==================== dds_cmd_master_flat
dds_cmd_master_flat/met3.png
Drawn at 3 px/µm. Cells faint in the background.
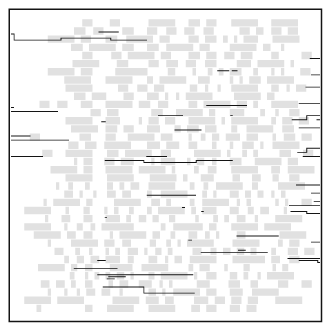

===== src/rtl/dds_cmd_master_pkg.sv =====
// Shared command codes, error codes and byte-sequencing helper
// for the DDS command initiator.
`timescale 1ns/1ps
package dds_cmd_master_pkg;

  localparam logic [7:0] CMD_BYTE0   = 8'h01;
  localparam logic [7:0] CMD_BYTE1   = 8'h02;
  localparam logic [7:0] CMD_BYTE2   = 8'h03;
  localparam logic [7:0] CMD_BYTE3   = 8'h04;
  localparam logic [7:0] CMD_SET     = 8'h05;
  localparam logic [7:0] CMD_ENABLE  = 8'h06;
  localparam logic [7:0] CMD_DISABLE = 8'h07;
  localparam logic [7:0] CMD_ACK     = 8'hAA;

  localparam logic [1:0] ERR_NONE    = 2'd0;
  localparam logic [1:0] ERR_TIMEOUT = 2'd1;
  localparam logic [1:0] ERR_BADRSP  = 2'd2;

  localparam logic [2:0] LAST_STEP   = 3'd5;

  // phase 0 is the command byte, phase 1 the data byte (steps 0-3 only)
  function automatic logic [7:0] step_byte(
    input logic [2:0]  step,
    input logic        phase,
    input logic [31:0] m,
    input logic        en
  );
    logic [7:0] b;
    b = CMD_SET;
    case (step)
      3'd0:    b = phase ? m[7:0]   : CMD_BYTE0;
      3'd1:    b = phase ? m[15:8]  : CMD_BYTE1;
      3'd2:    b = phase ? m[23:16] : CMD_BYTE2;
      3'd3:    b = phase ? m[31:24] : CMD_BYTE3;
      3'd4:    b = CMD_SET;
      default: b = en ? CMD_ENABLE : CMD_DISABLE;
    endcase
    return b;
  endfunction

endpackage


===== src/rtl/dds_cmd_master_if.sv =====
// Controller and UART-side signal bundle of the DDS command initiator.
`timescale 1ns/1ps
interface dds_cmd_master_if;
  logic        start;
  logic [31:0] m_in;
  logic        en_in;
  logic        busy;
  logic        done;
  logic        err;
  logic [1:0]  err_code;
  logic        transmit;
  logic [7:0]  tx_byte;
  logic        tx_busy;
  logic        received;
  logic [7:0]  rx_byte;

  modport master (
    input  start, m_in, en_in,
    input  tx_busy, received, rx_byte,
    output busy, done, err, err_code,
    output transmit, tx_byte
  );

  modport slave (
    output start, m_in, en_in,
    output tx_busy, received, rx_byte,
    input  busy, done, err, err_code,
    input  transmit, tx_byte
  );
endinterface


===== src/rtl/dds_cmd_master_ack_watchdog.sv =====
// ACK flag, bad-response detect and saturating timeout counter,
// armed from the transmit pulse of a command's last byte.
`timescale 1ns/1ps
module dds_cmd_master_ack_watchdog
  import dds_cmd_master_pkg::*;
#(
  parameter int ACK_TIMEOUT = 1200000,
  parameter int CNT_W       = $clog2(ACK_TIMEOUT+1)
) (
  input  logic       clk,
  input  logic       rst_n,
  input  logic       i_arm,
  input  logic       i_disarm,
  input  logic       i_received,
  input  logic [7:0] i_rx_byte,
  output logic       o_ack_ok,
  output logic       o_bad_rsp,
  output logic       o_timeout
);

  localparam logic [CNT_W-1:0] TO_LOAD = CNT_W'(ACK_TIMEOUT);

  logic             r_armed;
  logic             r_ack;
  logic [CNT_W-1:0] r_cnt;
  logic             w_hit;
  logic             w_miss;

  assign w_hit  = r_armed && i_received && (i_rx_byte == CMD_ACK);
  assign w_miss = r_armed && i_received && (i_rx_byte != CMD_ACK);

  always_ff @(posedge clk or negedge rst_n) begin
    if (!rst_n) begin
      r_armed <= 1'b0;
      r_ack   <= 1'b0;
      r_cnt   <= '0;
    end else if (i_arm) begin
      r_armed <= 1'b1;
      r_ack   <= 1'b0;
      r_cnt   <= TO_LOAD;
    end else if (i_disarm) begin
      r_armed <= 1'b0;
      r_ack   <= 1'b0;
      r_cnt   <= '0;
    end else if (r_armed) begin
      if (w_hit) r_ack <= 1'b1;
      if (r_cnt != '0) r_cnt <= r_cnt - 1'b1;
    end
  end

  // a same-cycle ACK counts so it beats a simultaneous expiry
  assign o_ack_ok  = r_ack || w_hit;
  assign o_bad_rsp = w_miss;
  assign o_timeout = r_armed && (r_cnt == '0);

endmodule


===== src/rtl/dds_cmd_master.sv =====
// UART command initiator: sends a tuning word, SET and ENABLE/DISABLE,
// waiting for an ACK after each complete command.
`timescale 1ns/1ps
module dds_cmd_master
  import dds_cmd_master_pkg::*;
#(
  parameter int ACK_TIMEOUT = 1200000,
  parameter int CNT_W       = $clog2(ACK_TIMEOUT+1)
) (
  input  logic              clk,
  input  logic              rst_n,
  dds_cmd_master_if.master  bus
);

  typedef enum logic [2:0] {
    S_IDLE, S_LOAD, S_SEND, S_GUARD,
    S_WAIT_TX, S_WAIT_ACK, S_DONE, S_ERR
  } state_t;

  state_t      r_state;
  logic [2:0]  r_step;
  logic        r_phase;
  logic [31:0] r_m;
  logic        r_en;
  logic        r_transmit;
  logic [7:0]  r_tx_byte;
  logic        r_busy;
  logic        r_done;
  logic        r_err;
  logic [1:0]  r_err_code;

  logic        w_last;
  logic        w_arm;
  logic        w_disarm;
  logic        w_ack_ok;
  logic        w_bad_rsp;
  logic        w_timeout;
  logic        w_fail;
  logic [1:0]  w_code;

  assign w_last   = (r_step >= 3'd4) || r_phase;
  assign w_arm    = (r_state == S_SEND) && !bus.tx_busy && w_last;
  assign w_disarm = r_state inside {S_IDLE, S_LOAD, S_DONE, S_ERR};

  dds_cmd_master_ack_watchdog #(
    .ACK_TIMEOUT (ACK_TIMEOUT),
    .CNT_W       (CNT_W)
  ) u_wd (
    .clk        (clk),
    .rst_n      (rst_n),
    .i_arm      (w_arm),
    .i_disarm   (w_disarm),
    .i_received (bus.received),
    .i_rx_byte  (bus.rx_byte),
    .o_ack_ok   (w_ack_ok),
    .o_bad_rsp  (w_bad_rsp),
    .o_timeout  (w_timeout)
  );

  always_comb begin
    w_fail = 1'b0;
    w_code = ERR_NONE;
    if (r_state inside {S_GUARD, S_WAIT_TX, S_WAIT_ACK} &&
        !(r_state == S_WAIT_ACK && w_ack_ok)) begin
      if (w_bad_rsp) begin
        w_fail = 1'b1;
        w_code = ERR_BADRSP;
      end else if (r_state == S_WAIT_ACK && w_timeout) begin
        w_fail = 1'b1;
        w_code = ERR_TIMEOUT;
      end
    end
  end

  always_ff @(posedge clk or negedge rst_n) begin
    if (!rst_n) begin
      r_state    <= S_IDLE;
      r_step     <= 3'd0;
      r_phase    <= 1'b0;
      r_m        <= 32'd0;
      r_en       <= 1'b0;
      r_transmit <= 1'b0;
      r_tx_byte  <= 8'd0;
      r_busy     <= 1'b0;
      r_done     <= 1'b0;
      r_err      <= 1'b0;
      r_err_code <= ERR_NONE;
    end else begin
      r_transmit <= 1'b0;
      r_done     <= 1'b0;
      r_err      <= 1'b0;
      if (w_fail) begin
        r_state    <= S_ERR;
        r_err      <= 1'b1;
        r_busy     <= 1'b0;
        r_err_code <= w_code;
      end else begin
        unique case (r_state)
          S_IDLE: if (bus.start) begin
            r_m        <= bus.m_in;
            r_en       <= bus.en_in;
            r_busy     <= 1'b1;
            r_err_code <= ERR_NONE;
            r_step     <= 3'd0;
            r_phase    <= 1'b0;
            r_state    <= S_LOAD;
          end
          S_LOAD: begin
            r_tx_byte <= step_byte(r_step, r_phase, r_m, r_en);
            r_state   <= S_SEND;
          end
          S_SEND: if (!bus.tx_busy) begin
            r_transmit <= 1'b1;
            r_state    <= S_GUARD;
          end
          // UART raises tx_busy a cycle late, so skip one look
          S_GUARD: r_state <= S_WAIT_TX;
          S_WAIT_TX: if (!bus.tx_busy) begin
            if (w_last) begin
              r_state <= S_WAIT_ACK;
            end else begin
              r_phase <= 1'b1;
              r_state <= S_LOAD;
            end
          end
          S_WAIT_ACK: if (w_ack_ok) begin
            r_phase <= 1'b0;
            if (r_step == LAST_STEP) begin
              r_done  <= 1'b1;
              r_busy  <= 1'b0;
              r_state <= S_DONE;
            end else begin
              r_step  <= r_step + 3'd1;
              r_state <= S_LOAD;
            end
          end
          S_DONE: r_state <= S_IDLE;
          S_ERR:  r_state <= S_IDLE;
        endcase
      end
    end
  end

  assign bus.transmit = r_transmit;
  assign bus.tx_byte  = r_tx_byte;
  assign bus.busy     = r_busy;
  assign bus.done     = r_done;
  assign bus.err      = r_err;
  assign bus.err_code = r_err_code;

endmodule


===== src/flat_wrapper.sv =====
// flat-port wrapper written by rule: the top's interface ports become plain ports
module dds_cmd_master_flat import dds_cmd_master_pkg::*;
#(
  parameter int ACK_TIMEOUT = 1200000,
  parameter int CNT_W       = $clog2(ACK_TIMEOUT+1)
)
  (clk, rst_n, bus_start, bus_m_in, bus_en_in, bus_tx_busy, bus_received, bus_rx_byte, bus_busy, bus_done, bus_err, bus_err_code, bus_transmit, bus_tx_byte);
  dds_cmd_master_if bus_i ();
  input  logic clk;
  input  logic rst_n;
  input wire logic [$bits(bus_i.start)-1:0] bus_start;
  input wire logic [$bits(bus_i.m_in)-1:0] bus_m_in;
  input wire logic [$bits(bus_i.en_in)-1:0] bus_en_in;
  input wire logic [$bits(bus_i.tx_busy)-1:0] bus_tx_busy;
  input wire logic [$bits(bus_i.received)-1:0] bus_received;
  input wire logic [$bits(bus_i.rx_byte)-1:0] bus_rx_byte;
  output wire logic [$bits(bus_i.busy)-1:0] bus_busy;
  output wire logic [$bits(bus_i.done)-1:0] bus_done;
  output wire logic [$bits(bus_i.err)-1:0] bus_err;
  output wire logic [$bits(bus_i.err_code)-1:0] bus_err_code;
  output wire logic [$bits(bus_i.transmit)-1:0] bus_transmit;
  output wire logic [$bits(bus_i.tx_byte)-1:0] bus_tx_byte;
  assign bus_i.start = bus_start;
  assign bus_i.m_in = bus_m_in;
  assign bus_i.en_in = bus_en_in;
  assign bus_i.tx_busy = bus_tx_busy;
  assign bus_i.received = bus_received;
  assign bus_i.rx_byte = bus_rx_byte;
  assign bus_busy = bus_i.busy;
  assign bus_done = bus_i.done;
  assign bus_err = bus_i.err;
  assign bus_err_code = bus_i.err_code;
  assign bus_transmit = bus_i.transmit;
  assign bus_tx_byte = bus_i.tx_byte;
  dds_cmd_master #(.ACK_TIMEOUT(ACK_TIMEOUT), .CNT_W(CNT_W)) u_core (.clk(clk), .rst_n(rst_n), .bus(bus_i));
endmodule

===== config.mk =====
export PLATFORM = sky130hd
export DESIGN_NAME = dds_cmd_master_flat
export DESIGN_NICKNAME = d
export VERILOG_FILES = /design/src/rtl/dds_cmd_master_pkg.sv /design/src/rtl/dds_cmd_master_if.sv /design/src/rtl/dds_cmd_master_ack_watchdog.sv /design/src/rtl/dds_cmd_master.sv /design/src/flat_wrapper.sv
export SDC_FILE = /design/constraint.sdc
export NUM_CORES = 1
export LEC_CHECK = 0
export CELL_PAD_IN_SITES_DETAIL_PLACEMENT = 2
export CELL_PAD_IN_SITES_GLOBAL_PLACEMENT = 2
export CORE_MARGIN = 1.5
export CORE_UTILIZATION = 38
export DETAILED_ROUTE_END_ITERATION = 12
export PLACE_DENSITY = 0.89
export RECOVER_POWER = 100
export SLEW_MARGIN = 20
export SYNTH_ARGS = -nofsm -noshare
export SYNTH_HDL_FRONTEND = slang
export SYNTH_SLANG_ARGS = --single-unit

===== constraint.sdc =====
create_clock -name clk -period 5.7 [get_ports clk]
set_clock_uncertainty 0.2 [all_clocks]
set_input_delay 1.14 -clock clk [delete_from_list [all_inputs] [get_ports clk]]
set_output_delay 1.14 -clock clk [all_outputs]
set_load 0.05 [all_outputs]

==================== fsm_nth_one_detector_flat
$ cat config.mk
export PLATFORM = sky130hd
export DESIGN_NAME = fsm_nth_one_detector_flat
export DESIGN_NICKNAME = d
export VERILOG_FILES = /design/src/rtl/fsm_nth_one_detector_if.sv /design/src/rtl/fsm_nth_one_detector.sv /design/src/flat_wrapper.sv
export SDC_FILE = /design/constraint.sdc
export NUM_CORES = 1
export LEC_CHECK = 0
export ABC_AREA = 1
export CAP_MARGIN = 20
export CORE_MARGIN = 10
export CORE_UTILIZATION = 35
export CTS_CLUSTER_DIAMETER = 150
export DETAILED_ROUTE_END_ITERATION = 10
export DONT_BUFFER_PORTS = 1
export GPL_ROUTABILITY_DRIVEN = 0
export PLACE_DENSITY_LB_ADDON = 0.12
export SYNTH_ARGS = -nofsm -noshare
export SYNTH_HDL_FRONTEND = slang
export SYNTH_SLANG_ARGS = --single-unit
$ cat constraint.sdc
create_clock -name clk_i -period 3.6 [get_ports clk_i]
set_input_delay 0.54 -clock clk_i [delete_from_list [all_inputs] [get_ports clk_i]]
set_output_delay 0.54 -clock clk_i [all_outputs]
set_load 0.02 [all_outputs]
$ cat src/rtl/fsm_nth_one_detector_if.sv
// Control/status bundle of the Nth-one detector: stimulus and enables in,
// pulse, phase, hit counter and flags out.
interface fsm_nth_one_detector_if #(
  parameter int N     = 2,
  parameter int CNT_W = 8
);
  localparam int PW = (N > 1) ? $clog2(N) : 1;

  logic             en;
  logic             clr;
  logic             mode;
  logic             din;
  logic             dout;
  logic [PW-1:0]    phase;
  logic [CNT_W-1:0] hit_cnt;
  logic             busy;
  logic             ovf;

  modport master (
    output en, clr, mode, din,
    input  dout, phase, hit_cnt, busy, ovf
  );

  modport slave (
    input  en, clr, mode, din,
    output dout, phase, hit_cnt, busy, ovf
  );
endinterface

$ cat src/rtl/fsm_nth_one_detector.sv
// Counts accepted din=1 samples and emits a same-cycle Mealy pulse on every
// Nth one, with a saturating pulse counter and a sticky overflow flag.
module fsm_nth_one_detector #(
  parameter int N     = 2,
  parameter int CNT_W = 8
) (
  input  logic                   clk_i,
  input  logic                   rst_ni,
  fsm_nth_one_detector_if.slave  bus
);
  localparam int PW = (N > 1) ? $clog2(N) : 1;

  if (N < 1) begin : g_bad_n
    $error("fsm_nth_one_detector: N must be >= 1");
  end

  localparam logic [1:0]       S_IDLE  = 2'b01;
  localparam logic [1:0]       S_RUN   = 2'b10;
  localparam logic [PW-1:0]    LAST    = PW'(N - 1);
  localparam logic [CNT_W-1:0] HIT_MAX = {CNT_W{1'b1}};

  logic [1:0]       state_q, state_d;
  logic [PW-1:0]    phase_q, phase_d;
  logic [CNT_W-1:0] hit_q, hit_d;
  logic             ovf_q, ovf_d;
  logic             run_s;
  logic             accept_s;
  logic             pulse_s;

  // State register.
  always_ff @(posedge clk_i or negedge rst_ni) begin
    if (!rst_ni) begin
      state_q <= S_IDLE;
    end else begin
      state_q <= state_d;
    end
  end

  // Next-state logic; illegal encodings fall back to IDLE.
  always_comb begin
    state_d = S_IDLE;
    case (state_q)
      S_IDLE, S_RUN: begin
        if (bus.clr) begin
          state_d = S_IDLE;
        end else begin
          state_d = S_RUN;
        end
      end
      default: state_d = S_IDLE;
    endcase
  end

  // Output decode: the pulse is gated by state so an async reset kills it at once.
  always_comb begin
    run_s    = (state_q == S_RUN);
    accept_s = run_s & bus.en & ~bus.clr & bus.din;
    pulse_s  = accept_s & (phase_q == LAST);
  end

  assign bus.dout    = pulse_s;
  assign bus.busy    = run_s;
  assign bus.phase   = phase_q;
  assign bus.hit_cnt = hit_q;
  assign bus.ovf     = ovf_q;

  // Counter next-values: clr wins, then enable, then din.
  always_comb begin
    phase_d = phase_q;
    hit_d   = hit_q;
    ovf_d   = ovf_q;
    if (bus.clr) begin
      phase_d = '0;
      hit_d   = '0;
      ovf_d   = 1'b0;
    end else if (run_s && bus.en) begin
      if (bus.din) begin
        if (phase_q == LAST) begin
          phase_d = '0;
          if (hit_q == HIT_MAX) begin
            ovf_d = 1'b1;
          end else begin
            hit_d = hit_q + CNT_W'(1);
          end
        end else begin
          phase_d = phase_q + PW'(1);
        end
      end else if (bus.mode) begin
        phase_d = '0;
      end else begin
        phase_d = phase_q;
      end
    end else begin
      phase_d = phase_q;
    end
  end

  // Counter registers.
  always_ff @(posedge clk_i or negedge rst_ni) begin
    if (!rst_ni) begin
      phase_q <= '0;
      hit_q   <= '0;
      ovf_q   <= 1'b0;
    end else begin
      phase_q <= phase_d;
      hit_q   <= hit_d;
      ovf_q   <= ovf_d;
    end
  end
endmodule
$ cat src/flat_wrapper.sv
// flat-port wrapper written by rule: the top's interface ports become plain ports
module fsm_nth_one_detector_flat 
#(
  parameter int N     = 2,
  parameter int CNT_W = 8
)
  (clk_i, rst_ni, bus_en, bus_clr, bus_mode, bus_din, bus_dout, bus_phase, bus_hit_cnt, bus_busy, bus_ovf);
  fsm_nth_one_detector_if #(.N(N), .CNT_W(CNT_W)) bus_i ();
  input  logic clk_i;
  input  logic rst_ni;
  input wire logic [$bits(bus_i.en)-1:0] bus_en;
  input wire logic [$bits(bus_i.clr)-1:0] bus_clr;
  input wire logic [$bits(bus_i.mode)-1:0] bus_mode;
  input wire logic [$bits(bus_i.din)-1:0] bus_din;
  output wire logic [$bits(bus_i.dout)-1:0] bus_dout;
  output wire logic [$bits(bus_i.phase)-1:0] bus_phase;
  output wire logic [$bits(bus_i.hit_cnt)-1:0] bus_hit_cnt;
  output wire logic [$bits(bus_i.busy)-1:0] bus_busy;
  output wire logic [$bits(bus_i.ovf)-1:0] bus_ovf;
  assign bus_i.en = bus_en;
  assign bus_i.clr = bus_clr;
  assign bus_i.mode = bus_mode;
  assign bus_i.din = bus_din;
  assign bus_dout = bus_i.dout;
  assign bus_phase = bus_i.phase;
  assign bus_hit_cnt = bus_i.hit_cnt;
  assign bus_busy = bus_i.busy;
  assign bus_ovf = bus_i.ovf;
  fsm_nth_one_detector #(.N(N), .CNT_W(CNT_W)) u_core (.clk_i(clk_i), .rst_ni(rst_ni), .bus(bus_i));
endmodule

==> notes/layouts.md <==
Pictures saved along the way, in no particular order.

Signal wires by layer.
picture 1
Drawn at 4 px/µm.
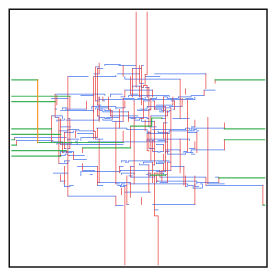
picture 2
Drawn at 3 px/µm.
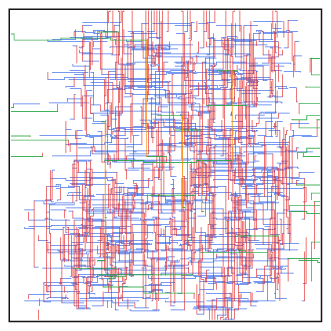
- largest die: picture 2
- most wire: picture 2
Picture 1 comes from fsm_nth_one_detector_flat.
Picture 2 comes from dds_cmd_master_flat.

dds_cmd_master_flat/registers.png
Drawn at 3 px/µm. Other sequential cells in the stronger grey, the rest of the logic in the fainter grey.
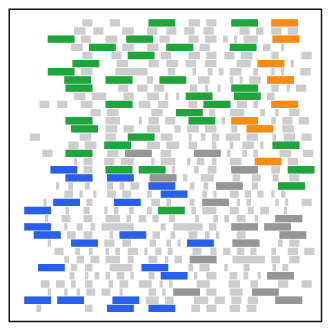
| colour | netlist name | sequential cells |
|---|---|---|
| blue | u_core.u_wd.r_cnt | 21 |
| orange | u_core.bus.tx_byte | 8 |
| green | u_core.r_m | 32 |
not coloured: 16
Final Util: 48.27%
sequential cell area: 0.001927 mm²
P_seq: 0.000986 W
Seq area share: 40.84%

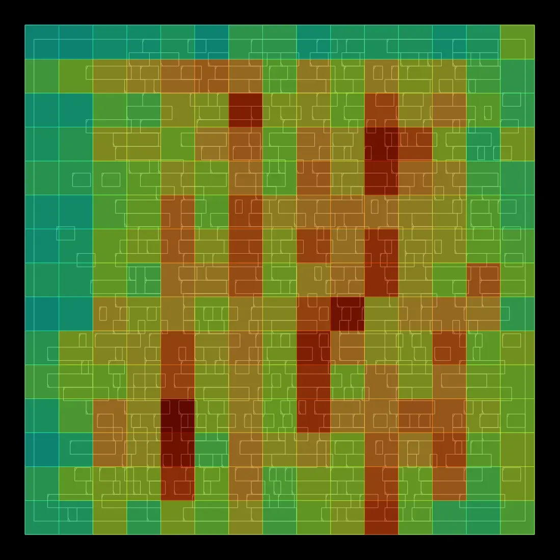
dds_cmd_master_flat/final_congestion.png
met1 Use GR: 28.57%
WL/cell: 21.40 µm

Notes on dds_cmd_master_flat/met3.png above:
main direction: horizontal
wire length on this layer: 441 µm

==> impl_metrics.tcl, dds_cmd_master_flat <==
# yosys + openroad results
set metrics [dict create \
    taps 133 \
    numSynthFlops 77 \
    viasPerCell 5.621 \
    rrSetupSlack_ns 2.14 \
    most_common_cell "dfrtp_1" \
    avgSynthCellArea_um2 11.11 \
    grt_use_total_pct 22.71 \
    logic_gate_count 241 \
    critical_path_class "in -> reg" \
    ir_drop_mv 0.3005 \
    drtIter0Drc 103 \
    die_y_um 103.6 \
    path_cells "dlygate4sd3_1, nand2_1, nor3_1, clkbuf_1, o22ai_1, a32o_1" \
    chip_area_mm2 0.01072 \
    yosys-top-cells-count "dfrtp_1, nor2_1, mux2_2" \
    compound_area_share_pct 15.01 \
    hpwl_mm 7.796 \
    io_pins 60 \
    syn_nets 399 \
    synthXorXnorAreaFrac_pct 4.331 \
    top_area_share_pct 50.15 \
    logic_family "AND-OR/OR-AND gates" \
    violations "capacitance limit, slew limit" \
    stdcell_count 536 \
    dp_slack_ns 2.382 \
    holdPathStages 2 \
    m1WireLength_mm 5.001 \
    worst_path_max_delay_cell "clkbuf_1" \
    max_freq_mhz 244.2 \
    final-clk-cell-share_pct 5.224 \
    slew_violations 115 \
    wl_mm 11.47 \
    area_delta_synth_final_pct 22.79 \
    comb_area_mm2 0.001752 \
    critPathTopFamily "buffers and inverters" \
    route.met2.wl_mm 5.863 \
    total_leakage_power_nw 1.942 \
    firstDrtPassIters 5 \
    flop-count 77 \
    antenna_cells 0 \
    fin_nets 452 \
    yosys-stat-cells 346 \
    n_all_inverters 10 \
    status "finished with violations" \
    ys_sh_simple_pct 14.59 \
    cap_viol_max_count 2 \
    hold_path_class "reg -> reg" \
    cts_tree "built" \
    worstPathMaxFanout 36 \
    cts_resized 0 \
    ys_area_mm2 0.003842 \
    use_met3_pct 4.342 \
    ys_types 60 \
    drc_errors 0 \
    syn_inst 346 \
    hold_buffers 0 \
    hold_violations 0 \
    ys_seq_share_pct 50.15 \
    syn_area_mm2 0.003842 \
    crit_cells 6 \
    chipWidth_um 103.6 \
]
-- dds_cmd_master_flat: where the power goes --
group	internal, W	switching (W)
registers	0.000768	0.000218
logic	0.000497	0.000833
clock network	0.000312	0.000211
total	0.00158	0.00126
-- dds_cmd_master_flat: worst register-to-register path: stages, from the launching register on --
cell      delay [ns]
dfrtp_1         0.52
inv_1           0.27
nand2_1         0.10
nor3_1          0.21
clkbuf_1        1.46
o22ai_1         0.35
a32o_1          0.33
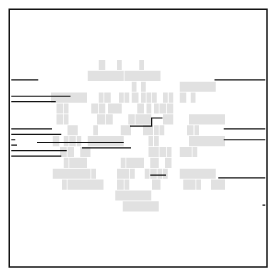
fsm_nth_one_detector_flat/met3.png
Drawn at 4 px/µm. Cells faint in the background.
share of all routed wire: 11%
main direction: horizontal
wire length on this layer: 173 µm
longest straight run: 21.4 µm

==> impl_metrics.tcl, fsm_nth_one_detector_flat <==
# yosys + openroad results
set metrics [dict create \
    syn_area_um2 679.4 \
    power.switching_w 0.0001132 \
    comb_area_share_pct 44.16 \
    ys_area_um2 679.4 \
    final_cell_mix "nand2_1, dfrtp_1, inv_1" \
    min_period_ns 1.993 \
    critPathTopFamily "simple AND/OR/NAND/NOR gates" \
    crit_cells 4 \
    syn_nets 93 \
    cap_viol_max_count 0 \
    worstMarginPinSlew_ns 0.5276 \
    rows 15 \
    numCtsBuffers 3 \
    final_layout_size_suffix_gt1_share_pct 13.64 \
    status "finished clean" \
    taps 25 \
    avgSynthCellArea_um2 7.993 \
    synth.area.top_cells "dfrtp_1, nand2_1, nand3_1" \
    startpoint_type "register" \
    cts_tree "built" \
    worstPathMaxFanout 3 \
    fillers 188 \
    initial_core_util_pct 38.11 \
    finalSetupViolCount 0 \
    log.warning_count 26 \
    max_stage_delay_ns 0.36 \
    die_y_um 64.06 \
    h-tree-depth 1 \
    max_freq_mhz 501.9 \
    dpl.cell_count 108 \
    grt_remaining_overflow 0 \
    crit_end "bus_dout" \
    power.internal_w 0.0002219 \
    postPlaceCellArea_um2 691.9 \
    numPortBuffers 0 \
    synthArstFlopShare_pct 100.0 \
    routedWlPerCell_um 13.35 \
    p_seq_share_pct 56.2 \
    flop-count 12 \
    vias 548 \
    grt_pass1_wl_mm 2.642 \
    hold_violations 0 \
    cts.sinks 12 \
    finalCritPeriodShare_pct 55.35 \
    synth-edff-count 0 \
]
## fsm_nth_one_detector_flat: cell families after synthesis
logic type      Yosys count  share of synthesized area (%)
buf+inv                  12                          8.288
flops                    12                          44.38
fa+ha+maj                 2                          3.683
simple gates             43                          29.47
compound gates           16                          14.18
## fsm_nth_one_detector_flat: repair_timing
item,4_1_cts,5_1_grt
hold buffers,1,0
endpoints found under the hold margin,11,0
buffers inserted,0,0
## fsm_nth_one_detector_flat: layer usage
metal  track usage [%]  routed length [µm]
met5                 0                   0
met4             2.459                  15
met3             5.923                 172
met2             11.19                 601
met1             9.571                 718

==================== speculation_predictor_flat
speculation_predictor_flat/clock_map.png
Drawn at 2 px/µm.
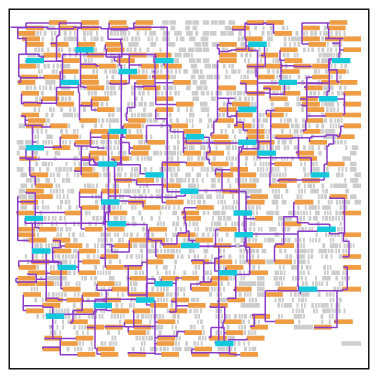

**src/rtl/speculation_predictor_if.sv**
```systemverilog
// Speculation bus between fetch / program counter and the branch predictor.
// master: the predictor (drives the begin-speculation side).
// slave : fetch and program counter (drive fetch info and resolution).
interface speculation_predictor_if #(
    parameter int DATABITWIDTH = 16
);
    logic                    clk_en;
    logic                    StallEnable;
    logic                    FetchBranch;
    logic                    FetchRelative;
    logic [DATABITWIDTH-1:0] FetchProgramCounter;
    logic [DATABITWIDTH-1:0] BranchImmediate;
    logic                    BeginSpeculationPulse;
    logic                    PredictingTrue;
    logic                    RelativeSpeculation;
    logic [DATABITWIDTH-1:0] SpeculativeDestination;
    logic                    Speculating;
    logic                    FetchHold;
    logic                    EndSpeculationPulse;
    logic                    MispredictedSpeculationPulse;
    logic [DATABITWIDTH-1:0] ActualDestination;

    modport master (
        input  clk_en, StallEnable, FetchBranch, FetchRelative,
               FetchProgramCounter, BranchImmediate,
               EndSpeculationPulse, MispredictedSpeculationPulse, ActualDestination,
        output BeginSpeculationPulse, PredictingTrue, RelativeSpeculation,
               SpeculativeDestination, Speculating, FetchHold
    );

    modport slave (
        output clk_en, StallEnable, FetchBranch, FetchRelative,
               FetchProgramCounter, BranchImmediate,
               EndSpeculationPulse, MispredictedSpeculationPulse, ActualDestination,
        input  BeginSpeculationPulse, PredictingTrue, RelativeSpeculation,
               SpeculativeDestination, Speculating, FetchHold
    );
endinterface

```
**src/rtl/speculation_predictor.sv**
```systemverilog
// Direct-mapped branch predictor / target buffer with 2-bit counters.
// Starts one speculation at a time and trains the table at resolution.
// Optional feature macro: SPECULATION_PREDICTOR_STATS_EN adds saturating
// PredictionCount / MispredictCount outputs.
module speculation_predictor #(
    parameter int DATABITWIDTH = 16,
    parameter int ENTRIES      = 8
) (
    input  logic                          clk,
    input  logic                          async_rst_n,
    speculation_predictor_if.master       bus
`ifdef SPECULATION_PREDICTOR_STATS_EN
    ,
    output logic [15:0]                   PredictionCount,
    output logic [15:0]                   MispredictCount
`endif
);
    localparam int IDXW = $clog2(ENTRIES);
    localparam int TAGW = DATABITWIDTH - IDXW;

    typedef enum logic {IDLE = 1'b0, SPEC = 1'b1} state_t;

    state_t                      r_state;
    state_t                      w_state_next;

    // Table contents flattened so each entry can own its register process.
    logic [ENTRIES-1:0]              w_valid;
    logic [ENTRIES*TAGW-1:0]         w_tag_flat;
    logic [ENTRIES*DATABITWIDTH-1:0] w_target_flat;
    logic [ENTRIES*2-1:0]            w_cnt_flat;

    logic [IDXW-1:0]             w_idx;
    logic [TAGW-1:0]             w_tag;
    logic [DATABITWIDTH-1:0]     w_entry_target;
    logic [1:0]                  w_entry_cnt;
    logic [DATABITWIDTH-1:0]     w_fall;
    logic                        w_active;
    logic                        w_hit;
    logic                        w_taken;
    logic                        w_issue;
    logic                        w_end;
    logic                        w_res_taken;

    logic [IDXW-1:0]             r_cap_idx;
    logic [TAGW-1:0]             r_cap_tag;
    logic                        r_cap_pred;
    logic                        r_cap_hit;
    logic [DATABITWIDTH-1:0]     r_cap_fall;

    assign w_active       = bus.clk_en && !bus.StallEnable;
    assign w_idx          = bus.FetchProgramCounter[IDXW-1:0];
    assign w_tag          = bus.FetchProgramCounter[DATABITWIDTH-1:IDXW];
    assign w_entry_target = w_target_flat[w_idx*DATABITWIDTH +: DATABITWIDTH];
    assign w_entry_cnt    = w_cnt_flat[w_idx*2 +: 2];
    assign w_hit          = w_valid[w_idx] && (w_tag_flat[w_idx*TAGW +: TAGW] == w_tag);
    assign w_taken        = w_hit && w_entry_cnt[1];
    assign w_fall         = bus.FetchProgramCounter + DATABITWIDTH'(1);
    // Reset gates the issue path so the combinational pulse is 0 during reset.
    assign w_issue        = async_rst_n && (r_state == IDLE) && bus.FetchBranch && w_active;
    assign w_end          = (r_state == SPEC) && bus.EndSpeculationPulse && w_active;
    // A mispredicted taken guess only counts as not-taken if the PC fell through.
    assign w_res_taken    = !bus.MispredictedSpeculationPulse ? r_cap_pred :
                            (!r_cap_pred || (bus.ActualDestination != r_cap_fall));
    assign bus.Speculating = (r_state == SPEC);

    // Next-state and zero-latency speculation outputs.
    always_comb begin
        w_state_next               = r_state;
        bus.BeginSpeculationPulse  = 1'b0;
        bus.PredictingTrue         = 1'b0;
        bus.RelativeSpeculation    = 1'b0;
        bus.SpeculativeDestination = '0;
        bus.FetchHold              = 1'b0;
        case (r_state)
            IDLE: begin
                if (w_issue) begin
                    bus.BeginSpeculationPulse  = 1'b1;
                    bus.PredictingTrue         = w_taken;
                    bus.RelativeSpeculation    = bus.FetchRelative;
                    bus.SpeculativeDestination = bus.FetchRelative ? bus.BranchImmediate
                                                                   : w_entry_target;
                    w_state_next               = SPEC;
                end
            end
            SPEC: begin
                bus.FetchHold = bus.FetchBranch;
                if (w_end) begin
                    w_state_next = IDLE;
                end
            end
            default: w_state_next = IDLE;
        endcase
    end

    // State register.
    always_ff @(posedge clk or negedge async_rst_n) begin
        if (!async_rst_n) begin
            r_state <= IDLE;
        end else begin
            r_state <= w_state_next;
        end
    end

    // Capture the lookup context of the issuing branch for later training.
    always_ff @(posedge clk or negedge async_rst_n) begin
        if (!async_rst_n) begin
            r_cap_idx  <= '0;
            r_cap_tag  <= '0;
            r_cap_pred <= 1'b0;
            r_cap_hit  <= 1'b0;
            r_cap_fall <= '0;
        end else if (w_issue) begin
            r_cap_idx  <= w_idx;
            r_cap_tag  <= w_tag;
            r_cap_pred <= w_taken;
            r_cap_hit  <= w_hit;
            r_cap_fall <= w_fall;
        end
    end

    genvar gi;
    generate
        for (gi = 0; gi < ENTRIES; gi++) begin : g_entry
            logic                    r_valid;
            logic [TAGW-1:0]         r_tag;
            logic [DATABITWIDTH-1:0] r_target;
            logic [1:0]              r_cnt;
            logic                    w_we;

            assign w_we = w_end && (r_cap_idx == IDXW'(gi));
            assign w_valid[gi]                                   = r_valid;
            assign w_tag_flat[gi*TAGW +: TAGW]                   = r_tag;
            assign w_target_flat[gi*DATABITWIDTH +: DATABITWIDTH] = r_target;
            assign w_cnt_flat[gi*2 +: 2]                         = r_cnt;

            // Train this entry with the resolved outcome of the captured branch.
            always_ff @(posedge clk or negedge async_rst_n) begin
                if (!async_rst_n) begin
                    r_valid  <= 1'b0;
                    r_tag    <= '0;
                    r_target <= '0;
                    r_cnt    <= 2'b01;
                end else if (w_we) begin
                    if (w_res_taken) begin
                        r_target <= bus.ActualDestination;
                        if (r_cap_hit) begin
                            if (r_cnt != 2'b11) r_cnt <= r_cnt + 2'b01;
                        end else begin
                            r_valid <= 1'b1;
                            r_tag   <= r_cap_tag;
                            r_cnt   <= 2'b10;
                        end
                    end else if (r_cap_hit) begin
                        if (r_cnt != 2'b00) r_cnt <= r_cnt - 2'b01;
                    end
                end
            end
        end
    endgenerate

`ifdef SPECULATION_PREDICTOR_STATS_EN
    logic [15:0] r_pred_cnt;
    logic [15:0] r_mis_cnt;

    // Saturating issue and mispredict statistics.
    always_ff @(posedge clk or negedge async_rst_n) begin
        if (!async_rst_n) begin
            r_pred_cnt <= '0;
            r_mis_cnt  <= '0;
        end else begin
            if (w_issue && (r_pred_cnt != 16'hFFFF)) r_pred_cnt <= r_pred_cnt + 16'd1;
            if (w_end && bus.MispredictedSpeculationPulse && (r_mis_cnt != 16'hFFFF))
                r_mis_cnt <= r_mis_cnt + 16'd1;
        end
    end

    assign PredictionCount = r_pred_cnt;
    assign MispredictCount = r_mis_cnt;
`endif
endmodule

```
**src/flat_wrapper.sv**
```systemverilog
// flat-port wrapper written by rule: the top's interface ports become plain ports
module speculation_predictor_flat 
#(
    parameter int DATABITWIDTH = 16,
    parameter int ENTRIES      = 8
)
  (clk, async_rst_n, bus_clk_en, bus_StallEnable, bus_FetchBranch, bus_FetchRelative, bus_FetchProgramCounter, bus_BranchImmediate, bus_EndSpeculationPulse, bus_MispredictedSpeculationPulse, bus_ActualDestination, bus_BeginSpeculationPulse, bus_PredictingTrue, bus_RelativeSpeculation, bus_SpeculativeDestination, bus_Speculating, bus_FetchHold);
  speculation_predictor_if #(.DATABITWIDTH(DATABITWIDTH)) bus_i ();
  input  logic clk;
  input  logic async_rst_n;
  input wire logic [$bits(bus_i.clk_en)-1:0] bus_clk_en;
  input wire logic [$bits(bus_i.StallEnable)-1:0] bus_StallEnable;
  input wire logic [$bits(bus_i.FetchBranch)-1:0] bus_FetchBranch;
  input wire logic [$bits(bus_i.FetchRelative)-1:0] bus_FetchRelative;
  input wire logic [$bits(bus_i.FetchProgramCounter)-1:0] bus_FetchProgramCounter;
  input wire logic [$bits(bus_i.BranchImmediate)-1:0] bus_BranchImmediate;
  input wire logic [$bits(bus_i.EndSpeculationPulse)-1:0] bus_EndSpeculationPulse;
  input wire logic [$bits(bus_i.MispredictedSpeculationPulse)-1:0] bus_MispredictedSpeculationPulse;
  input wire logic [$bits(bus_i.ActualDestination)-1:0] bus_ActualDestination;
  output wire logic [$bits(bus_i.BeginSpeculationPulse)-1:0] bus_BeginSpeculationPulse;
  output wire logic [$bits(bus_i.PredictingTrue)-1:0] bus_PredictingTrue;
  output wire logic [$bits(bus_i.RelativeSpeculation)-1:0] bus_RelativeSpeculation;
  output wire logic [$bits(bus_i.SpeculativeDestination)-1:0] bus_SpeculativeDestination;
  output wire logic [$bits(bus_i.Speculating)-1:0] bus_Speculating;
  output wire logic [$bits(bus_i.FetchHold)-1:0] bus_FetchHold;
  assign bus_i.clk_en = bus_clk_en;
  assign bus_i.StallEnable = bus_StallEnable;
  assign bus_i.FetchBranch = bus_FetchBranch;
  assign bus_i.FetchRelative = bus_FetchRelative;
  assign bus_i.FetchProgramCounter = bus_FetchProgramCounter;
  assign bus_i.BranchImmediate = bus_BranchImmediate;
  assign bus_i.EndSpeculationPulse = bus_EndSpeculationPulse;
  assign bus_i.MispredictedSpeculationPulse = bus_MispredictedSpeculationPulse;
  assign bus_i.ActualDestination = bus_ActualDestination;
  assign bus_BeginSpeculationPulse = bus_i.BeginSpeculationPulse;
  assign bus_PredictingTrue = bus_i.PredictingTrue;
  assign bus_RelativeSpeculation = bus_i.RelativeSpeculation;
  assign bus_SpeculativeDestination = bus_i.SpeculativeDestination;
  assign bus_Speculating = bus_i.Speculating;
  assign bus_FetchHold = bus_i.FetchHold;
  speculation_predictor #(.DATABITWIDTH(DATABITWIDTH), .ENTRIES(ENTRIES)) u_core (.clk(clk), .async_rst_n(async_rst_n), .bus(bus_i));
endmodule
```
**config.mk**
```make
export PLATFORM = sky130hd
export DESIGN_NAME = speculation_predictor_flat
export DESIGN_NICKNAME = d
export VERILOG_FILES = /design/src/rtl/speculation_predictor_if.sv /design/src/rtl/speculation_predictor.sv /design/src/flat_wrapper.sv
export SDC_FILE = /design/constraint.sdc
export NUM_CORES = 1
export LEC_CHECK = 0
export ABC_AREA = 1
export CAP_MARGIN = 5
export CELL_PAD_IN_SITES_DETAIL_PLACEMENT = 0
export CELL_PAD_IN_SITES_GLOBAL_PLACEMENT = 1
export CORE_MARGIN = 3
export CORE_UTILIZATION = 49
export DETAILED_ROUTE_END_ITERATION = 8
export GPL_TIMING_DRIVEN = 0
export PLACE_DENSITY = 0.86
export SKIP_CTS_REPAIR_TIMING = 1
export SLEW_MARGIN = 10
export SYNTH_ARGS = -nofsm -noshare
export SYNTH_HDL_FRONTEND = slang
export SYNTH_SLANG_ARGS = --single-unit
```
**constraint.sdc**
```tcl
create_clock -name clk -period 3.34 [get_ports clk]
set_input_delay 0.668 -clock clk [delete_from_list [all_inputs] [get_ports clk]]
set_output_delay 0.668 -clock clk [all_outputs]
set_load 0.1 [all_outputs]
```
==================== pipeline_hazard_ctrl
$ cat src/rtl/pipeline_hazard_ctrl.sv
// Stall/flush controller for the 5-stage RV32IM pipeline: load-use bubbles,
// taken-branch squashes and multi-cycle MUL/DIV sequencing in EX.
module pipeline_hazard_ctrl #(
    parameter int unsigned MUL_CYCLES = 2,
    parameter int unsigned DIV_CYCLES = 16
) (
    input  logic       CLK,
    input  logic       RESET,
    input  logic [4:0] ID_RS1,
    input  logic [4:0] ID_RS2,
    input  logic       ID_USES_RS1,
    input  logic       ID_USES_RS2,
    input  logic [4:0] EX_RD,
    input  logic       EX_MEM_READ,
    input  logic       EX_IS_MULDIV,
    input  logic       EX_IS_DIV,
    input  logic       BRANCH_TAKEN,
    output logic       PC_WRITE_EN,
    output logic       IFID_WRITE_EN,
    output logic       IDEX_WRITE_EN,
    output logic       BUBBLE_SEL,
    output logic       IFID_FLUSH,
    output logic       EXMEM_BUBBLE,
    output logic       MULDIV_START,
    output logic       MULDIV_BUSY
);

    typedef enum logic [0:0] {StRun, StMdBusy} state_e;

    // The start cycle is itself the first stall, so the counter loads N-1.
    localparam logic [5:0] MulLoad = 6'(MUL_CYCLES - 1);
    localparam logic [5:0] DivLoad = 6'(DIV_CYCLES - 1);

    state_e     state_q, state_d;
    logic [5:0] cnt_q, cnt_d;
    logic       load_use;

    assign load_use = EX_MEM_READ && (EX_RD != 5'd0) &&
                      ((ID_USES_RS1 && (ID_RS1 == EX_RD)) ||
                       (ID_USES_RS2 && (ID_RS2 == EX_RD)));

    always_ff @(posedge CLK or posedge RESET) begin
        if (RESET) begin
            state_q <= StRun;
            cnt_q   <= 6'd0;
        end else begin
            state_q <= state_d;
            cnt_q   <= cnt_d;
        end
    end

    always_comb begin
        state_d       = state_q;
        cnt_d         = cnt_q;
        PC_WRITE_EN   = 1'b1;
        IFID_WRITE_EN = 1'b1;
        IDEX_WRITE_EN = 1'b1;
        BUBBLE_SEL    = 1'b0;
        IFID_FLUSH    = 1'b0;
        EXMEM_BUBBLE  = 1'b0;
        MULDIV_START  = 1'b0;
        MULDIV_BUSY   = 1'b0;

        if (RESET) begin
            state_d       = StRun;
            cnt_d         = 6'd0;
            PC_WRITE_EN   = 1'b0;
            IFID_WRITE_EN = 1'b0;
            IDEX_WRITE_EN = 1'b0;
            BUBBLE_SEL    = 1'b1;
            IFID_FLUSH    = 1'b1;
            EXMEM_BUBBLE  = 1'b1;
        end else begin
            unique case (state_q)
                StRun: begin
                    if (EX_IS_MULDIV) begin
                        MULDIV_START  = 1'b1;
                        PC_WRITE_EN   = 1'b0;
                        IFID_WRITE_EN = 1'b0;
                        IDEX_WRITE_EN = 1'b0;
                        EXMEM_BUBBLE  = 1'b1;
                        state_d       = StMdBusy;
                        cnt_d         = EX_IS_DIV ? DivLoad : MulLoad;
                    end else if (BRANCH_TAKEN) begin
                        // Squash wins over load-use: the ID instruction is discarded anyway.
                        IFID_FLUSH = 1'b1;
                        BUBBLE_SEL = 1'b1;
                    end else if (load_use) begin
                        PC_WRITE_EN   = 1'b0;
                        IFID_WRITE_EN = 1'b0;
                        BUBBLE_SEL    = 1'b1;
                    end
                end
                StMdBusy: begin
                    MULDIV_BUSY = 1'b1;
                    if (cnt_q != 6'd0) begin
                        PC_WRITE_EN   = 1'b0;
                        IFID_WRITE_EN = 1'b0;
                        IDEX_WRITE_EN = 1'b0;
                        EXMEM_BUBBLE  = 1'b1;
                        cnt_d         = cnt_q - 6'd1;
                    end else begin
                        state_d = StRun;
                    end
                end
                default: state_d = StRun;
            endcase
        end
    end

endmodule

$ cat config.mk
export PLATFORM = sky130hd
export DESIGN_NAME = pipeline_hazard_ctrl
export DESIGN_NICKNAME = d
export VERILOG_FILES = /design/src/rtl/pipeline_hazard_ctrl.sv
export SDC_FILE = /design/constraint.sdc
export NUM_CORES = 1
export LEC_CHECK = 0
export CORE_UTILIZATION = 30
export CTS_BUF_LIST = sky130_fd_sc_hd__clkbuf_8
export DETAILED_ROUTE_END_ITERATION = 8
export PLACE_DENSITY = 0.59
export SYNTH_ARGS = -nofsm -noshare
export SYNTH_HDL_FRONTEND = slang
export SYNTH_SLANG_ARGS = --single-unit
$ cat constraint.sdc
create_clock -name CLK -period 2.2 [get_ports CLK]
set_input_delay 0.33 -clock CLK [delete_from_list [all_inputs] [get_ports CLK]]
set_output_delay 0.33 -clock CLK [all_outputs]
set_load 0.005 [all_outputs]
==================== pc_stack_unit
**src/rtl/pc_stack_unit.sv**
```systemverilog
// Program counter and circular return-address stack for the FRANK6000 datapath.
// CALLS pushes PC+1 and loads the target in one edge; RETRN pops into the return register first.
module pc_stack_unit #(
    parameter int PC_W        = 10,
    parameter int STACK_DEPTH = 4,
    parameter int SP_W        = $clog2(STACK_DEPTH)
) (
    input  logic            i_clk,
    input  logic            i_rst,
    input  logic            i_en,
    input  logic            i_jump,
    input  logic [1:0]      i_j_mode,
    input  logic            i_call,
    input  logic            i_return,
    input  logic            i_PCw,
    input  logic [PC_W-1:0] i_target,
    output logic [PC_W-1:0] o_pc,
    output logic [PC_W-1:0] o_ret_addr,
    output logic [SP_W:0]   o_stack_count,
    output logic            o_stack_empty,
    output logic            o_stack_full,
    output logic            o_stack_ovf,
    output logic            o_stack_unf
);

    localparam logic [SP_W:0] DEPTH_CNT = (SP_W + 1)'(STACK_DEPTH);

    logic [PC_W-1:0] pc_reg;
    logic [PC_W-1:0] pc_next;
    logic [PC_W-1:0] pc_inc;
    logic [PC_W-1:0] ret_reg;
    logic [PC_W-1:0] mem_reg [STACK_DEPTH];
    logic [SP_W-1:0] sp_reg;
    logic [SP_W-1:0] sp_dec;
    logic [SP_W:0]   count_reg;
    logic            ovf_reg;
    logic            unf_reg;
    logic            push;
    logic            pop;
    logic            empty;
    logic            full;

    // A simultaneous call strobe always suppresses the return strobe.
    assign push   = i_en & i_call & i_jump & i_PCw;
    assign pop    = i_en & i_return & ~i_call;
    assign empty  = (count_reg == '0);
    assign full   = (count_reg == DEPTH_CNT);
    assign pc_inc = pc_reg + 1'b1;
    assign sp_dec = sp_reg - 1'b1;

    always_comb begin
        pc_next = pc_inc;
        if (i_jump) begin
            case (i_j_mode)
                2'b00:   pc_next = pc_inc;
                2'b01:   pc_next = i_target;
                2'b10:   pc_next = ret_reg;
                default: pc_next = pc_reg + PC_W'(2);
            endcase
        end
    end

    // Each entry captures PC+1 when the pointer sits on it; when full this overwrites the oldest.
    generate
        for (genvar gi = 0; gi < STACK_DEPTH; gi++) begin : g_entry
            always_ff @(posedge i_clk) begin
                if (!i_rst) begin
                    mem_reg[gi] <= '0;
                end else if (push && (sp_reg == SP_W'(gi))) begin
                    mem_reg[gi] <= pc_inc;
                end
            end
        end
    endgenerate

    always_ff @(posedge i_clk) begin
        if (!i_rst) begin
            pc_reg    <= '0;
            ret_reg   <= '0;
            sp_reg    <= '0;
            count_reg <= '0;
            ovf_reg   <= 1'b0;
            unf_reg   <= 1'b0;
        end else if (i_en) begin
            if (i_PCw) begin
                pc_reg <= pc_next;
            end
            if (push) begin
                sp_reg <= sp_reg + 1'b1;
                if (full) begin
                    ovf_reg <= 1'b1;
                end else begin
                    count_reg <= count_reg + 1'b1;
                end
            end else if (pop) begin
                if (empty) begin
                    ret_reg <= '0;
                    unf_reg <= 1'b1;
                end else begin
                    ret_reg   <= mem_reg[sp_dec];
                    sp_reg    <= sp_dec;
                    count_reg <= count_reg - 1'b1;
                end
            end
        end
    end

    assign o_pc          = pc_reg;
    assign o_ret_addr    = ret_reg;
    assign o_stack_count = count_reg;
    assign o_stack_empty = empty;
    assign o_stack_full  = full;
    assign o_stack_ovf   = ovf_reg;
    assign o_stack_unf   = unf_reg;

endmodule

```
**config.mk**
```make
export PLATFORM = sky130hd
export DESIGN_NAME = pc_stack_unit
export DESIGN_NICKNAME = d
export VERILOG_FILES = /design/src/rtl/pc_stack_unit.sv
export SDC_FILE = /design/constraint.sdc
export NUM_CORES = 1
export LEC_CHECK = 0
export CAP_MARGIN = 25
export CORE_UTILIZATION = 60
export CTS_BUF_LIST = sky130_fd_sc_hd__clkbuf_16
export DETAILED_ROUTE_END_ITERATION = 8
export DONT_BUFFER_PORTS = 1
export PLACE_DENSITY_LB_ADDON = 0.1
export SLEW_MARGIN = 20
export SYNTH_ARGS = -nofsm -noshare
export SYNTH_HDL_FRONTEND = slang
export SYNTH_SLANG_ARGS = --single-unit
```
**constraint.sdc**
```tcl
create_clock -name i_clk -period 2.82 [get_ports i_clk]
set_input_delay 0.423 -clock i_clk [delete_from_list [all_inputs] [get_ports i_clk]]
set_output_delay 0.423 -clock i_clk [all_outputs]
set_load 0.02 [all_outputs]
```
==================== sar_search
## config.mk

```make
export PLATFORM = sky130hd
export DESIGN_NAME = sar_search
export DESIGN_NICKNAME = d
export VERILOG_FILES = /design/src/rtl/sar_pkg.sv /design/src/rtl/sar_search.sv
export SDC_FILE = /design/constraint.sdc
export NUM_CORES = 1
export LEC_CHECK = 0
export CORE_MARGIN = 2
export CORE_UTILIZATION = 46
export CTS_CLUSTER_DIAMETER = 80
export CTS_CLUSTER_SIZE = 30
export DETAILED_ROUTE_END_ITERATION = 8
export GPL_TIMING_DRIVEN = 0
export PLACE_DENSITY = 0.74
export SLEW_MARGIN = 0
export SYNTH_ARGS = -nofsm -noshare
export SYNTH_HDL_FRONTEND = slang
export SYNTH_SLANG_ARGS = --single-unit
export TNS_END_PERCENT = 5
```

## constraint.sdc

```tcl
create_clock -name clk -period 1.55 [get_ports clk]
set_input_delay 0.155 -clock clk [delete_from_list [all_inputs] [get_ports clk]]
set_output_delay 0.155 -clock clk [all_outputs]
set_load 0.03 [all_outputs]
```

## src/rtl/sar_pkg.sv

```systemverilog
// rtl/sar_pkg.sv - shared types and defaults for the successive-approximation search controller
package sar_pkg;

    typedef enum logic [1:0] {
        IDLE  = 2'd0,
        TRIAL = 2'd1,
        DONE  = 2'd2
    } sar_state_t;

    localparam int SAR_WIDTH_DEF = 4;

endpackage

```

## src/rtl/sar_search.sv

```systemverilog
// rtl/sar_search.sv - successive-approximation search controller, MSB first; option macro SAR_EARLY_EXIT_EN
module sar_search
    import sar_pkg::*;
#(
    parameter int WIDTH = SAR_WIDTH_DEF
) (
    input  logic             clk,
    input  logic             rst_n,
    input  logic             start,
    input  logic             cmp_gt,
    input  logic             cmp_eq,
    output logic [WIDTH-1:0] trial,
    output logic             busy,
    output logic             done,
    output logic [WIDTH-1:0] result
);

    localparam int IW = (WIDTH > 1) ? $clog2(WIDTH) : 1;
    localparam logic [WIDTH-1:0] TRIAL_MSB = {1'b1, {(WIDTH-1){1'b0}}};
    localparam logic [IW-1:0]    IDX_TOP   = IW'(WIDTH - 1);
    localparam logic [IW-1:0]    IDX_ONE   = IW'(1);

    sar_state_t        state;
    logic [IW-1:0]     idx;
    logic              keep;
    logic [WIDTH-1:0]  resolved;
    logic [WIDTH-1:0]  next_trial;

    // Resolve the bit under test from the comparator verdict and arm the next lower bit
    always_comb begin
        keep       = cmp_gt | cmp_eq;
        resolved   = trial;
        if (!keep) begin
            resolved[idx] = 1'b0;
        end
        next_trial = resolved;
        if (idx != '0) begin
            next_trial[idx - IDX_ONE] = 1'b1;
        end
    end

    // Search state machine; all outputs are registered
    always_ff @(posedge clk) begin
        if (!rst_n) begin
            state  <= IDLE;
            idx    <= '0;
            trial  <= '0;
            busy   <= 1'b0;
            done   <= 1'b0;
            result <= '0;
        end else begin
            case (state)
                IDLE, DONE: begin
                    done  <= 1'b0;
                    busy  <= 1'b0;
                    trial <= '0;
                    state <= IDLE;
                    if (start) begin
                        trial <= TRIAL_MSB;
                        idx   <= IDX_TOP;
                        busy  <= 1'b1;
                        state <= TRIAL;
                    end
                end
                TRIAL: begin
`ifdef SAR_EARLY_EXIT_EN
                    if (cmp_eq) begin
                        // Exact hit: the current trial already is the answer
                        result <= trial;
                        state  <= DONE;
                        busy   <= 1'b0;
                        done   <= 1'b1;
                    end else if (idx == '0) begin
`else
                    if (idx == '0) begin
`endif
                        result <= resolved;
                        trial  <= resolved;
                        state  <= DONE;
                        busy   <= 1'b0;
                        done   <= 1'b1;
                    end else begin
                        trial <= next_trial;
                        idx   <= idx - IDX_ONE;
                    end
                end
                default: begin
                    state <= IDLE;
                    busy  <= 1'b0;
                    done  <= 1'b0;
                    trial <= '0;
                end
            endcase
        end
    end

endmodule

```


==> notes/layouts.md <==
Pictures saved along the way, in no particular order.

Metal 3.
panel A
Drawn at 6 px/µm. Cells faint in the background.
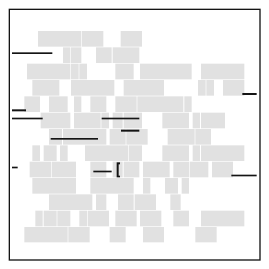
panel B
Drawn at 4 px/µm. Cells faint in the background.
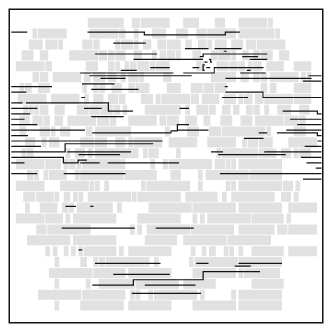
panel C
Drawn at 6 px/µm. Cells faint in the background.
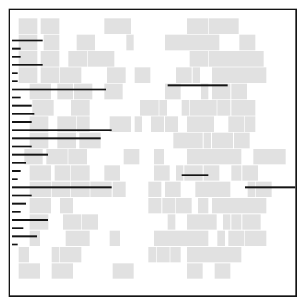
panel D
Drawn at 1.5 px/µm. Cells faint in the background.
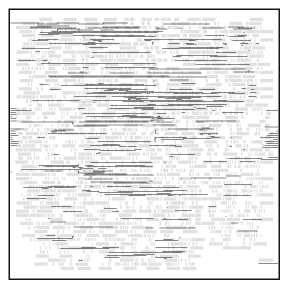
The one with the smallest die is panel A.
The one with the largest die is panel D.
For speculation_predictor_flat, see panel D.
For pipeline_hazard_ctrl, see panel C.
For pc_stack_unit, see panel B.
For sar_search, see panel A.

sar_search/registers.png
Drawn at 6 px/µm. Other sequential cells in the stronger grey, the rest of the logic in the fainter grey.
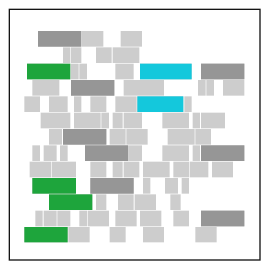
| colour | netlist name | sequential cells |
|---|---|---|
| green | result | 4 |
| cyan | idx | 2 |

==> impl_metrics.tcl, sar_search <==
# yosys + openroad results
set metrics [dict create \
    ys_seq_share_pct 43.24 \
    grt_pass1_wl_mm 1.966 \
    clkPwrFrac_pct 27.0 \
    total_leakage_power_nw 0.3355 \
    rr_endpoint "idx[0]" \
    synthXorXnorAreaFrac_pct 0 \
    postPlaceCellArea_um2 797.0 \
    vias 505 \
    rrSetupSlack_ns 0.09 \
    grt.busiest_layer "met2" \
    critPathTopFamily "buffers and inverters" \
    hp-start "rst_n" \
    worstMarginPinSlew_ns 0.3619 \
    status "finished clean" \
    cap_viol_max_count 0 \
    cts_setup_buffers 0 \
    syn_inst 65 \
    postLayoutCellArea_um2 827.0 \
    yosys-stat-cells 65 \
    p_total_w 0.0007554 \
]
[sar_search: how the worst max path moves through the flow]
stage | start | to | slack [ns] | cells past startpoint
2_1_floorplan | idx[0] | idx[0] | 0.15 | 6
3_3_place_gp | idx[0] | idx[0] | 0.03 | 6
3_5_place_dp | idx[0] | idx[0] | -0.01 | 6
4_1_cts | result[0] | result[0] | 0.03 | 1
5_1_grt | idx[1] | idx[0] | 0.01 | 6
6_report | trial[0] | trial[0] | 0.08 | 1
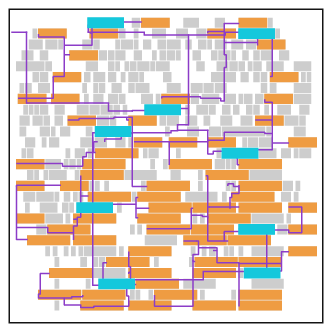
pc_stack_unit/clock_map.png
Drawn at 4 px/µm.
[orange] flip-flops | count: 67
[purple] clock wires | length: 876 µm
[cyan] cells driving clock nets | count: 9
flops lie: spread over the die
Clock power frac: 45.4%
clk latency late pin: 0.34 ns
Final Skew: 0.005374 ns
P_clk: 0.00111 W

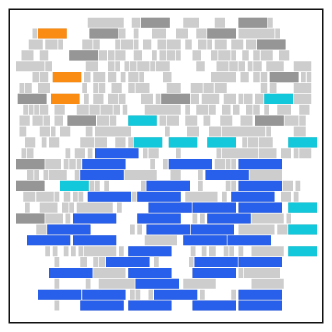
pc_stack_unit/registers.png
Drawn at 4 px/µm. Other sequential cells in the stronger grey, the rest of the logic in the fainter grey.
| colour | netlist name | sequential cells |
|---|---|---|
| orange | o_stack_count | 3 |
| blue | mem_reg | 40 |
| cyan | o_ret_addr | 10 |
not coloured: 14

==> impl_metrics.tcl, pc_stack_unit <==
# yosys + openroad results
set metrics [dict create \
    initial_core_util_pct 62.51 \
    top_area_share_pct 34.68 \
    fin_nets 363 \
    cp-end-kind "register" \
    power-top-group "registers" \
    numSynthFlops 67 \
    hp-start "i_rst" \
    hold_path_end "o_pc[7]" \
    yosys-top-cells-count "nor2_1, edfxtp_1, dfxtp_1" \
    vias 2690 \
    worstMarginPinSlew_ns 0.8204 \
    status "finished clean" \
    most_common_cell "nor2_1" \
    total_leakage_power_nw 1.327 \
    syn_area_mm2 0.003463 \
    synth-warning-count 0 \
    p_comb_share_pct 9.1 \
    ir_drop_mv 0.3848 \
    worstPathMaxFanout 8 \
    chipWidth_um 77.98 \
    critical_path_class "reg -> reg" \
    antenna_cells 0 \
    worstPathArrival_ns 2.20 \
    stdcell_count 410 \
    final_layout_size_suffix_gt1_share_pct 12.13 \
    timing.rr.start "o_pc[1]" \
    startpoint "o_pc[1]" \
    postPlaceCellArea_mm2 0.003535 \
    io_pins 46 \
    crit_cells 5 \
    cts-root-buf "clkbuf_16" \
    route.met2.wl_mm 3.949 \
    avgSynthCellArea_um2 10.40 \
    met2_usage_pct 45.04 \
    wl_mm 8.221 \
    final.setup.worst_slack_ns 0.6911 \
    use_met3_pct 8.941 \
    postLayoutCellArea_mm2 0.003829 \
    logic_family "simple AND/OR/NAND/NOR gates" \
    p_seq_share_pct 45.5 \
    cap_viol_max_count 0 \
    wl_met3_um 882 \
    path_cells "ha_1, nand4_1, nor3_1, xnor2_1, nor2_1" \
    drc_errors 0 \
]
pc_stack_unit: worst register-to-register path, cell delays in order, from the launching register on:
cell	delay, ns
dfxtp_1	0.58
ha_1	0.35
nand4_1	0.21
nor3_1	0.39
xnor2_1	0.25
nor2_1	0.08
pc_stack_unit: final cells by class:
cell class	count	area (µm²)
multi-input combinational	236	1594
sequential	67	1742
fill	441	1712
clock buffer	9	225.2
tap	72	90.09
inverter	9	33.78
timing repair buffer	10	75.07
clock inverter	7	68.82
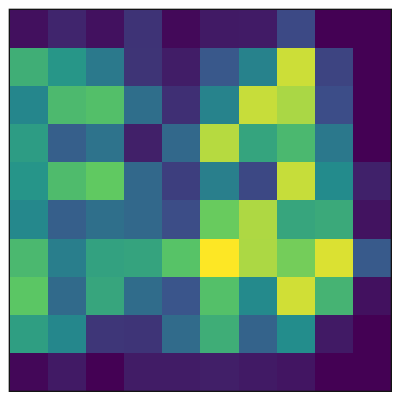
pipeline_hazard_ctrl/wire_density.png
Drawn at 8 px/µm. The die is cut into 10 by 10 equal tiles; dark purple is low, yellow is high, scaled to the fullest tile. Values are wire area over tile area, all layers added.
nearly empty tiles: 10%
tiles over half the peak: 34%
mean over tiles: 0.12
fullest tile: 0.32
WL/cell: 11.94 µm
Detailed Route WL: 1.743 mm
via count: 703

==> impl_metrics.tcl, pipeline_hazard_ctrl <==
# yosys + openroad results
set metrics [dict create \
    rr_endpoint "cnt_q[3]" \
    use_met3_pct 5.283 \
    worst-r2r-cell-count 6 \
    initial_core_util_pct 31.76 \
    fin_util_pct 56.25 \
    firstDrtPassIters 4 \
    final.setup.worst_slack_ns 0.04763 \
    highest_layer "met3" \
    grt_antenna_before_repair 0 \
    cap_viol_max_count 0 \
    critical_path_class "reg -> out" \
    h-tree-depth 1 \
    crit_cells 6 \
    most_common_cell "xor2_1" \
    postPlaceCellArea_mm2 0.001050 \
    worstPathArrival_ns 1.82 \
    syn_nets 97 \
    compound_area_share_pct 21.49 \
    yosys-stat-cells 72 \
    tns_ns 0 \
    dominant_cells "multi-input combinational cells" \
    taps 27 \
    stdcell_count 146 \
    hpwl_mm 1.423 \
    numCtsBuffers 3 \
    cts_buffer_depth 2 \
    swShare_pct 32.73 \
    worst_path_max_delay_cell "clkdlybuf4s50_1" \
    wl_met3_um 139 \
    numPortBuffers 30 \
    num-nonclk-buffers 46 \
    final_layout_size_suffix_gt1_share_pct 24.37 \
    cts-root-buf "clkbuf_8" \
    clkSlewWorstSetupHoldPaths_ns 0.04 \
    rsz0062_at_grt "true" \
    slew_headroom_pct 81.38 \
    met1_usage_pct 17.87 \
    fin_nets 145 \
    n_all_inverters 5 \
    status "finished clean" \
    p_clk_w 0.000174 \
    area_delta_synth_final_pct 77.11 \
    ys_types 33 \
    fillers 202 \
    max_freq_mhz 464.6 \
    seq_area_share_pct 15.87 \
    viasPerCell 4.815 \
]
==> pipeline_hazard_ctrl: flip-flops by register name, summed over array words and instances (netlist names) <==
| register | cells |
|---|---|
| state_q | 1 |
| cnt_q | 6 |
==> pipeline_hazard_ctrl: what timing repair did <==
item / CTS / global route
setup endpoints to repair: 5 / 4
setup buffers: 1 / 0
gates resized: 23 / 2
pin swaps: 5 / 3
==> pipeline_hazard_ctrl: tightest hold or removal path: stages, from the launching register on <==
cell	delay (ns)
dfrtp_1	0.34
buf_4	0.13
a311oi_1	0.07
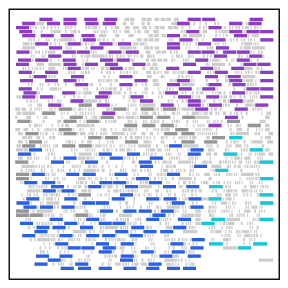
speculation_predictor_flat/registers.png
Drawn at 1.5 px/µm. Other sequential cells in the stronger grey, the rest of the logic in the fainter grey.
| colour | netlist name | sequential cells |
|---|---|---|
| cyan | u_core.g_entry.r_cnt | 16 |
| purple | u_core.g_entry.r_target | 128 |
| blue | u_core.g_entry.r_tag | 104 |
not coloured: 43
sequential cell area: 0.007292 mm²
P_seq: 0.00473 W
Final Util: 60.06%

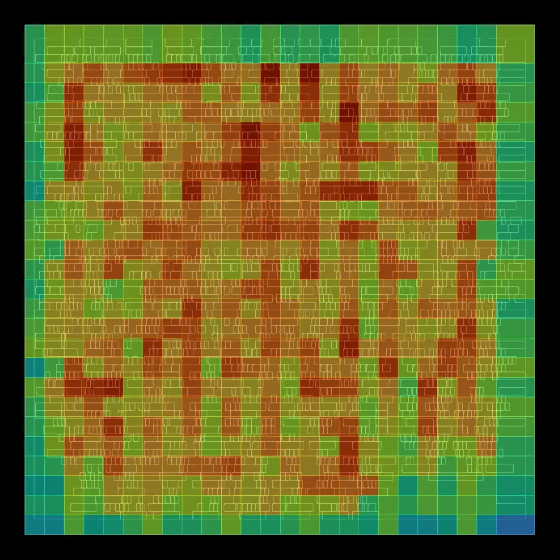
speculation_predictor_flat/final_congestion.png
Most Crowded Layer GR: met1
met2 Use GR: 45.39%

Notes on speculation_predictor_flat/clock_map.png above:
[cyan] cells driving clock nets | count: 35
[orange] flip-flops | count: 291
[purple] clock wires | length: 3950 µm
routed clock nets: 36
clk latency late pin: 0.52 ns
Final Skew: 0.02349 ns
P_clk: 0.00378 W
Clock power frac: 34.3%

==> impl_metrics.tcl, speculation_predictor_flat <==
# yosys + openroad results
set metrics [dict create \
    final_layout_size_suffix_gt1_share_pct 12.03 \
    cap_viol_max_count 0 \
    path_cells "dlymetal6s2s_1, buf_4, buf_6, clkbuf_2, o21ai_0, o221ai_2, a32o_2, buf_4" \
    powerDensity_mw_per_mm2 629.6 \
    finalSetupViolCount 0 \
    cts-root-buf "clkbuf_16" \
    hpwl_mm 34.49 \
    synth-warning-count 0 \
    hold_path_class "in -> async" \
    cts.sinks 291 \
    hold_violations 0 \
    globalplace.congestion 0.9309 \
    largest_register_ffs 128 \
    grt_pass1_wl_mm 75.31 \
    die_y_um 179.0 \
    crit_cells 8 \
    avgSynthCellArea_um2 7.825 \
    slew_violations 0 \
    hold_slack_ns 0.03000 \
    syn_area_mm2 0.01466 \
    ir_drop_mv 0.4827 \
    finalCritPeriodShare_pct 99.74 \
    grt_pass1_vias 12750 \
    fp.coreArea_mm2 0.02909 \
    yosys-top-cells-count "nand2_1, dfrtp_1, o21ai_0" \
    numPortBuffers 75 \
    numSynthFlops 291 \
    rows 62 \
    grt_max_degree 104 \
    grt_use_total_pct 31.10 \
    status "finished clean" \
    power-top-group "registers" \
    final_common_cell "nand2_1" \
    top_area_share_pct 48.29 \
    cpMostUsedCell "buf_4" \
    fin_nets 2070 \
    power.internal_w 0.007414 \
    worstMarginPinSlew_ns 0.9615 \
    min_period_ns 3.331 \
    met1_usage_pct 46.34 \
    most_common_cell "nand2_1" \
    cts_buffer_depth 3 \
    route.met2.wl_mm 21.58 \
    path_buffers 5 \
    grt_antenna_before_repair 0 \
    cts_tree "built" \
    final_cell_mix "nand2_1, dfrtp_1, o21ai_0" \
    dpl.cell_count 2335 \
    p_comb_w 0.00250 \
    chipWidth_um 179.0 \
]
speculation_predictor_flat: area by class of cell:
type	count	share of cell area, %
Clock inverter	11	0.6230
Sequential cell	291	41.74
Clock buffer	49	5.829
Multi-Input combinational cell	1297	35.89
Buffer	108	4.161
Timing Repair Buffer	86	5.113
Antenna cell	1	0.01432
Tap cell	384	2.750
Inverter	178	3.881
speculation_predictor_flat: cell families after synthesis:
group | after synthesis | synth area share [%]
compound gates | 421 | 16.21
xor+xnor | 6 | 0.3584
fa+ha+maj | 17 | 1.450
buf+inv | 286 | 8.490
flops | 291 | 49.73
simple gates | 853 | 23.76

==================== demux_2_stream
===== src/rtl/demux_pkg.sv =====
// Shared types for the 1:2 streaming demultiplexer and its lane FIFOs.
package demux_pkg;

    typedef enum logic {LANE0 = 1'b0, LANE1 = 1'b1} lane_e;

    typedef enum logic [1:0] {EMPTY, PARTIAL, FULL} occ_e;

    localparam int unsigned DEMUX_DEPTH_DEFAULT = 2;

endpackage


===== src/rtl/lane_fifo.sv =====
// Per-lane FIFO for demux_2_stream.
// Occupancy is tracked as an EMPTY/PARTIAL/FULL state machine alongside the count.
module lane_fifo
    import demux_pkg::*;
#(
    parameter int unsigned data_width = 16,
    parameter int unsigned DEPTH      = DEMUX_DEPTH_DEFAULT
) (
    input  logic                         clk,
    input  logic                         rst_n,
    input  logic                         push,
    input  logic [data_width-1:0]        din,
    output logic                         full,
    input  logic                         pop,
    output logic [data_width-1:0]        dout,
    output logic                         valid,
    output logic [$clog2(DEPTH+1)-1:0]   count
);

    localparam int unsigned CW = $clog2(DEPTH + 1);
    localparam int unsigned PW = $clog2(DEPTH);

    logic [data_width-1:0] mem [DEPTH];
    logic [PW-1:0]         wr_ptr;
    logic [PW-1:0]         rd_ptr;
    logic [CW-1:0]         count_q;
    logic [CW-1:0]         count_next;
    occ_e                  state;
    occ_e                  state_next;
    logic                  do_push;
    logic                  do_pop;

    assign full    = (state == FULL);
    assign valid   = (state != EMPTY);
    assign do_push = push & ~full;
    assign do_pop  = pop & valid;
    assign count   = count_q;
    assign dout    = valid ? mem[rd_ptr] : '0;

    always_comb begin
        count_next = count_q;
        state_next = state;
        case ({do_push, do_pop})
            2'b10:   count_next = count_q + CW'(1);
            2'b01:   count_next = count_q - CW'(1);
            default: count_next = count_q;
        endcase
        case (state)
            EMPTY:   if (do_push) state_next = PARTIAL;
            PARTIAL: begin
                if (do_push && !do_pop && count_q == CW'(DEPTH - 1))
                    state_next = FULL;
                else if (do_pop && !do_push && count_q == CW'(1))
                    state_next = EMPTY;
            end
            FULL:    if (do_pop) state_next = PARTIAL;
            default: state_next = EMPTY;
        endcase
    end

    always_ff @(posedge clk or negedge rst_n) begin
        if (!rst_n) begin
            state   <= EMPTY;
            count_q <= '0;
            wr_ptr  <= '0;
            rd_ptr  <= '0;
        end else begin
            state   <= state_next;
            count_q <= count_next;
            if (do_push) wr_ptr <= wr_ptr + PW'(1);
            if (do_pop)  rd_ptr <= rd_ptr + PW'(1);
        end
    end

    // Storage is deliberately left out of reset; dout is masked while empty.
    always_ff @(posedge clk) begin
        if (do_push) mem[wr_ptr] <= din;
    end

endmodule


===== src/rtl/demux_2_stream.sv =====
// 1:2 streaming demultiplexer: each beat is steered by in_sel into one of two lane FIFOs.
module demux_2_stream
    import demux_pkg::*;
#(
    parameter int unsigned data_width = 16,
    parameter int unsigned DEPTH      = DEMUX_DEPTH_DEFAULT
) (
    input  logic                         clk,
    input  logic                         rst_n,
    input  logic                         in_valid,
    input  logic                         in_sel,
    input  logic [data_width-1:0]        in_data,
    output logic                         in_ready,
    output logic                         out0_valid,
    output logic [data_width-1:0]        out0_data,
    input  logic                         out0_ready,
    output logic                         out1_valid,
    output logic [data_width-1:0]        out1_data,
    input  logic                         out1_ready,
    output logic [$clog2(DEPTH+1)-1:0]   count0,
    output logic [$clog2(DEPTH+1)-1:0]   count1
);

    logic  full0;
    logic  full1;
    logic  push0;
    logic  push1;
    lane_e lane;

    assign lane = lane_e'(in_sel);

    // in_ready depends only on the selected lane's full flag, never on outN_ready.
    always_comb begin
        in_ready = 1'b0;
        case (lane)
            LANE0:   in_ready = ~full0;
            LANE1:   in_ready = ~full1;
            default: in_ready = 1'b0;
        endcase
    end

    assign push0 = in_valid & in_ready & (lane == LANE0);
    assign push1 = in_valid & in_ready & (lane == LANE1);

    lane_fifo #(
        .data_width (data_width),
        .DEPTH      (DEPTH)
    ) u_lane0 (
        .clk   (clk),
        .rst_n (rst_n),
        .push  (push0),
        .din   (in_data),
        .full  (full0),
        .pop   (out0_ready),
        .dout  (out0_data),
        .valid (out0_valid),
        .count (count0)
    );

    lane_fifo #(
        .data_width (data_width),
        .DEPTH      (DEPTH)
    ) u_lane1 (
        .clk   (clk),
        .rst_n (rst_n),
        .push  (push1),
        .din   (in_data),
        .full  (full1),
        .pop   (out1_ready),
        .dout  (out1_data),
        .valid (out1_valid),
        .count (count1)
    );

endmodule


===== config.mk =====
export PLATFORM = sky130hd
export DESIGN_NAME = demux_2_stream
export DESIGN_NICKNAME = d
export VERILOG_FILES = /design/src/rtl/demux_pkg.sv /design/src/rtl/lane_fifo.sv /design/src/rtl/demux_2_stream.sv
export SDC_FILE = /design/constraint.sdc
export NUM_CORES = 1
export LEC_CHECK = 0
export CORE_UTILIZATION = 45
export CTS_CLUSTER_SIZE = 25
export DETAILED_ROUTE_END_ITERATION = 7
export GPL_TIMING_DRIVEN = 0
export PLACE_DENSITY = 0.8
export SETUP_SLACK_MARGIN = 0.4
export SKIP_LAST_GASP = 1
export SYNTH_ARGS = -nofsm -noshare
export SYNTH_HDL_FRONTEND = slang
export SYNTH_SLANG_ARGS = --single-unit

===== constraint.sdc =====
create_clock -name clk -period 2.1 [get_ports clk]
set_input_delay 0.42 -clock clk [delete_from_list [all_inputs] [get_ports clk]]
set_output_delay 0.42 -clock clk [all_outputs]
set_load 0.02 [all_outputs]

==================== ram_port_b_loader
`src/rtl/ram_port_b_loader.sv`:
```
// Byte-stream command engine for port B of the dual-port program/data RAM.
// Loads big-endian 16-bit words from the host link and dumps RAM words back.
module ram_port_b_loader #(
  parameter int DATA_WIDTH = 32,
  parameter int ADDR_WIDTH = 10 + DATA_WIDTH / 16 - 1
) (
  input  logic                  clock,
  input  logic                  reset,
  input  logic [7:0]            rx_data,
  input  logic                  rx_valid,
  output logic                  rx_ready,
  output logic [7:0]            tx_data,
  output logic                  tx_valid,
  input  logic                  tx_ready,
  output logic [ADDR_WIDTH-1:0] address_b,
  output logic [15:0]           data_b,
  output logic                  wren_b,
  input  logic [15:0]           q_b,
  output logic                  busy
);

  localparam logic [7:0] CMD_W = 8'h57;
  localparam logic [7:0] CMD_R = 8'h52;

  typedef enum logic [3:0] {
    IDLE,
    ADDR_HI,
    ADDR_LO,
    CNT_HI,
    CNT_LO,
    WR_HI,
    WR_LO,
    RD_ADDR,
    RD_WAIT,
    RD_CAP,
    TX_HI,
    TX_LO
  } state_t;

  state_t                state, state_n;
  logic                  is_rd, is_rd_n;
  logic [7:0]            ahi, ahi_n;
  logic [7:0]            chi, chi_n;
  logic [7:0]            hi, hi_n;
  logic [ADDR_WIDTH-1:0] addr, addr_n;
  logic [15:0]           count, count_n;
  logic [15:0]           word, word_n;
  logic [ADDR_WIDTH-1:0] address_b_n;
  logic [15:0]           data_b_n;
  logic                  wren_b_n;
  logic [15:0]           addr16;
  logic [15:0]           cnt16;
  logic                  acc;
  logic                  tx_fire;

  assign rx_ready = (state == IDLE)    || (state == ADDR_HI) ||
                    (state == ADDR_LO) || (state == CNT_HI)  ||
                    (state == CNT_LO)  || (state == WR_HI)   ||
                    (state == WR_LO);
  assign tx_valid = (state == TX_HI) || (state == TX_LO);
  assign tx_data  = (state == TX_HI) ? word[15:8] :
                    (state == TX_LO) ? word[7:0]  : 8'h00;
  assign busy     = (state != IDLE);

  assign acc     = rx_valid && rx_ready;
  assign tx_fire = tx_valid && tx_ready;
  assign addr16  = {ahi, rx_data};
  assign cnt16   = {chi, rx_data};

  always_ff @(posedge clock or posedge reset) begin
    if (reset) begin
      state     <= IDLE;
      is_rd     <= 1'b0;
      ahi       <= 8'h00;
      chi       <= 8'h00;
      hi        <= 8'h00;
      addr      <= '0;
      count     <= 16'h0000;
      word      <= 16'h0000;
      address_b <= '0;
      data_b    <= 16'h0000;
      wren_b    <= 1'b0;
    end else begin
      state     <= state_n;
      is_rd     <= is_rd_n;
      ahi       <= ahi_n;
      chi       <= chi_n;
      hi        <= hi_n;
      addr      <= addr_n;
      count     <= count_n;
      word      <= word_n;
      address_b <= address_b_n;
      data_b    <= data_b_n;
      wren_b    <= wren_b_n;
    end
  end

  always_comb begin
    state_n     = state;
    is_rd_n     = is_rd;
    ahi_n       = ahi;
    chi_n       = chi;
    hi_n        = hi;
    addr_n      = addr;
    count_n     = count;
    word_n      = word;
    address_b_n = address_b;
    data_b_n    = data_b;
    wren_b_n    = 1'b0;
    unique case (state)
      IDLE: begin
        // Unknown bytes are consumed and dropped
        if (acc && (rx_data == CMD_W || rx_data == CMD_R)) begin
          is_rd_n = (rx_data == CMD_R);
          state_n = ADDR_HI;
        end
      end
      ADDR_HI: begin
        if (acc) begin
          ahi_n   = rx_data;
          state_n = ADDR_LO;
        end
      end
      ADDR_LO: begin
        if (acc) begin
          addr_n  = addr16[ADDR_WIDTH-1:0];
          state_n = CNT_HI;
        end
      end
      CNT_HI: begin
        if (acc) begin
          chi_n   = rx_data;
          state_n = CNT_LO;
        end
      end
      CNT_LO: begin
        if (acc) begin
          count_n = cnt16;
          if (cnt16 == 16'h0000)
            state_n = IDLE;
          else if (is_rd)
            state_n = RD_ADDR;
          else
            state_n = WR_HI;
        end
      end
      WR_HI: begin
        if (acc) begin
          hi_n    = rx_data;
          state_n = WR_LO;
        end
      end
      WR_LO: begin
        if (acc) begin
          address_b_n = addr;
          data_b_n    = {hi, rx_data};
          wren_b_n    = 1'b1;
          addr_n      = addr + ADDR_WIDTH'(1);
          count_n     = count - 16'd1;
          state_n     = (count == 16'd1) ? IDLE : WR_HI;
        end
      end
      RD_ADDR: begin
        address_b_n = addr;
        state_n     = RD_WAIT;
      end
      RD_WAIT: begin
        // RAM registers address_b on this edge
        state_n = RD_CAP;
      end
      RD_CAP: begin
        word_n  = q_b;
        addr_n  = addr + ADDR_WIDTH'(1);
        count_n = count - 16'd1;
        state_n = TX_HI;
      end
      TX_HI: begin
        if (tx_fire)
          state_n = TX_LO;
      end
      TX_LO: begin
        if (tx_fire)
          state_n = (count == 16'h0000) ? IDLE : RD_ADDR;
      end
      default: state_n = IDLE;
    endcase
  end

endmodule

```
`config.mk`:
```
export PLATFORM = sky130hd
export DESIGN_NAME = ram_port_b_loader
export DESIGN_NICKNAME = d
export VERILOG_FILES = /design/src/rtl/ram_port_b_loader.sv
export SDC_FILE = /design/constraint.sdc
export NUM_CORES = 1
export LEC_CHECK = 0
export ABC_AREA = 1
export ABC_CLOCK_PERIOD_IN_PS = 4070
export CORE_MARGIN = 2
export CORE_UTILIZATION = 40
export CTS_BUF_LIST = sky130_fd_sc_hd__clkbuf_4
export DETAILED_ROUTE_END_ITERATION = 12
export GPL_TIMING_DRIVEN = 0
export SLEW_MARGIN = 10
export SYNTH_ARGS = -nofsm -noshare
export SYNTH_HDL_FRONTEND = slang
export SYNTH_SLANG_ARGS = --single-unit
export TNS_END_PERCENT = 5
```
`constraint.sdc`:
```
create_clock -name clock -period 4.07 [get_ports clock]
set_input_delay 0.6105 -clock clock [delete_from_list [all_inputs] [get_ports clock]]
set_output_delay 0.6105 -clock clock [all_outputs]
set_load 0.02 [all_outputs]
```
ram_port_b_loader/met3.png
Drawn at 2 px/µm. Cells faint in the background.
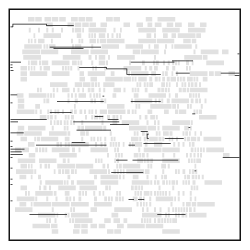
wire length on this layer: 499 µm
longest straight run: 35.0 µm
main direction: horizontal
nets with wire on the layer: 47
share of all routed wire: 3.9%

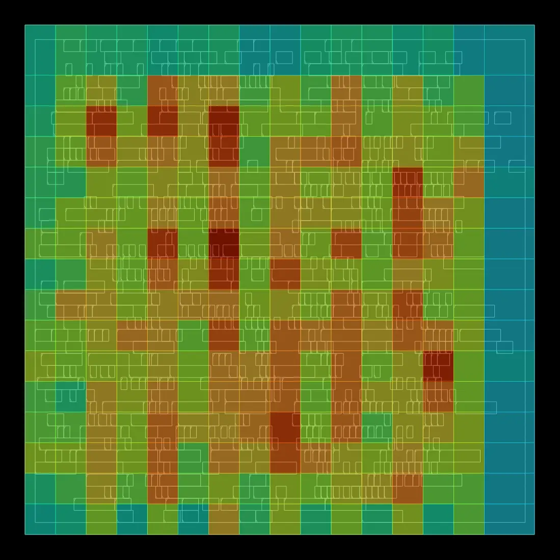
ram_port_b_loader/final_congestion.png
met2 Use GR: 32.90%
met3 Track Usage GR: 3.848%
WL/cell: 14.53 µm

==> impl_metrics.tcl, ram_port_b_loader <==
# yosys + openroad results
set metrics [dict create \
    numSynthFlops 95 \
    fin_util_pct 49.36 \
    taps 147 \
    syn_area_mm2 0.004911 \
    fillers 1225 \
    chip_area_mm2 0.01318 \
    h-tree-depth 3 \
    dominant_cells "registers" \
    timing.rr.start "state[2]" \
    syn_inst 652 \
    drtIter0Drc 229 \
    path_cells "buf_4, nor2_4, inv_1, nor2_1, buf_2, a32o_1, clkdlybuf4s50_1" \
    clkPwrFrac_pct 13.2 \
    fin_nets 762 \
    synth.area.top_cells "dfrtp_1, nand2_1, nor2_1" \
    hold_violations 0 \
    grt.busiest_layer "met2" \
    vias 4463 \
    worst-r2r-cell-count 10 \
    slew_violations 0 \
    synth-edff-count 0 \
    logic_family "simple AND/OR/NAND/NOR gates" \
    rr_endpoint "count[4]" \
    worstPathMaxFanout 10 \
    seq_power_w 0.00171 \
    total_leakage_power_nw 2.849 \
    final-nonclk-buf-share_pct 13.50 \
    rows 40 \
    path_buffers 4 \
    worstMarginPinSlew_ns 0.4896 \
    ys_area_mm2 0.004911 \
    synth-warning-count 0 \
    dpl.cell_count 866 \
    status "finished clean" \
    grt_max_degree 63 \
    ys_sh_simple_pct 32.25 \
    swShare_pct 43.23 \
    syn_nets 684 \
    ys_types 31 \
    hold_slack_ns 0.4970 \
    ys_sh_adder_pct 1.019 \
    area_delta_synth_final_pct 20.74 \
    finalCritPeriodShare_pct 78.98 \
    min_period_ns 3.214 \
    drc_errors 0 \
    hold_buffers 0 \
    final_common_cell "nand2_1" \
    hold_path_class "in -> async" \
    wl_mm 12.82 \
    io_pins 67 \
    worstPathArrival_ns 2.60 \
    initial_core_util_pct 40.89 \
    rrSetupSlack_ns 2.27 \
    finalSetupViolCount 0 \
    startpoint_type "register" \
    cp-end-kind "output pin" \
    globalplace.congestion 0.8426 \
    numPortBuffers 66 \
    critPathTopFamily "buffers and inverters" \
    flop_area_mm2 0.002377 \
    cts-root-buf "clkbuf_4" \
    cap_viol_max_count 0 \
    n_all_inverters 48 \
    logic_gate_count 492 \
    numCtsBuffers 9 \
    synthArstFlopShare_pct 100.0 \
    ys_sh_mux_pct 0.6879 \
    p_total_w 0.004111 \
    grt_pass1_vias 4301 \
    slew_headroom_pct 67.11 \
]
ram_port_b_loader: per-layer routing:
layer	share of wire [%]	up-vias
met5	0	-
met4	1.4	0
met3	3.9	13
met2	47	83
met1	47	2129
li1	-	2238
ram_port_b_loader: cell usage after synthesis (5+ instances only):
cell type and instances:
a21oi_1 6, a32o_1 8, buf_2 6, buf_4 5, dfrtp_1 95, inv_1 41
nand2_1 283, nand3_1 24, nand4_1 5, nor2_1 64, o21a_1 9, o21ai_0 40
o21ai_1 20
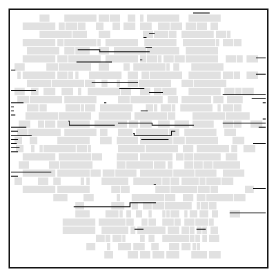
demux_2_stream/met3.png
Drawn at 3 px/µm. Cells faint in the background.
wire length on this layer: 291 µm
longest straight run: 18.6 µm

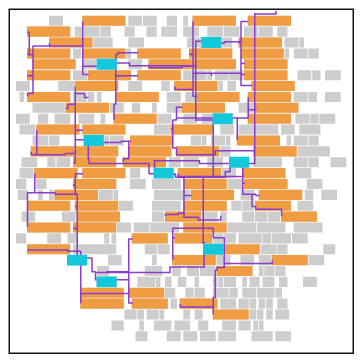
demux_2_stream/clock_map.png
Drawn at 4 px/µm.
[orange] flip-flops | count: 76
[cyan] cells driving clock nets | count: 9
[purple] clock wires | length: 810 µm
routed clock nets: 10
flops lie: spread over the die

==> impl_metrics.tcl, demux_2_stream <==
# yosys + openroad results
set metrics [dict create \
    firstDrtPassIters 4 \
    p_seq_share_pct 32.4 \
    syn_nets 237 \
    log.warning_count 29 \
    worstMarginPinSlew_ns 0.5579 \
    ys_types 36 \
    path_buffers 3 \
    cp-end-kind "output pin" \
    hold_violations 0 \
    min_period_ns 1.851 \
    critPathTopFamily "buffers and inverters" \
    antenna_cells 0 \
    seq_area_share_pct 49.38 \
    total_leakage_power_nw 1.786 \
    finalSetupViolCount 0 \
    cts-root-buf "clkbuf_8" \
    viasPerCell 4.869 \
    chipWidth_um 85.66 \
    power-top-group "combinational logic" \
    postLayoutCellArea_mm2 0.004506 \
    required_ns 1.68 \
    ys_sh_adder_pct 1.589 \
    met1_usage_pct 21.67 \
    ir_drop_mv 0.7584 \
    hold_buffers 0 \
    rsz0062_at_grt "true" \
    postPlaceCellArea_mm2 0.003874 \
    top_area_share_pct 61.03 \
    cts_setup_buffers 16 \
    cap_viol_max_count 0 \
    comb_area_um2 965.9 \
    grt_use_total_pct 18.71 \
    antenna_left 0 \
    die_y_um 85.66 \
    dominant_cells "registers" \
    synth-warning-count 0 \
    cpMostUsedCell "buf_6" \
    fin_util_pct 66.32 \
    critical_path_class "reg -> out" \
    wl_mm 6.574 \
    h-tree-depth 3 \
    finalCritPeriodShare_pct 88.14 \
    cts_tree "built" \
    clkSlewWorstSetupHoldPaths_ns 0.08 \
    p_total_w 0.006293 \
    highest_layer "met4" \
    fin_nets 329 \
    compound_area_share_pct 3.536 \
    status "finished clean" \
    seq_power_w 0.00204 \
    final_common_cell "edfxtp_1" \
    drtIter0Drc 95 \
    final-nonclk-buf-share_pct 21.72 \
    p_clk_w 0.00107 \
    hold_slack_ns 0.3620 \
    synth.area.top_cells "edfxtp_1, mux2i_1, dfrtp_1" \
    num-nonclk-buffers 90 \
    logic_gate_count 120 \
    syn_inst 211 \
    ys_area_mm2 0.003149 \
    worstPathMaxFanout 4 \
    wl_met3_um 290 \
    ys_sh_simple_pct 8.423 \
    final-clk-cell-share_pct 4.249 \
    final_layout_size_suffix_gt1_share_pct 38.96 \
    avgSynthCellArea_um2 14.93 \
    met2_usage_pct 32.22 \
]
[demux_2_stream: final timing paths]
check                                      start          endpoint  slack (ns)  cells after the start
worst min-delay path                  out1_ready  u_lane1.state[0]        0.36                      3
max in group asynchronous                  rst_n  u_lane0.state[0]        1.27                      1
worst max-delay path              u_lane1.rd_ptr      out1_data[1]        0.25                      5
worst min register to register  u_lane0.count[1]  u_lane0.count[1]        0.51                      2
min in group asynchronous                  rst_n  u_lane1.count[0]        0.43                      1
worst max register to register  u_lane0.state[0]  u_lane0.state[0]        0.52                      9

==================== pnm_result_writer
pnm_result_writer/clock_map.png
Drawn at 2 px/µm.
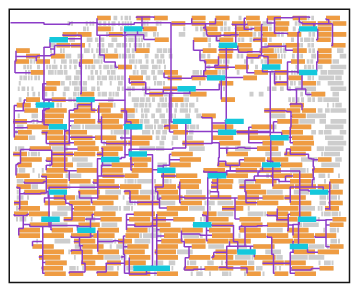

File: config.mk
export PLATFORM = sky130hd
export DESIGN_NAME = pnm_result_writer
export DESIGN_NICKNAME = d
export VERILOG_FILES = /design/src/rtl/pnm_pkg.sv /design/src/rtl/pnm_wb_fifo.sv /design/src/rtl/pnm_result_writer.sv
export SDC_FILE = /design/constraint.sdc
export NUM_CORES = 1
export LEC_CHECK = 0
export CORE_ASPECT_RATIO = 0.8
export CORE_UTILIZATION = 60
export DETAILED_ROUTE_END_ITERATION = 10
export DONT_BUFFER_PORTS = 1
export PLACE_DENSITY = 0.76
export SLEW_MARGIN = 20
export SYNTH_ARGS = -nofsm -noshare
export SYNTH_HDL_FRONTEND = slang
export SYNTH_HIERARCHICAL = 1
export SYNTH_SLANG_ARGS = --single-unit
File: constraint.sdc
create_clock -name clk -period 10.4 [get_ports clk]
set_input_delay 1.56 -clock clk [delete_from_list [all_inputs] [get_ports clk]]
set_output_delay 1.56 -clock clk [all_outputs]
set_load 0.01 [all_outputs]
File: src/rtl/pnm_pkg.sv
// Shared PNM definitions: write-back FSM states, page-mapping helpers and the
// default-parameter write-buffer entry layout used by both read and write sides.
package pnm_pkg;

  typedef enum logic [1:0] {
    ST_IDLE,
    ST_RUN,
    ST_DRAIN,
    ST_DONE
  } wb_state_e;

  function automatic int page_addr_bits(input int num_pages);
    return $clog2(num_pages);
  endfunction

  localparam int PNM_DATA_WIDTH     = 32;
  localparam int PNM_ADDRESS_SIZE   = 16;
  localparam int PNM_NUM_PAGES      = 64;
  localparam int PNM_PAGE_ADDR_BITS = page_addr_bits(PNM_NUM_PAGES);
  localparam int PNM_OFFSET_BITS    = PNM_ADDRESS_SIZE - PNM_PAGE_ADDR_BITS;

  // Page in the MSBs, page-local offset below it, then the data word.
  typedef struct packed {
    logic [PNM_PAGE_ADDR_BITS-1:0] page;
    logic [PNM_OFFSET_BITS-1:0]    offset;
    logic [PNM_DATA_WIDTH-1:0]     data;
  } pnm_wb_entry_t;

endpackage

File: src/rtl/pnm_wb_fifo.sv
// Write-buffer FIFO for the result writer; registered-pointer design with no
// write-to-read bypass, so a pushed entry becomes visible the following cycle.
module pnm_wb_fifo #(
  parameter int WIDTH = 48,
  parameter int DEPTH = 4
) (
  input  logic             clk,
  input  logic             rst_n,
  input  logic             i_push,
  input  logic [WIDTH-1:0] i_data,
  input  logic             i_pop,
  output logic [WIDTH-1:0] o_data,
  output logic             o_full,
  output logic             o_empty
);

  localparam int PW = $clog2(DEPTH);

  logic [WIDTH-1:0] r_mem [DEPTH];
  logic [PW:0]      r_wptr;
  logic [PW:0]      r_rptr;
  logic             w_do_push;
  logic             w_do_pop;

  // Extra pointer MSB distinguishes full from empty when indices match.
  assign o_empty   = (r_wptr == r_rptr);
  assign o_full    = (r_wptr[PW] != r_rptr[PW]) && (r_wptr[PW-1:0] == r_rptr[PW-1:0]);
  assign o_data    = r_mem[r_rptr[PW-1:0]];
  assign w_do_push = i_push && !o_full;
  assign w_do_pop  = i_pop && !o_empty;

  always_ff @(posedge clk) begin
    if (!rst_n) begin
      r_wptr <= '0;
      r_rptr <= '0;
    end else begin
      if (w_do_push) r_wptr <= r_wptr + 1'b1;
      if (w_do_pop)  r_rptr <= r_rptr + 1'b1;
    end
  end

  always_ff @(posedge clk) begin
    if (w_do_push) r_mem[r_wptr[PW-1:0]] <= i_data;
  end

endmodule

File: src/rtl/pnm_result_writer.sv
// PNM write-back engine: buffers the compute result stream and writes each
// result into its owning page, in acceptance order, with per-page backpressure.
module pnm_result_writer
  import pnm_pkg::*;
#(
  parameter int DATA_WIDTH   = 32,
  parameter int ADDRESS_SIZE = 16,
  parameter int NUM_PAGES    = 64,
  parameter int FIFO_DEPTH   = 4
) (
  input  logic                                              clk,
  input  logic                                              rst_n,
  input  logic                                              wb_start,
  input  logic [ADDRESS_SIZE-1:0]                           wb_count,
  input  logic                                              in_valid,
  output logic                                              in_ready,
  input  logic [ADDRESS_SIZE-1:0]                           in_addr,
  input  logic [DATA_WIDTH-1:0]                             in_data,
  input  logic [NUM_PAGES-1:0]                              page_ready,
  output logic [NUM_PAGES-1:0]                              wr_en,
  output logic [ADDRESS_SIZE-page_addr_bits(NUM_PAGES)-1:0] wr_addr,
  output logic [DATA_WIDTH-1:0]                             wr_data,
  output logic                                              busy,
  output logic                                              done
);

  localparam int PAGE_ADDR_BITS = page_addr_bits(NUM_PAGES);
  localparam int OFFSET_BITS    = ADDRESS_SIZE - PAGE_ADDR_BITS;

  typedef struct packed {
    logic [PAGE_ADDR_BITS-1:0] page;
    logic [OFFSET_BITS-1:0]    offset;
    logic [DATA_WIDTH-1:0]     data;
  } entry_t;

  localparam int ENTRY_W = $bits(entry_t);

  wb_state_e               r_state;
  wb_state_e               w_state_nxt;
  logic [ADDRESS_SIZE-1:0] r_count;
  logic [ADDRESS_SIZE-1:0] r_accepted;
  logic [ADDRESS_SIZE-1:0] w_accepted_inc;
  logic [NUM_PAGES-1:0]    r_wr_en;
  logic [OFFSET_BITS-1:0]  r_wr_addr;
  logic [DATA_WIDTH-1:0]   r_wr_data;
  logic                    r_done;

  logic                    w_in_ready;
  logic                    w_push;
  logic                    w_issue;
  logic                    w_fifo_full;
  logic                    w_fifo_empty;
  logic [ENTRY_W-1:0]      w_fifo_rdata;
  entry_t                  w_push_entry;
  entry_t                  w_head;
  logic [NUM_PAGES-1:0]    w_page_hit;

  assign w_push_entry.page   = in_addr[ADDRESS_SIZE-1 -: PAGE_ADDR_BITS];
  assign w_push_entry.offset = in_addr[OFFSET_BITS-1:0];
  assign w_push_entry.data   = in_data;

  assign w_push         = in_valid && w_in_ready;
  assign w_accepted_inc = r_accepted + 1'b1;

  pnm_wb_fifo #(
    .WIDTH (ENTRY_W),
    .DEPTH (FIFO_DEPTH)
  ) u_fifo (
    .clk     (clk),
    .rst_n   (rst_n),
    .i_push  (w_push),
    .i_data  (w_push_entry),
    .i_pop   (w_issue),
    .o_data  (w_fifo_rdata),
    .o_full  (w_fifo_full),
    .o_empty (w_fifo_empty)
  );

  assign w_head  = entry_t'(w_fifo_rdata);
  assign w_issue = !w_fifo_empty && page_ready[w_head.page];

  for (genvar p = 0; p < NUM_PAGES; p++) begin : g_page_dec
    assign w_page_hit[p] = (w_head.page == PAGE_ADDR_BITS'(p));
  end

  always_ff @(posedge clk) begin
    if (!rst_n) r_state <= ST_IDLE;
    else        r_state <= w_state_nxt;
  end

  always_comb begin
    w_state_nxt = r_state;
    w_in_ready  = 1'b0;
    unique case (r_state)
      ST_IDLE: begin
        // A zero-count job still passes through DRAIN (FIFO already empty),
        // so its done lands two cycles after the start pulse.
        if (wb_start) w_state_nxt = (wb_count == '0) ? ST_DRAIN : ST_RUN;
      end
      ST_RUN: begin
        w_in_ready = !w_fifo_full;
        if (in_valid && w_in_ready && (w_accepted_inc == r_count)) w_state_nxt = ST_DRAIN;
      end
      ST_DRAIN: begin
        if (w_fifo_empty) w_state_nxt = ST_DONE;
      end
      ST_DONE: begin
        w_state_nxt = ST_IDLE;
      end
      default: w_state_nxt = ST_IDLE;
    endcase
  end

  always_ff @(posedge clk) begin
    if (!rst_n) begin
      r_count    <= '0;
      r_accepted <= '0;
    end else if (r_state == ST_IDLE && wb_start) begin
      r_count    <= wb_count;
      r_accepted <= '0;
    end else if (w_push) begin
      r_accepted <= w_accepted_inc;
    end
  end

  // Address/data hold their last value when nothing issues.
  always_ff @(posedge clk) begin
    if (!rst_n) begin
      r_wr_en   <= '0;
      r_wr_addr <= '0;
      r_wr_data <= '0;
    end else if (w_issue) begin
      r_wr_en   <= w_page_hit;
      r_wr_addr <= w_head.offset;
      r_wr_data <= w_head.data;
    end else begin
      r_wr_en   <= '0;
    end
  end

  always_ff @(posedge clk) begin
    if (!rst_n) r_done <= 1'b0;
    else        r_done <= (w_state_nxt == ST_DONE);
  end

  assign in_ready = w_in_ready;
  assign wr_en    = r_wr_en;
  assign wr_addr  = r_wr_addr;
  assign wr_data  = r_wr_data;
  assign busy     = (r_state != ST_IDLE);
  assign done     = r_done;

endmodule
==================== memory_array_ctrl
--- config.mk ---
export PLATFORM = sky130hd
export DESIGN_NAME = memory_array_ctrl
export DESIGN_NICKNAME = d
export VERILOG_FILES = /design/src/rtl/memory_array_pkg.sv /design/src/rtl/memory_array_ctrl_arb.sv /design/src/rtl/memory_array_ctrl.sv
export SDC_FILE = /design/constraint.sdc
export NUM_CORES = 1
export LEC_CHECK = 0
export ABC_CLOCK_PERIOD_IN_PS = 3750
export CAP_MARGIN = 20
export CORE_MARGIN = 2
export CORE_UTILIZATION = 40
export DETAILED_ROUTE_END_ITERATION = 6
export GPL_TIMING_DRIVEN = 0
export PLACE_DENSITY = 0.75
export SETUP_SLACK_MARGIN = 0.5
export SLEW_MARGIN = 20
export SYNTH_ARGS = -nofsm -noshare
export SYNTH_HDL_FRONTEND = slang
export SYNTH_SLANG_ARGS = --single-unit
export TNS_END_PERCENT = 5
--- constraint.sdc ---
create_clock -name clk -period 3.75 [get_ports clk]
set_input_delay 0.75 -clock clk [delete_from_list [all_inputs] [get_ports clk]]
set_output_delay 0.75 -clock clk [all_outputs]
set_load 0.01 [all_outputs]
--- src/rtl/memory_array_pkg.sv ---
// memory_array_pkg: FSM state encoding and default geometry for memory_array_ctrl.
// The verify states exist only when MEMORY_ARRAY_CTRL_WRITE_VERIFY_EN is defined.
package memory_array_pkg;

  localparam int DEF_WORDS = 16;
  localparam int DEF_WIDTH = 8;

  typedef enum logic [2:0] {
    S_IDLE,
    S_SETUP,
    S_STROBE,
    S_HOLD
`ifdef MEMORY_ARRAY_CTRL_WRITE_VERIFY_EN
    ,
    S_VSETUP,
    S_VSTROBE,
    S_VHOLD
`endif
  } state_e;

endpackage

--- src/rtl/memory_array_ctrl_arb.sv ---
// rr_arbiter2: two-way round-robin arbiter. The grant is combinational from
// req; the last-grant pointer moves only when the granted request is taken.
module rr_arbiter2 (
  input  logic       clk,
  input  logic       rst_n,
  input  logic [1:0] req,
  input  logic       advance,
  output logic [1:0] gnt
);

  logic last;  // 1 = requester 1 was granted most recently

  // Lone requester wins; on contention the one not served last wins.
  always_comb begin
    gnt = 2'b00;
    case (req)
      2'b01:   gnt = 2'b01;
      2'b10:   gnt = 2'b10;
      2'b11:   gnt = last ? 2'b01 : 2'b10;
      default: gnt = 2'b00;
    endcase
  end

  // Pointer starts at 1 so requester 0 wins the first contention.
  always_ff @(posedge clk or negedge rst_n) begin
    if (!rst_n)       last <= 1'b1;
    else if (advance) last <= gnt[1];
  end

endmodule

--- src/rtl/memory_array_ctrl.sv ---
// memory_array_ctrl: serialises two requesters onto a bitcell word array with a
// SETUP / STROBE / HOLD access sequence. Defining MEMORY_ARRAY_CTRL_WRITE_VERIFY_EN
// adds a readback of every write and reports mismatches on rsp_err.
module memory_array_ctrl
  import memory_array_pkg::*;
#(
  parameter int WORDS = DEF_WORDS,
  parameter int WIDTH = DEF_WIDTH,
  parameter int AW    = $clog2(WORDS)
) (
  input  logic               clk,
  input  logic               rst_n,
  input  logic [1:0]         req_valid,
  output logic [1:0]         req_ready,
  input  logic [1:0]         req_we,
  input  logic [2*AW-1:0]    req_addr,
  input  logic [2*WIDTH-1:0] req_wdata,
  output logic               rsp_valid,
  output logic               rsp_id,
  output logic [WIDTH-1:0]   rsp_rdata,
  output logic               rsp_err,
  output logic [WORDS-1:0]   arr_sel,
  output logic               arr_rw,
  output logic [WIDTH-1:0]   arr_wdata,
  input  logic [WIDTH-1:0]   arr_rdata,
  output logic               busy
);

  state_e           state;
  logic             armed;     // low for the first cycle after reset release
  logic             we_q;
  logic [AW-1:0]    addr_q;
  logic [1:0]       gnt;
  logic             xfer;
  logic             xid;
  logic             we_mux;
  logic [AW-1:0]    addr_mux;
  logic [WIDTH-1:0] wdata_mux;
  logic             in_range;
  logic [WORDS-1:0] sel_dec;

  rr_arbiter2 u_arb (
    .clk     (clk),
    .rst_n   (rst_n),
    .req     (req_valid),
    .advance (xfer),
    .gnt     (gnt)
  );

  // The grant is a subset of req_valid, so any ready bit is a transfer.
  assign req_ready = (armed && state == S_IDLE) ? gnt : 2'b00;
  assign xfer      = |req_ready;
  assign xid       = req_ready[1];
  assign busy      = (state != S_IDLE);

  assign we_mux    = xid ? req_we[1]            : req_we[0];
  assign addr_mux  = xid ? req_addr[AW +: AW]   : req_addr[0 +: AW];
  assign wdata_mux = xid ? req_wdata[WIDTH +: WIDTH] : req_wdata[0 +: WIDTH];

  // Addresses past the array are serviced but never select a word.
  assign in_range = (32'(addr_q) < WORDS);

  // One-hot word select for the latched address (all zero when out of range).
  always_comb begin
    sel_dec = '0;
    for (int i = 0; i < WORDS; i++) sel_dec[i] = (32'(addr_q) == i);
  end

`ifdef MEMORY_ARRAY_CTRL_WRITE_VERIFY_EN
  logic [WIDTH-1:0] wdata_q;
  logic             err_q;
  assign rsp_err = err_q;
`else
  assign rsp_err = 1'b0;
`endif

  // Access sequencer. All array and response outputs are registered; arr_rw
  // only moves on edges where arr_sel is already zero, and the async reset
  // clears arr_sel together with everything else.
  always_ff @(posedge clk or negedge rst_n) begin
    if (!rst_n) begin
      state     <= S_IDLE;
      armed     <= 1'b0;
      we_q      <= 1'b0;
      addr_q    <= '0;
      arr_sel   <= '0;
      arr_rw    <= 1'b0;
      arr_wdata <= '0;
      rsp_valid <= 1'b0;
      rsp_id    <= 1'b0;
      rsp_rdata <= '0;
`ifdef MEMORY_ARRAY_CTRL_WRITE_VERIFY_EN
      wdata_q   <= '0;
      err_q     <= 1'b0;
`endif
    end else begin
      armed     <= 1'b1;
      rsp_valid <= 1'b0;
      case (state)
        S_IDLE: begin
          if (xfer) begin
            state     <= S_SETUP;
            we_q      <= we_mux;
            addr_q    <= addr_mux;
            rsp_id    <= xid;
            arr_rw    <= we_mux;
            arr_wdata <= we_mux ? wdata_mux : '0;
`ifdef MEMORY_ARRAY_CTRL_WRITE_VERIFY_EN
            wdata_q   <= wdata_mux;
`endif
          end
        end
        S_SETUP: begin
          state   <= S_STROBE;
          arr_sel <= sel_dec;
        end
        S_STROBE: begin
          state     <= S_HOLD;
          arr_sel   <= '0;
          rsp_rdata <= (!we_q && in_range) ? arr_rdata : '0;
`ifdef MEMORY_ARRAY_CTRL_WRITE_VERIFY_EN
          rsp_valid <= !we_q;  // writes respond after the readback
          err_q     <= 1'b0;
`else
          rsp_valid <= 1'b1;
`endif
        end
        S_HOLD: begin
`ifdef MEMORY_ARRAY_CTRL_WRITE_VERIFY_EN
          if (we_q) begin
            state  <= S_VSETUP;
            arr_rw <= 1'b0;
          end else begin
            state  <= S_IDLE;
          end
`else
          state <= S_IDLE;
`endif
        end
`ifdef MEMORY_ARRAY_CTRL_WRITE_VERIFY_EN
        S_VSETUP: begin
          state   <= S_VSTROBE;
          arr_sel <= sel_dec;
        end
        S_VSTROBE: begin
          state     <= S_VHOLD;
          arr_sel   <= '0;
          rsp_valid <= 1'b1;
          err_q     <= in_range && (arr_rdata != wdata_q);
        end
        S_VHOLD: begin
          state <= S_IDLE;
          err_q <= 1'b0;
        end
`endif
        default: state <= S_IDLE;
      endcase
    end
  end

endmodule

==================== mux_rr_flat
==> src/rtl/mux_rr_pkg.sv <==
// Shared definitions for the registered round-robin multiplexer:
// selection modes and the channel-count convention N = 2**SIZE_CTRL.
package mux_rr_pkg;

  localparam int MODE_FIXED = 0;
  localparam int MODE_RR    = 1;

  function automatic int chan_count(input int size_ctrl);
    return 1 << size_ctrl;
  endfunction

endpackage

==> src/rtl/mux_rr_if.sv <==
// Producer-side and consumer-side handshake bundle of mux_rr.
// master = environment driving the channels and consuming the output, slave = the mux.
interface mux_rr_if #(
  parameter int SIZE_CTRL = 2,
  parameter int WIRE      = 1
);
  localparam int N = 1 << SIZE_CTRL;

  logic [SIZE_CTRL-1:0] ctrl;
  logic [N-1:0]         in_valid;
  logic [N*WIRE-1:0]    in_data;
  logic [N-1:0]         in_ready;
  logic                 out_valid;
  logic [WIRE-1:0]      out_data;
  logic [SIZE_CTRL-1:0] out_sel;
  logic                 out_ready;

  modport master (
    output ctrl, in_valid, in_data, out_ready,
    input  in_ready, out_valid, out_data, out_sel
  );

  modport slave (
    input  ctrl, in_valid, in_data, out_ready,
    output in_ready, out_valid, out_data, out_sel
  );
endinterface

==> src/rtl/mux_rr_prio_enc.sv <==
// Rotating priority encoder: returns the first set request at or after ptr
// (wrapping modulo N) plus an any-request flag. Purely combinational.
module mux_rr_prio_enc #(
  parameter int SIZE_CTRL = 2
) (
  input  logic [(1<<SIZE_CTRL)-1:0] req_i,
  input  logic [SIZE_CTRL-1:0]      ptr_i,
  output logic [SIZE_CTRL-1:0]      grant_o,
  output logic                      any_o
);
  localparam int N = 1 << SIZE_CTRL;

  logic [N-1:0]         rot;
  logic [SIZE_CTRL-1:0] off;

  // rot[k] is the request k positions after ptr; index arithmetic wraps at N
  for (genvar gi = 0; gi < N; gi++) begin : g_rot
    logic [SIZE_CTRL-1:0] src_idx;
    assign src_idx = ptr_i + SIZE_CTRL'(gi);
    assign rot[gi] = req_i[src_idx];
  end

  always_comb begin
    off = '0;
    for (int i = N - 1; i >= 0; i--) begin
      if (rot[i]) off = SIZE_CTRL'(i);
    end
  end

  assign grant_o = ptr_i + off;
  assign any_o   = |rot;
endmodule

==> src/rtl/mux_rr.sv <==
// Registered N-to-1 multiplexer with valid/ready handshake and a one-entry
// output register; channel chosen by ctrl (MODE_FIXED) or round-robin (MODE_RR).
module mux_rr
  import mux_rr_pkg::*;
#(
  parameter int SIZE_CTRL = 2,
  parameter int WIRE      = 1,
  parameter int MODE      = MODE_FIXED
) (
  input logic  clk,
  input logic  rst,
  mux_rr_if.slave bus
);
  localparam int N = chan_count(SIZE_CTRL);

  logic                 load;
  logic                 req;
  logic                 xfer;
  logic [N-1:0]         req_vec;
  logic [SIZE_CTRL-1:0] ptr;
  logic [SIZE_CTRL-1:0] grant;
  logic [WIRE-1:0]      chan_data [N];

  logic                 out_valid_q, out_valid_d;
  logic [WIRE-1:0]      out_data_q,  out_data_d;
  logic [SIZE_CTRL-1:0] out_sel_q,   out_sel_d;

  // Fixed mode masks the request vector down to the ctrl channel so the same
  // encoder yields g = ctrl whenever that channel requests.
  if (MODE == MODE_RR) begin : g_rr
    logic [SIZE_CTRL-1:0] ptr_q, ptr_d;
    assign ptr_d = grant + SIZE_CTRL'(1);
    always_ff @(posedge clk) begin
      if (rst)       ptr_q <= '0;
      else if (xfer) ptr_q <= ptr_d;
    end
    assign ptr     = ptr_q;
    assign req_vec = bus.in_valid;
  end else begin : g_fix
    assign ptr     = '0;
    assign req_vec = bus.in_valid & (N'(1) << bus.ctrl);
  end

  mux_rr_prio_enc #(.SIZE_CTRL(SIZE_CTRL)) u_enc (
    .req_i   (req_vec),
    .ptr_i   (ptr),
    .grant_o (grant),
    .any_o   (req)
  );

  for (genvar gi = 0; gi < N; gi++) begin : g_chan
    assign chan_data[gi] = bus.in_data[gi*WIRE +: WIRE];
  end

  assign load = !out_valid_q || bus.out_ready;
  assign xfer = load && req && !rst;

  assign bus.in_ready = xfer ? (N'(1) << grant) : '0;

  always_comb begin
    out_valid_d = out_valid_q;
    out_data_d  = out_data_q;
    out_sel_d   = out_sel_q;
    if (xfer) begin
      out_valid_d = 1'b1;
      out_data_d  = chan_data[grant];
      out_sel_d   = grant;
    end else if (load) begin
      out_valid_d = 1'b0;
    end
  end

  always_ff @(posedge clk) begin
    if (rst) begin
      out_valid_q <= 1'b0;
      out_data_q  <= '0;
      out_sel_q   <= '0;
    end else begin
      out_valid_q <= out_valid_d;
      out_data_q  <= out_data_d;
      out_sel_q   <= out_sel_d;
    end
  end

  assign bus.out_valid = out_valid_q;
  assign bus.out_data  = out_data_q;
  assign bus.out_sel   = out_sel_q;
endmodule

==> src/flat_wrapper.sv <==
// flat-port wrapper written by rule: the top's interface ports become plain ports
module mux_rr_flat import mux_rr_pkg::*;
#(
  parameter int SIZE_CTRL = 2,
  parameter int WIRE      = 1,
  parameter int MODE      = MODE_FIXED
)
  (clk, rst, bus_ctrl, bus_in_valid, bus_in_data, bus_out_ready, bus_in_ready, bus_out_valid, bus_out_data, bus_out_sel);
  mux_rr_if #(.SIZE_CTRL(SIZE_CTRL), .WIRE(WIRE)) bus_i ();
  input logic clk;
  input logic rst;
  input wire logic [$bits(bus_i.ctrl)-1:0] bus_ctrl;
  input wire logic [$bits(bus_i.in_valid)-1:0] bus_in_valid;
  input wire logic [$bits(bus_i.in_data)-1:0] bus_in_data;
  input wire logic [$bits(bus_i.out_ready)-1:0] bus_out_ready;
  output wire logic [$bits(bus_i.in_ready)-1:0] bus_in_ready;
  output wire logic [$bits(bus_i.out_valid)-1:0] bus_out_valid;
  output wire logic [$bits(bus_i.out_data)-1:0] bus_out_data;
  output wire logic [$bits(bus_i.out_sel)-1:0] bus_out_sel;
  assign bus_i.ctrl = bus_ctrl;
  assign bus_i.in_valid = bus_in_valid;
  assign bus_i.in_data = bus_in_data;
  assign bus_i.out_ready = bus_out_ready;
  assign bus_in_ready = bus_i.in_ready;
  assign bus_out_valid = bus_i.out_valid;
  assign bus_out_data = bus_i.out_data;
  assign bus_out_sel = bus_i.out_sel;
  mux_rr #(.SIZE_CTRL(SIZE_CTRL), .WIRE(WIRE), .MODE(MODE)) u_core (.clk(clk), .rst(rst), .bus(bus_i));
endmodule
==> config.mk <==
export PLATFORM = sky130hd
export DESIGN_NAME = mux_rr_flat
export DESIGN_NICKNAME = d
export VERILOG_FILES = /design/src/rtl/mux_rr_pkg.sv /design/src/rtl/mux_rr_if.sv /design/src/rtl/mux_rr_prio_enc.sv /design/src/rtl/mux_rr.sv /design/src/flat_wrapper.sv
export SDC_FILE = /design/constraint.sdc
export NUM_CORES = 1
export LEC_CHECK = 0
export CORE_AREA = 2 2 39 41
export DETAILED_ROUTE_END_ITERATION = 10
export DIE_AREA = 0 0 41 43
export SLEW_MARGIN = 5
export SYNTH_ARGS = -nofsm -noshare
export SYNTH_HDL_FRONTEND = slang
export SYNTH_SLANG_ARGS = --single-unit
==> constraint.sdc <==
create_clock -name clk -period 1.7 [get_ports clk]
set_input_delay 0.17 -clock clk [delete_from_list [all_inputs] [get_ports clk]]
set_output_delay 0.17 -clock clk [all_outputs]
set_load 0.03 [all_outputs]
pnm_result_writer/registers.png
Drawn at 1.5 px/µm. Other sequential cells in the stronger grey, the rest of the logic in the fainter grey.
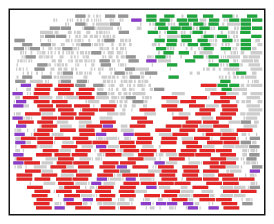
| colour | netlist name | sequential cells |
|---|---|---|
| red | u_fifo/r_mem | 192 |
| purple | wr_data | 32 |
| green | wr_en | 64 |

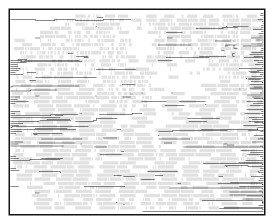
pnm_result_writer/met3.png
Drawn at 1.5 px/µm. Cells faint in the background.
wire length on this layer: 2440 µm
longest straight run: 80.3 µm
share of all routed wire: 8.8%
main direction: horizontal

## Picture notes: pnm_result_writer/clock_map.png
[orange] flip-flops | count: 341
[cyan] cells driving clock nets | count: 31
[purple] clock wires | length: 3340 µm
routed clock nets: 32
flops lie: spread over the die

==> impl_metrics.tcl, pnm_result_writer <==
# yosys + openroad results
set metrics [dict create \
    dominantRegCellSynth "edfxtp_1" \
    crit_cells 11 \
    drtIter0Drc 507 \
    ys_sh_mux_pct 14.56 \
    wl_mm 27.88 \
    flop_area_mm2 0.008753 \
    grt_antenna_before_repair 4 \
    numSynthFlops 341 \
    taps 300 \
    max_stage_delay_ns 0.97 \
    tns_ns 0 \
    fillers 1553 \
    area_delta_synth_final_pct 8.361 \
    power.switching_w 0.0007652 \
    clkSlewWorstSetupHoldPaths_ns 0.06 \
    clk_latency_ns 0.54 \
    numCtsBuffers 31 \
    worstPathMaxFanout 67 \
    worstPathArrival_ns 4.99 \
    finalCritPeriodShare_pct 43.90 \
    finalSetupViolCount 0 \
    cts_buffer_depth 3 \
    cap_viol_max_count 0 \
    seq_area_share_pct 60.05 \
    status "finished clean" \
    use_met3_pct 6.638 \
    final.setup.worst_slack_ns 5.834 \
    p_seq_share_pct 50.9 \
    clkPwrFrac_pct 36.0 \
    ir_drop_mv 0.1321 \
    syn_area_mm2 0.01345 \
    hold_path_end "r_count[6]" \
    globalplace.congestion 0.8320 \
    logic_gate_count 554 \
    logic_family "multiplexers" \
    final-nonclk-buf-share_pct 0.3605 \
    compound_area_share_pct 3.255 \
    firstDrtPassIters 5 \
    h-tree-depth 1 \
    power.internal_w 0.002328 \
    initial_core_util_pct 61.71 \
    comb_area_mm2 0.004324 \
    grt_pass1_wl_mm 41.72 \
    dpl.cell_count 1212 \
    worst-r2r-cell-count 11 \
    viasPerCell 5.982 \
    routedWlPerCell_um 21.89 \
    dominant_cells "registers" \
    cts_tree "built" \
    synth-warning-count 6 \
    ys_sh_adder_pct 0.5580 \
    fp.coreArea_mm2 0.02180 \
    grt_use_total_pct 23.95 \
    path_buffers 2 \
    rows 48 \
]
pnm_result_writer: power by group through the flow:
stage / logic (W) / registers (W) / clock network, W
final: 0.000407 / 0.00157 / 0.00111
after global routing: 0.000438 / 0.00159 / 0.00119
after CTS: 0.000409 / 0.00158 / 0.00114
after detailed placement: 0.000407 / 0.00161 / 0
after global placement: 0.000395 / 0.00160 / 0
after floorplan: 0.000418 / 0.00156 / 0
pnm_result_writer: metal layers:
layer  wire length (µm)  vias to the layer above
li1                   -                     3549
met1              11180                     3746
met2              13400                      273
met3               2438                       53
met4                867                        0
met5                  0                        -
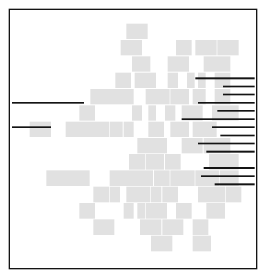
mux_rr_flat/met3.png
Drawn at 6 px/µm. Cells faint in the background.
share of all routed wire: 13%
longest straight run: 11.8 µm
Detailed Route WL: 895 µm
via count: 356
met3 Track Usage GR: 3.141%

==> impl_metrics.tcl, mux_rr_flat <==
# yosys + openroad results
set metrics [dict create \
    status "finished clean" \
    wl_met3_um 116 \
    dominant_cells "buffers" \
    finalSetupViolCount 0 \
    p_total_w 0.0003541 \
    required_ns 1.53 \
    globalplace.congestion 0.6515 \
    taps 16 \
    final-clk-cell-share_pct 3.689 \
    final.setup.worst_slack_ns 0.06981 \
    ys_types 22 \
    cts_buffer_depth 2 \
    ys_area_um2 300.3 \
    logic_gate_count 28 \
    highest_layer "met3" \
    slew_violations 0 \
]
mux_rr_flat: sequential cells by signal, indices dropped and copies added, names as in the netlist:
signal	cells
u_core.bus.out_sel	2
u_core.bus.out_valid	1
u_core.bus.out_data	1
mux_rr_flat: worst max path at each step:
stage,end,slack (ns),cells past startpoint
final,bus_in_ready[2],0.07,5
after global routing,bus_in_ready[2],0.006,4
after CTS,bus_in_ready[2],-0.02,5
after detailed placement,bus_in_ready[2],-0.06,5
after global placement,bus_in_ready[2],-0.07,5
after floorplan,bus_in_ready[2],0.009,3
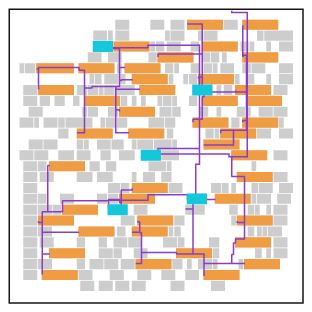
memory_array_ctrl/clock_map.png
Drawn at 4 px/µm.
[purple] clock wires | length: 534 µm
[orange] flip-flops | count: 43
[cyan] cells driving clock nets | count: 5
flops lie: spread over the die
P_clk: 0.000325 W
Final Skew: 0.005864 ns

==> impl_metrics.tcl, memory_array_ctrl <==
# yosys + openroad results
set metrics [dict create \
    hold_violations 0 \
    cts_setup_buffers 0 \
    numPortBuffers 75 \
    status "finished clean" \
    final-nonclk-buf-share_pct 29.51 \
    ys_types 37 \
    final-clk-cell-share_pct 3.618 \
    io_pins 77 \
    routedWlPerCell_um 13.31 \
    antenna_cells 0 \
    dpl.cell_count 308 \
    rsz0062_at_grt "false" \
    min_period_ns 3.132 \
    crit_cells 5 \
    required_ns 3.00 \
    rows 25 \
    postLayoutCellArea_mm2 0.002870 \
    clkPwrFrac_pct 15.4 \
    yosys-top-cells-count "dfrtp_1, inv_1, o22ai_1" \
    globalplace.congestion 0.7564 \
    path_cells "clkdlybuf4s50_1, a21boi_4, and2_2, buf_2, clkdlybuf4s50_1" \
    largest_register_ffs 16 \
    power.internal_w 0.001374 \
    hold_path_class "in -> async" \
    initial_core_util_pct 40.91 \
    grt_antenna_before_repair 0 \
    worstPathMaxFanout 7 \
    finalCritPeriodShare_pct 83.53 \
    swShare_pct 34.68 \
    syn_area_mm2 0.001907 \
    numSynthFlops 43 \
    max_stage_delay_ns 0.55 \
    cts.sinks 43 \
    tns_ns 0 \
    dp_slack_ns 0.3503 \
    die_y_um 73.05 \
    critPathTopFamily "buffers and inverters" \
    clkbuf_count 7 \
    syn_nets 219 \
    p_seq_share_pct 36.9 \
    grt_max_degree 29 \
    ir_drop_mv 0.2946 \
    drtIter0Drc 54 \
    numCtsBuffers 5 \
    synth-edff-count 0 \
    n_all_inverters 28 \
    h-tree-depth 2 \
    p_comb_share_pct 47.7 \
]
memory_array_ctrl: metal layers:
layer | wire (µm) | GRT usage [%]
met1 | 1896 | 21.05
met2 | 2008 | 26.83
met3 | 254 | 5.249
met4 | 74 | 6.173
met5 | 0 | 0
memory_array_ctrl: power groups by stage:
stage,Combinational (W),Sequential [W],Clock (W)
finish,0.00100,0.000776,0.000325
global route,0.00110,0.000801,0.000350
floorplan,0.000459,0.000837,0
detailed placement,0.00100,0.000781,0
global placement,0.000984,0.000778,0
CTS,0.00101,0.000776,0.000332

## Gallery

Routing congestion.
(a)
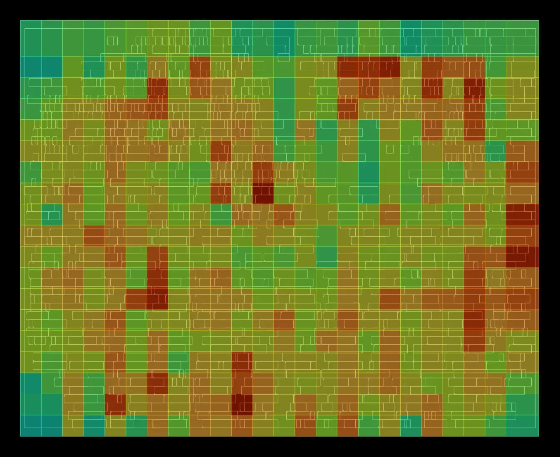
(b)
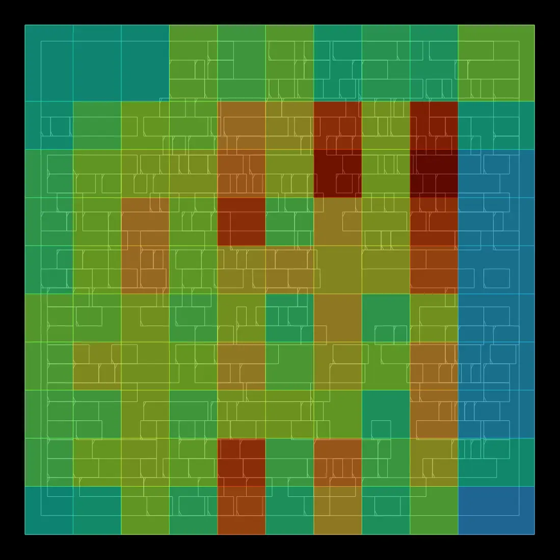
(c)
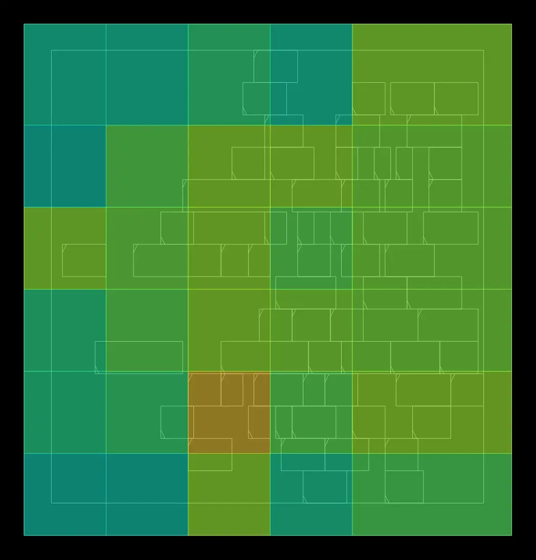
(a): pnm_result_writer
(c): mux_rr_flat
(b): memory_array_ctrl



==> layout pictures side by side <==
Signal wires by layer.
shot_01.png
Drawn at 6 px/µm.
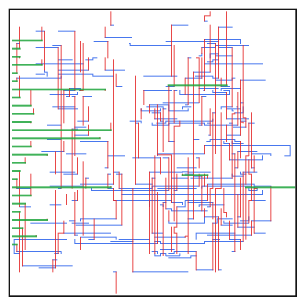
shot_02.png
Drawn at 6 px/µm.
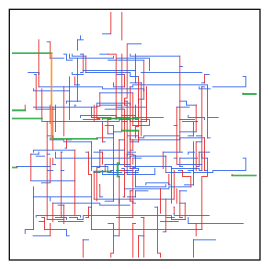
shot_03.png
Drawn at 1.5 px/µm.
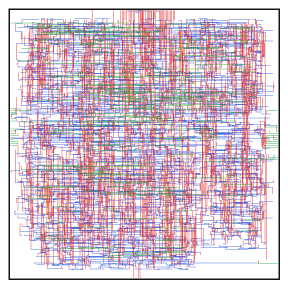
shot_04.png
Drawn at 2 px/µm.
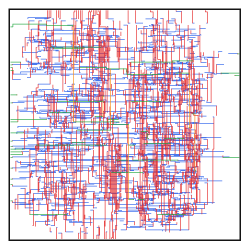
shot_05.png
Drawn at 4 px/µm.
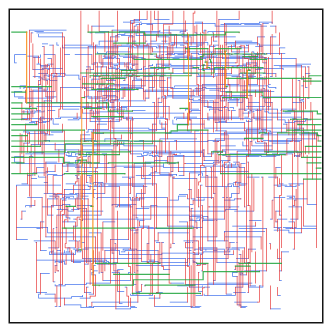
shot_06.png
Drawn at 4 px/µm.
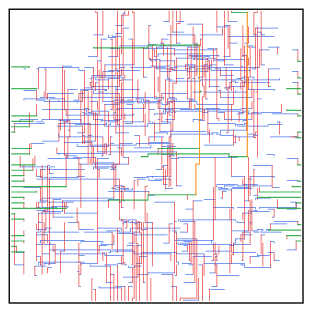
shot_02.png comes from sar_search.
shot_05.png comes from pc_stack_unit.
shot_03.png comes from speculation_predictor_flat.
shot_04.png comes from ram_port_b_loader.
shot_01.png comes from pipeline_hazard_ctrl.
shot_06.png comes from memory_array_ctrl.
Of these, largest die: shot_03.png
Of these, most wire: shot_03.png

Key to shot_06.png:
| colour | layer | wire length |
|---|---|---|
| red | met2 | 2010 µm |
| orange | met4 | 74.4 µm |
| green | met3 | 255 µm |
| blue | met1 | 1900 µm |


==> screenshots <==
Clock wires, drivers and flops.
image #1
Drawn at 10 px/µm.
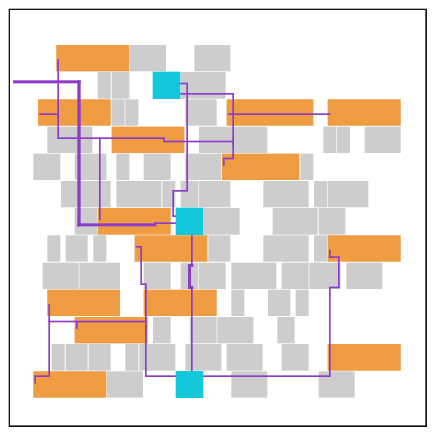
image #2
Drawn at 3 px/µm.
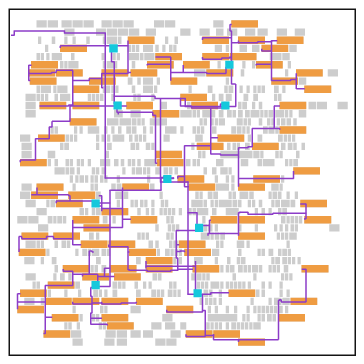
image #3
Drawn at 6 px/µm.
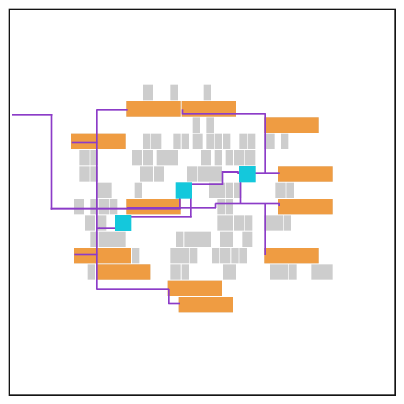
image #4
Drawn at 8 px/µm.
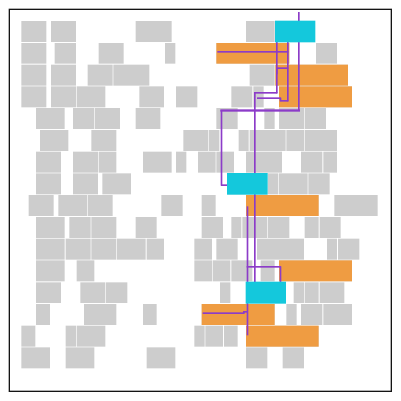
image #5
Drawn at 4 px/µm.
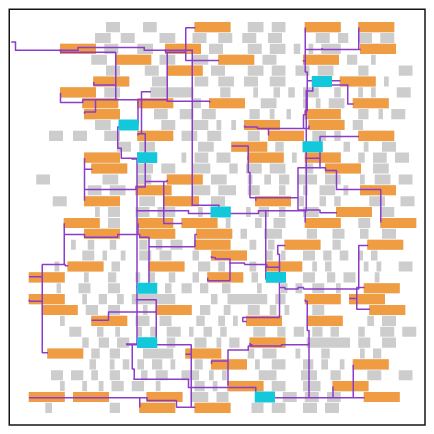
image #6
Drawn at 8 px/µm.
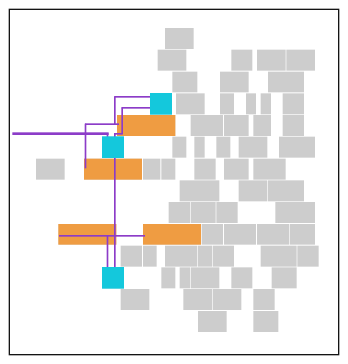
Of these, largest die: image #2
Of these, fewest sequential cells: image #6
image #3: fsm_nth_one_detector_flat
image #5: dds_cmd_master_flat
image #1: sar_search
image #6: mux_rr_flat
image #4: pipeline_hazard_ctrl
image #2: ram_port_b_loader

Power figures rest on the tool's default switching activity, not on a simulated workload.
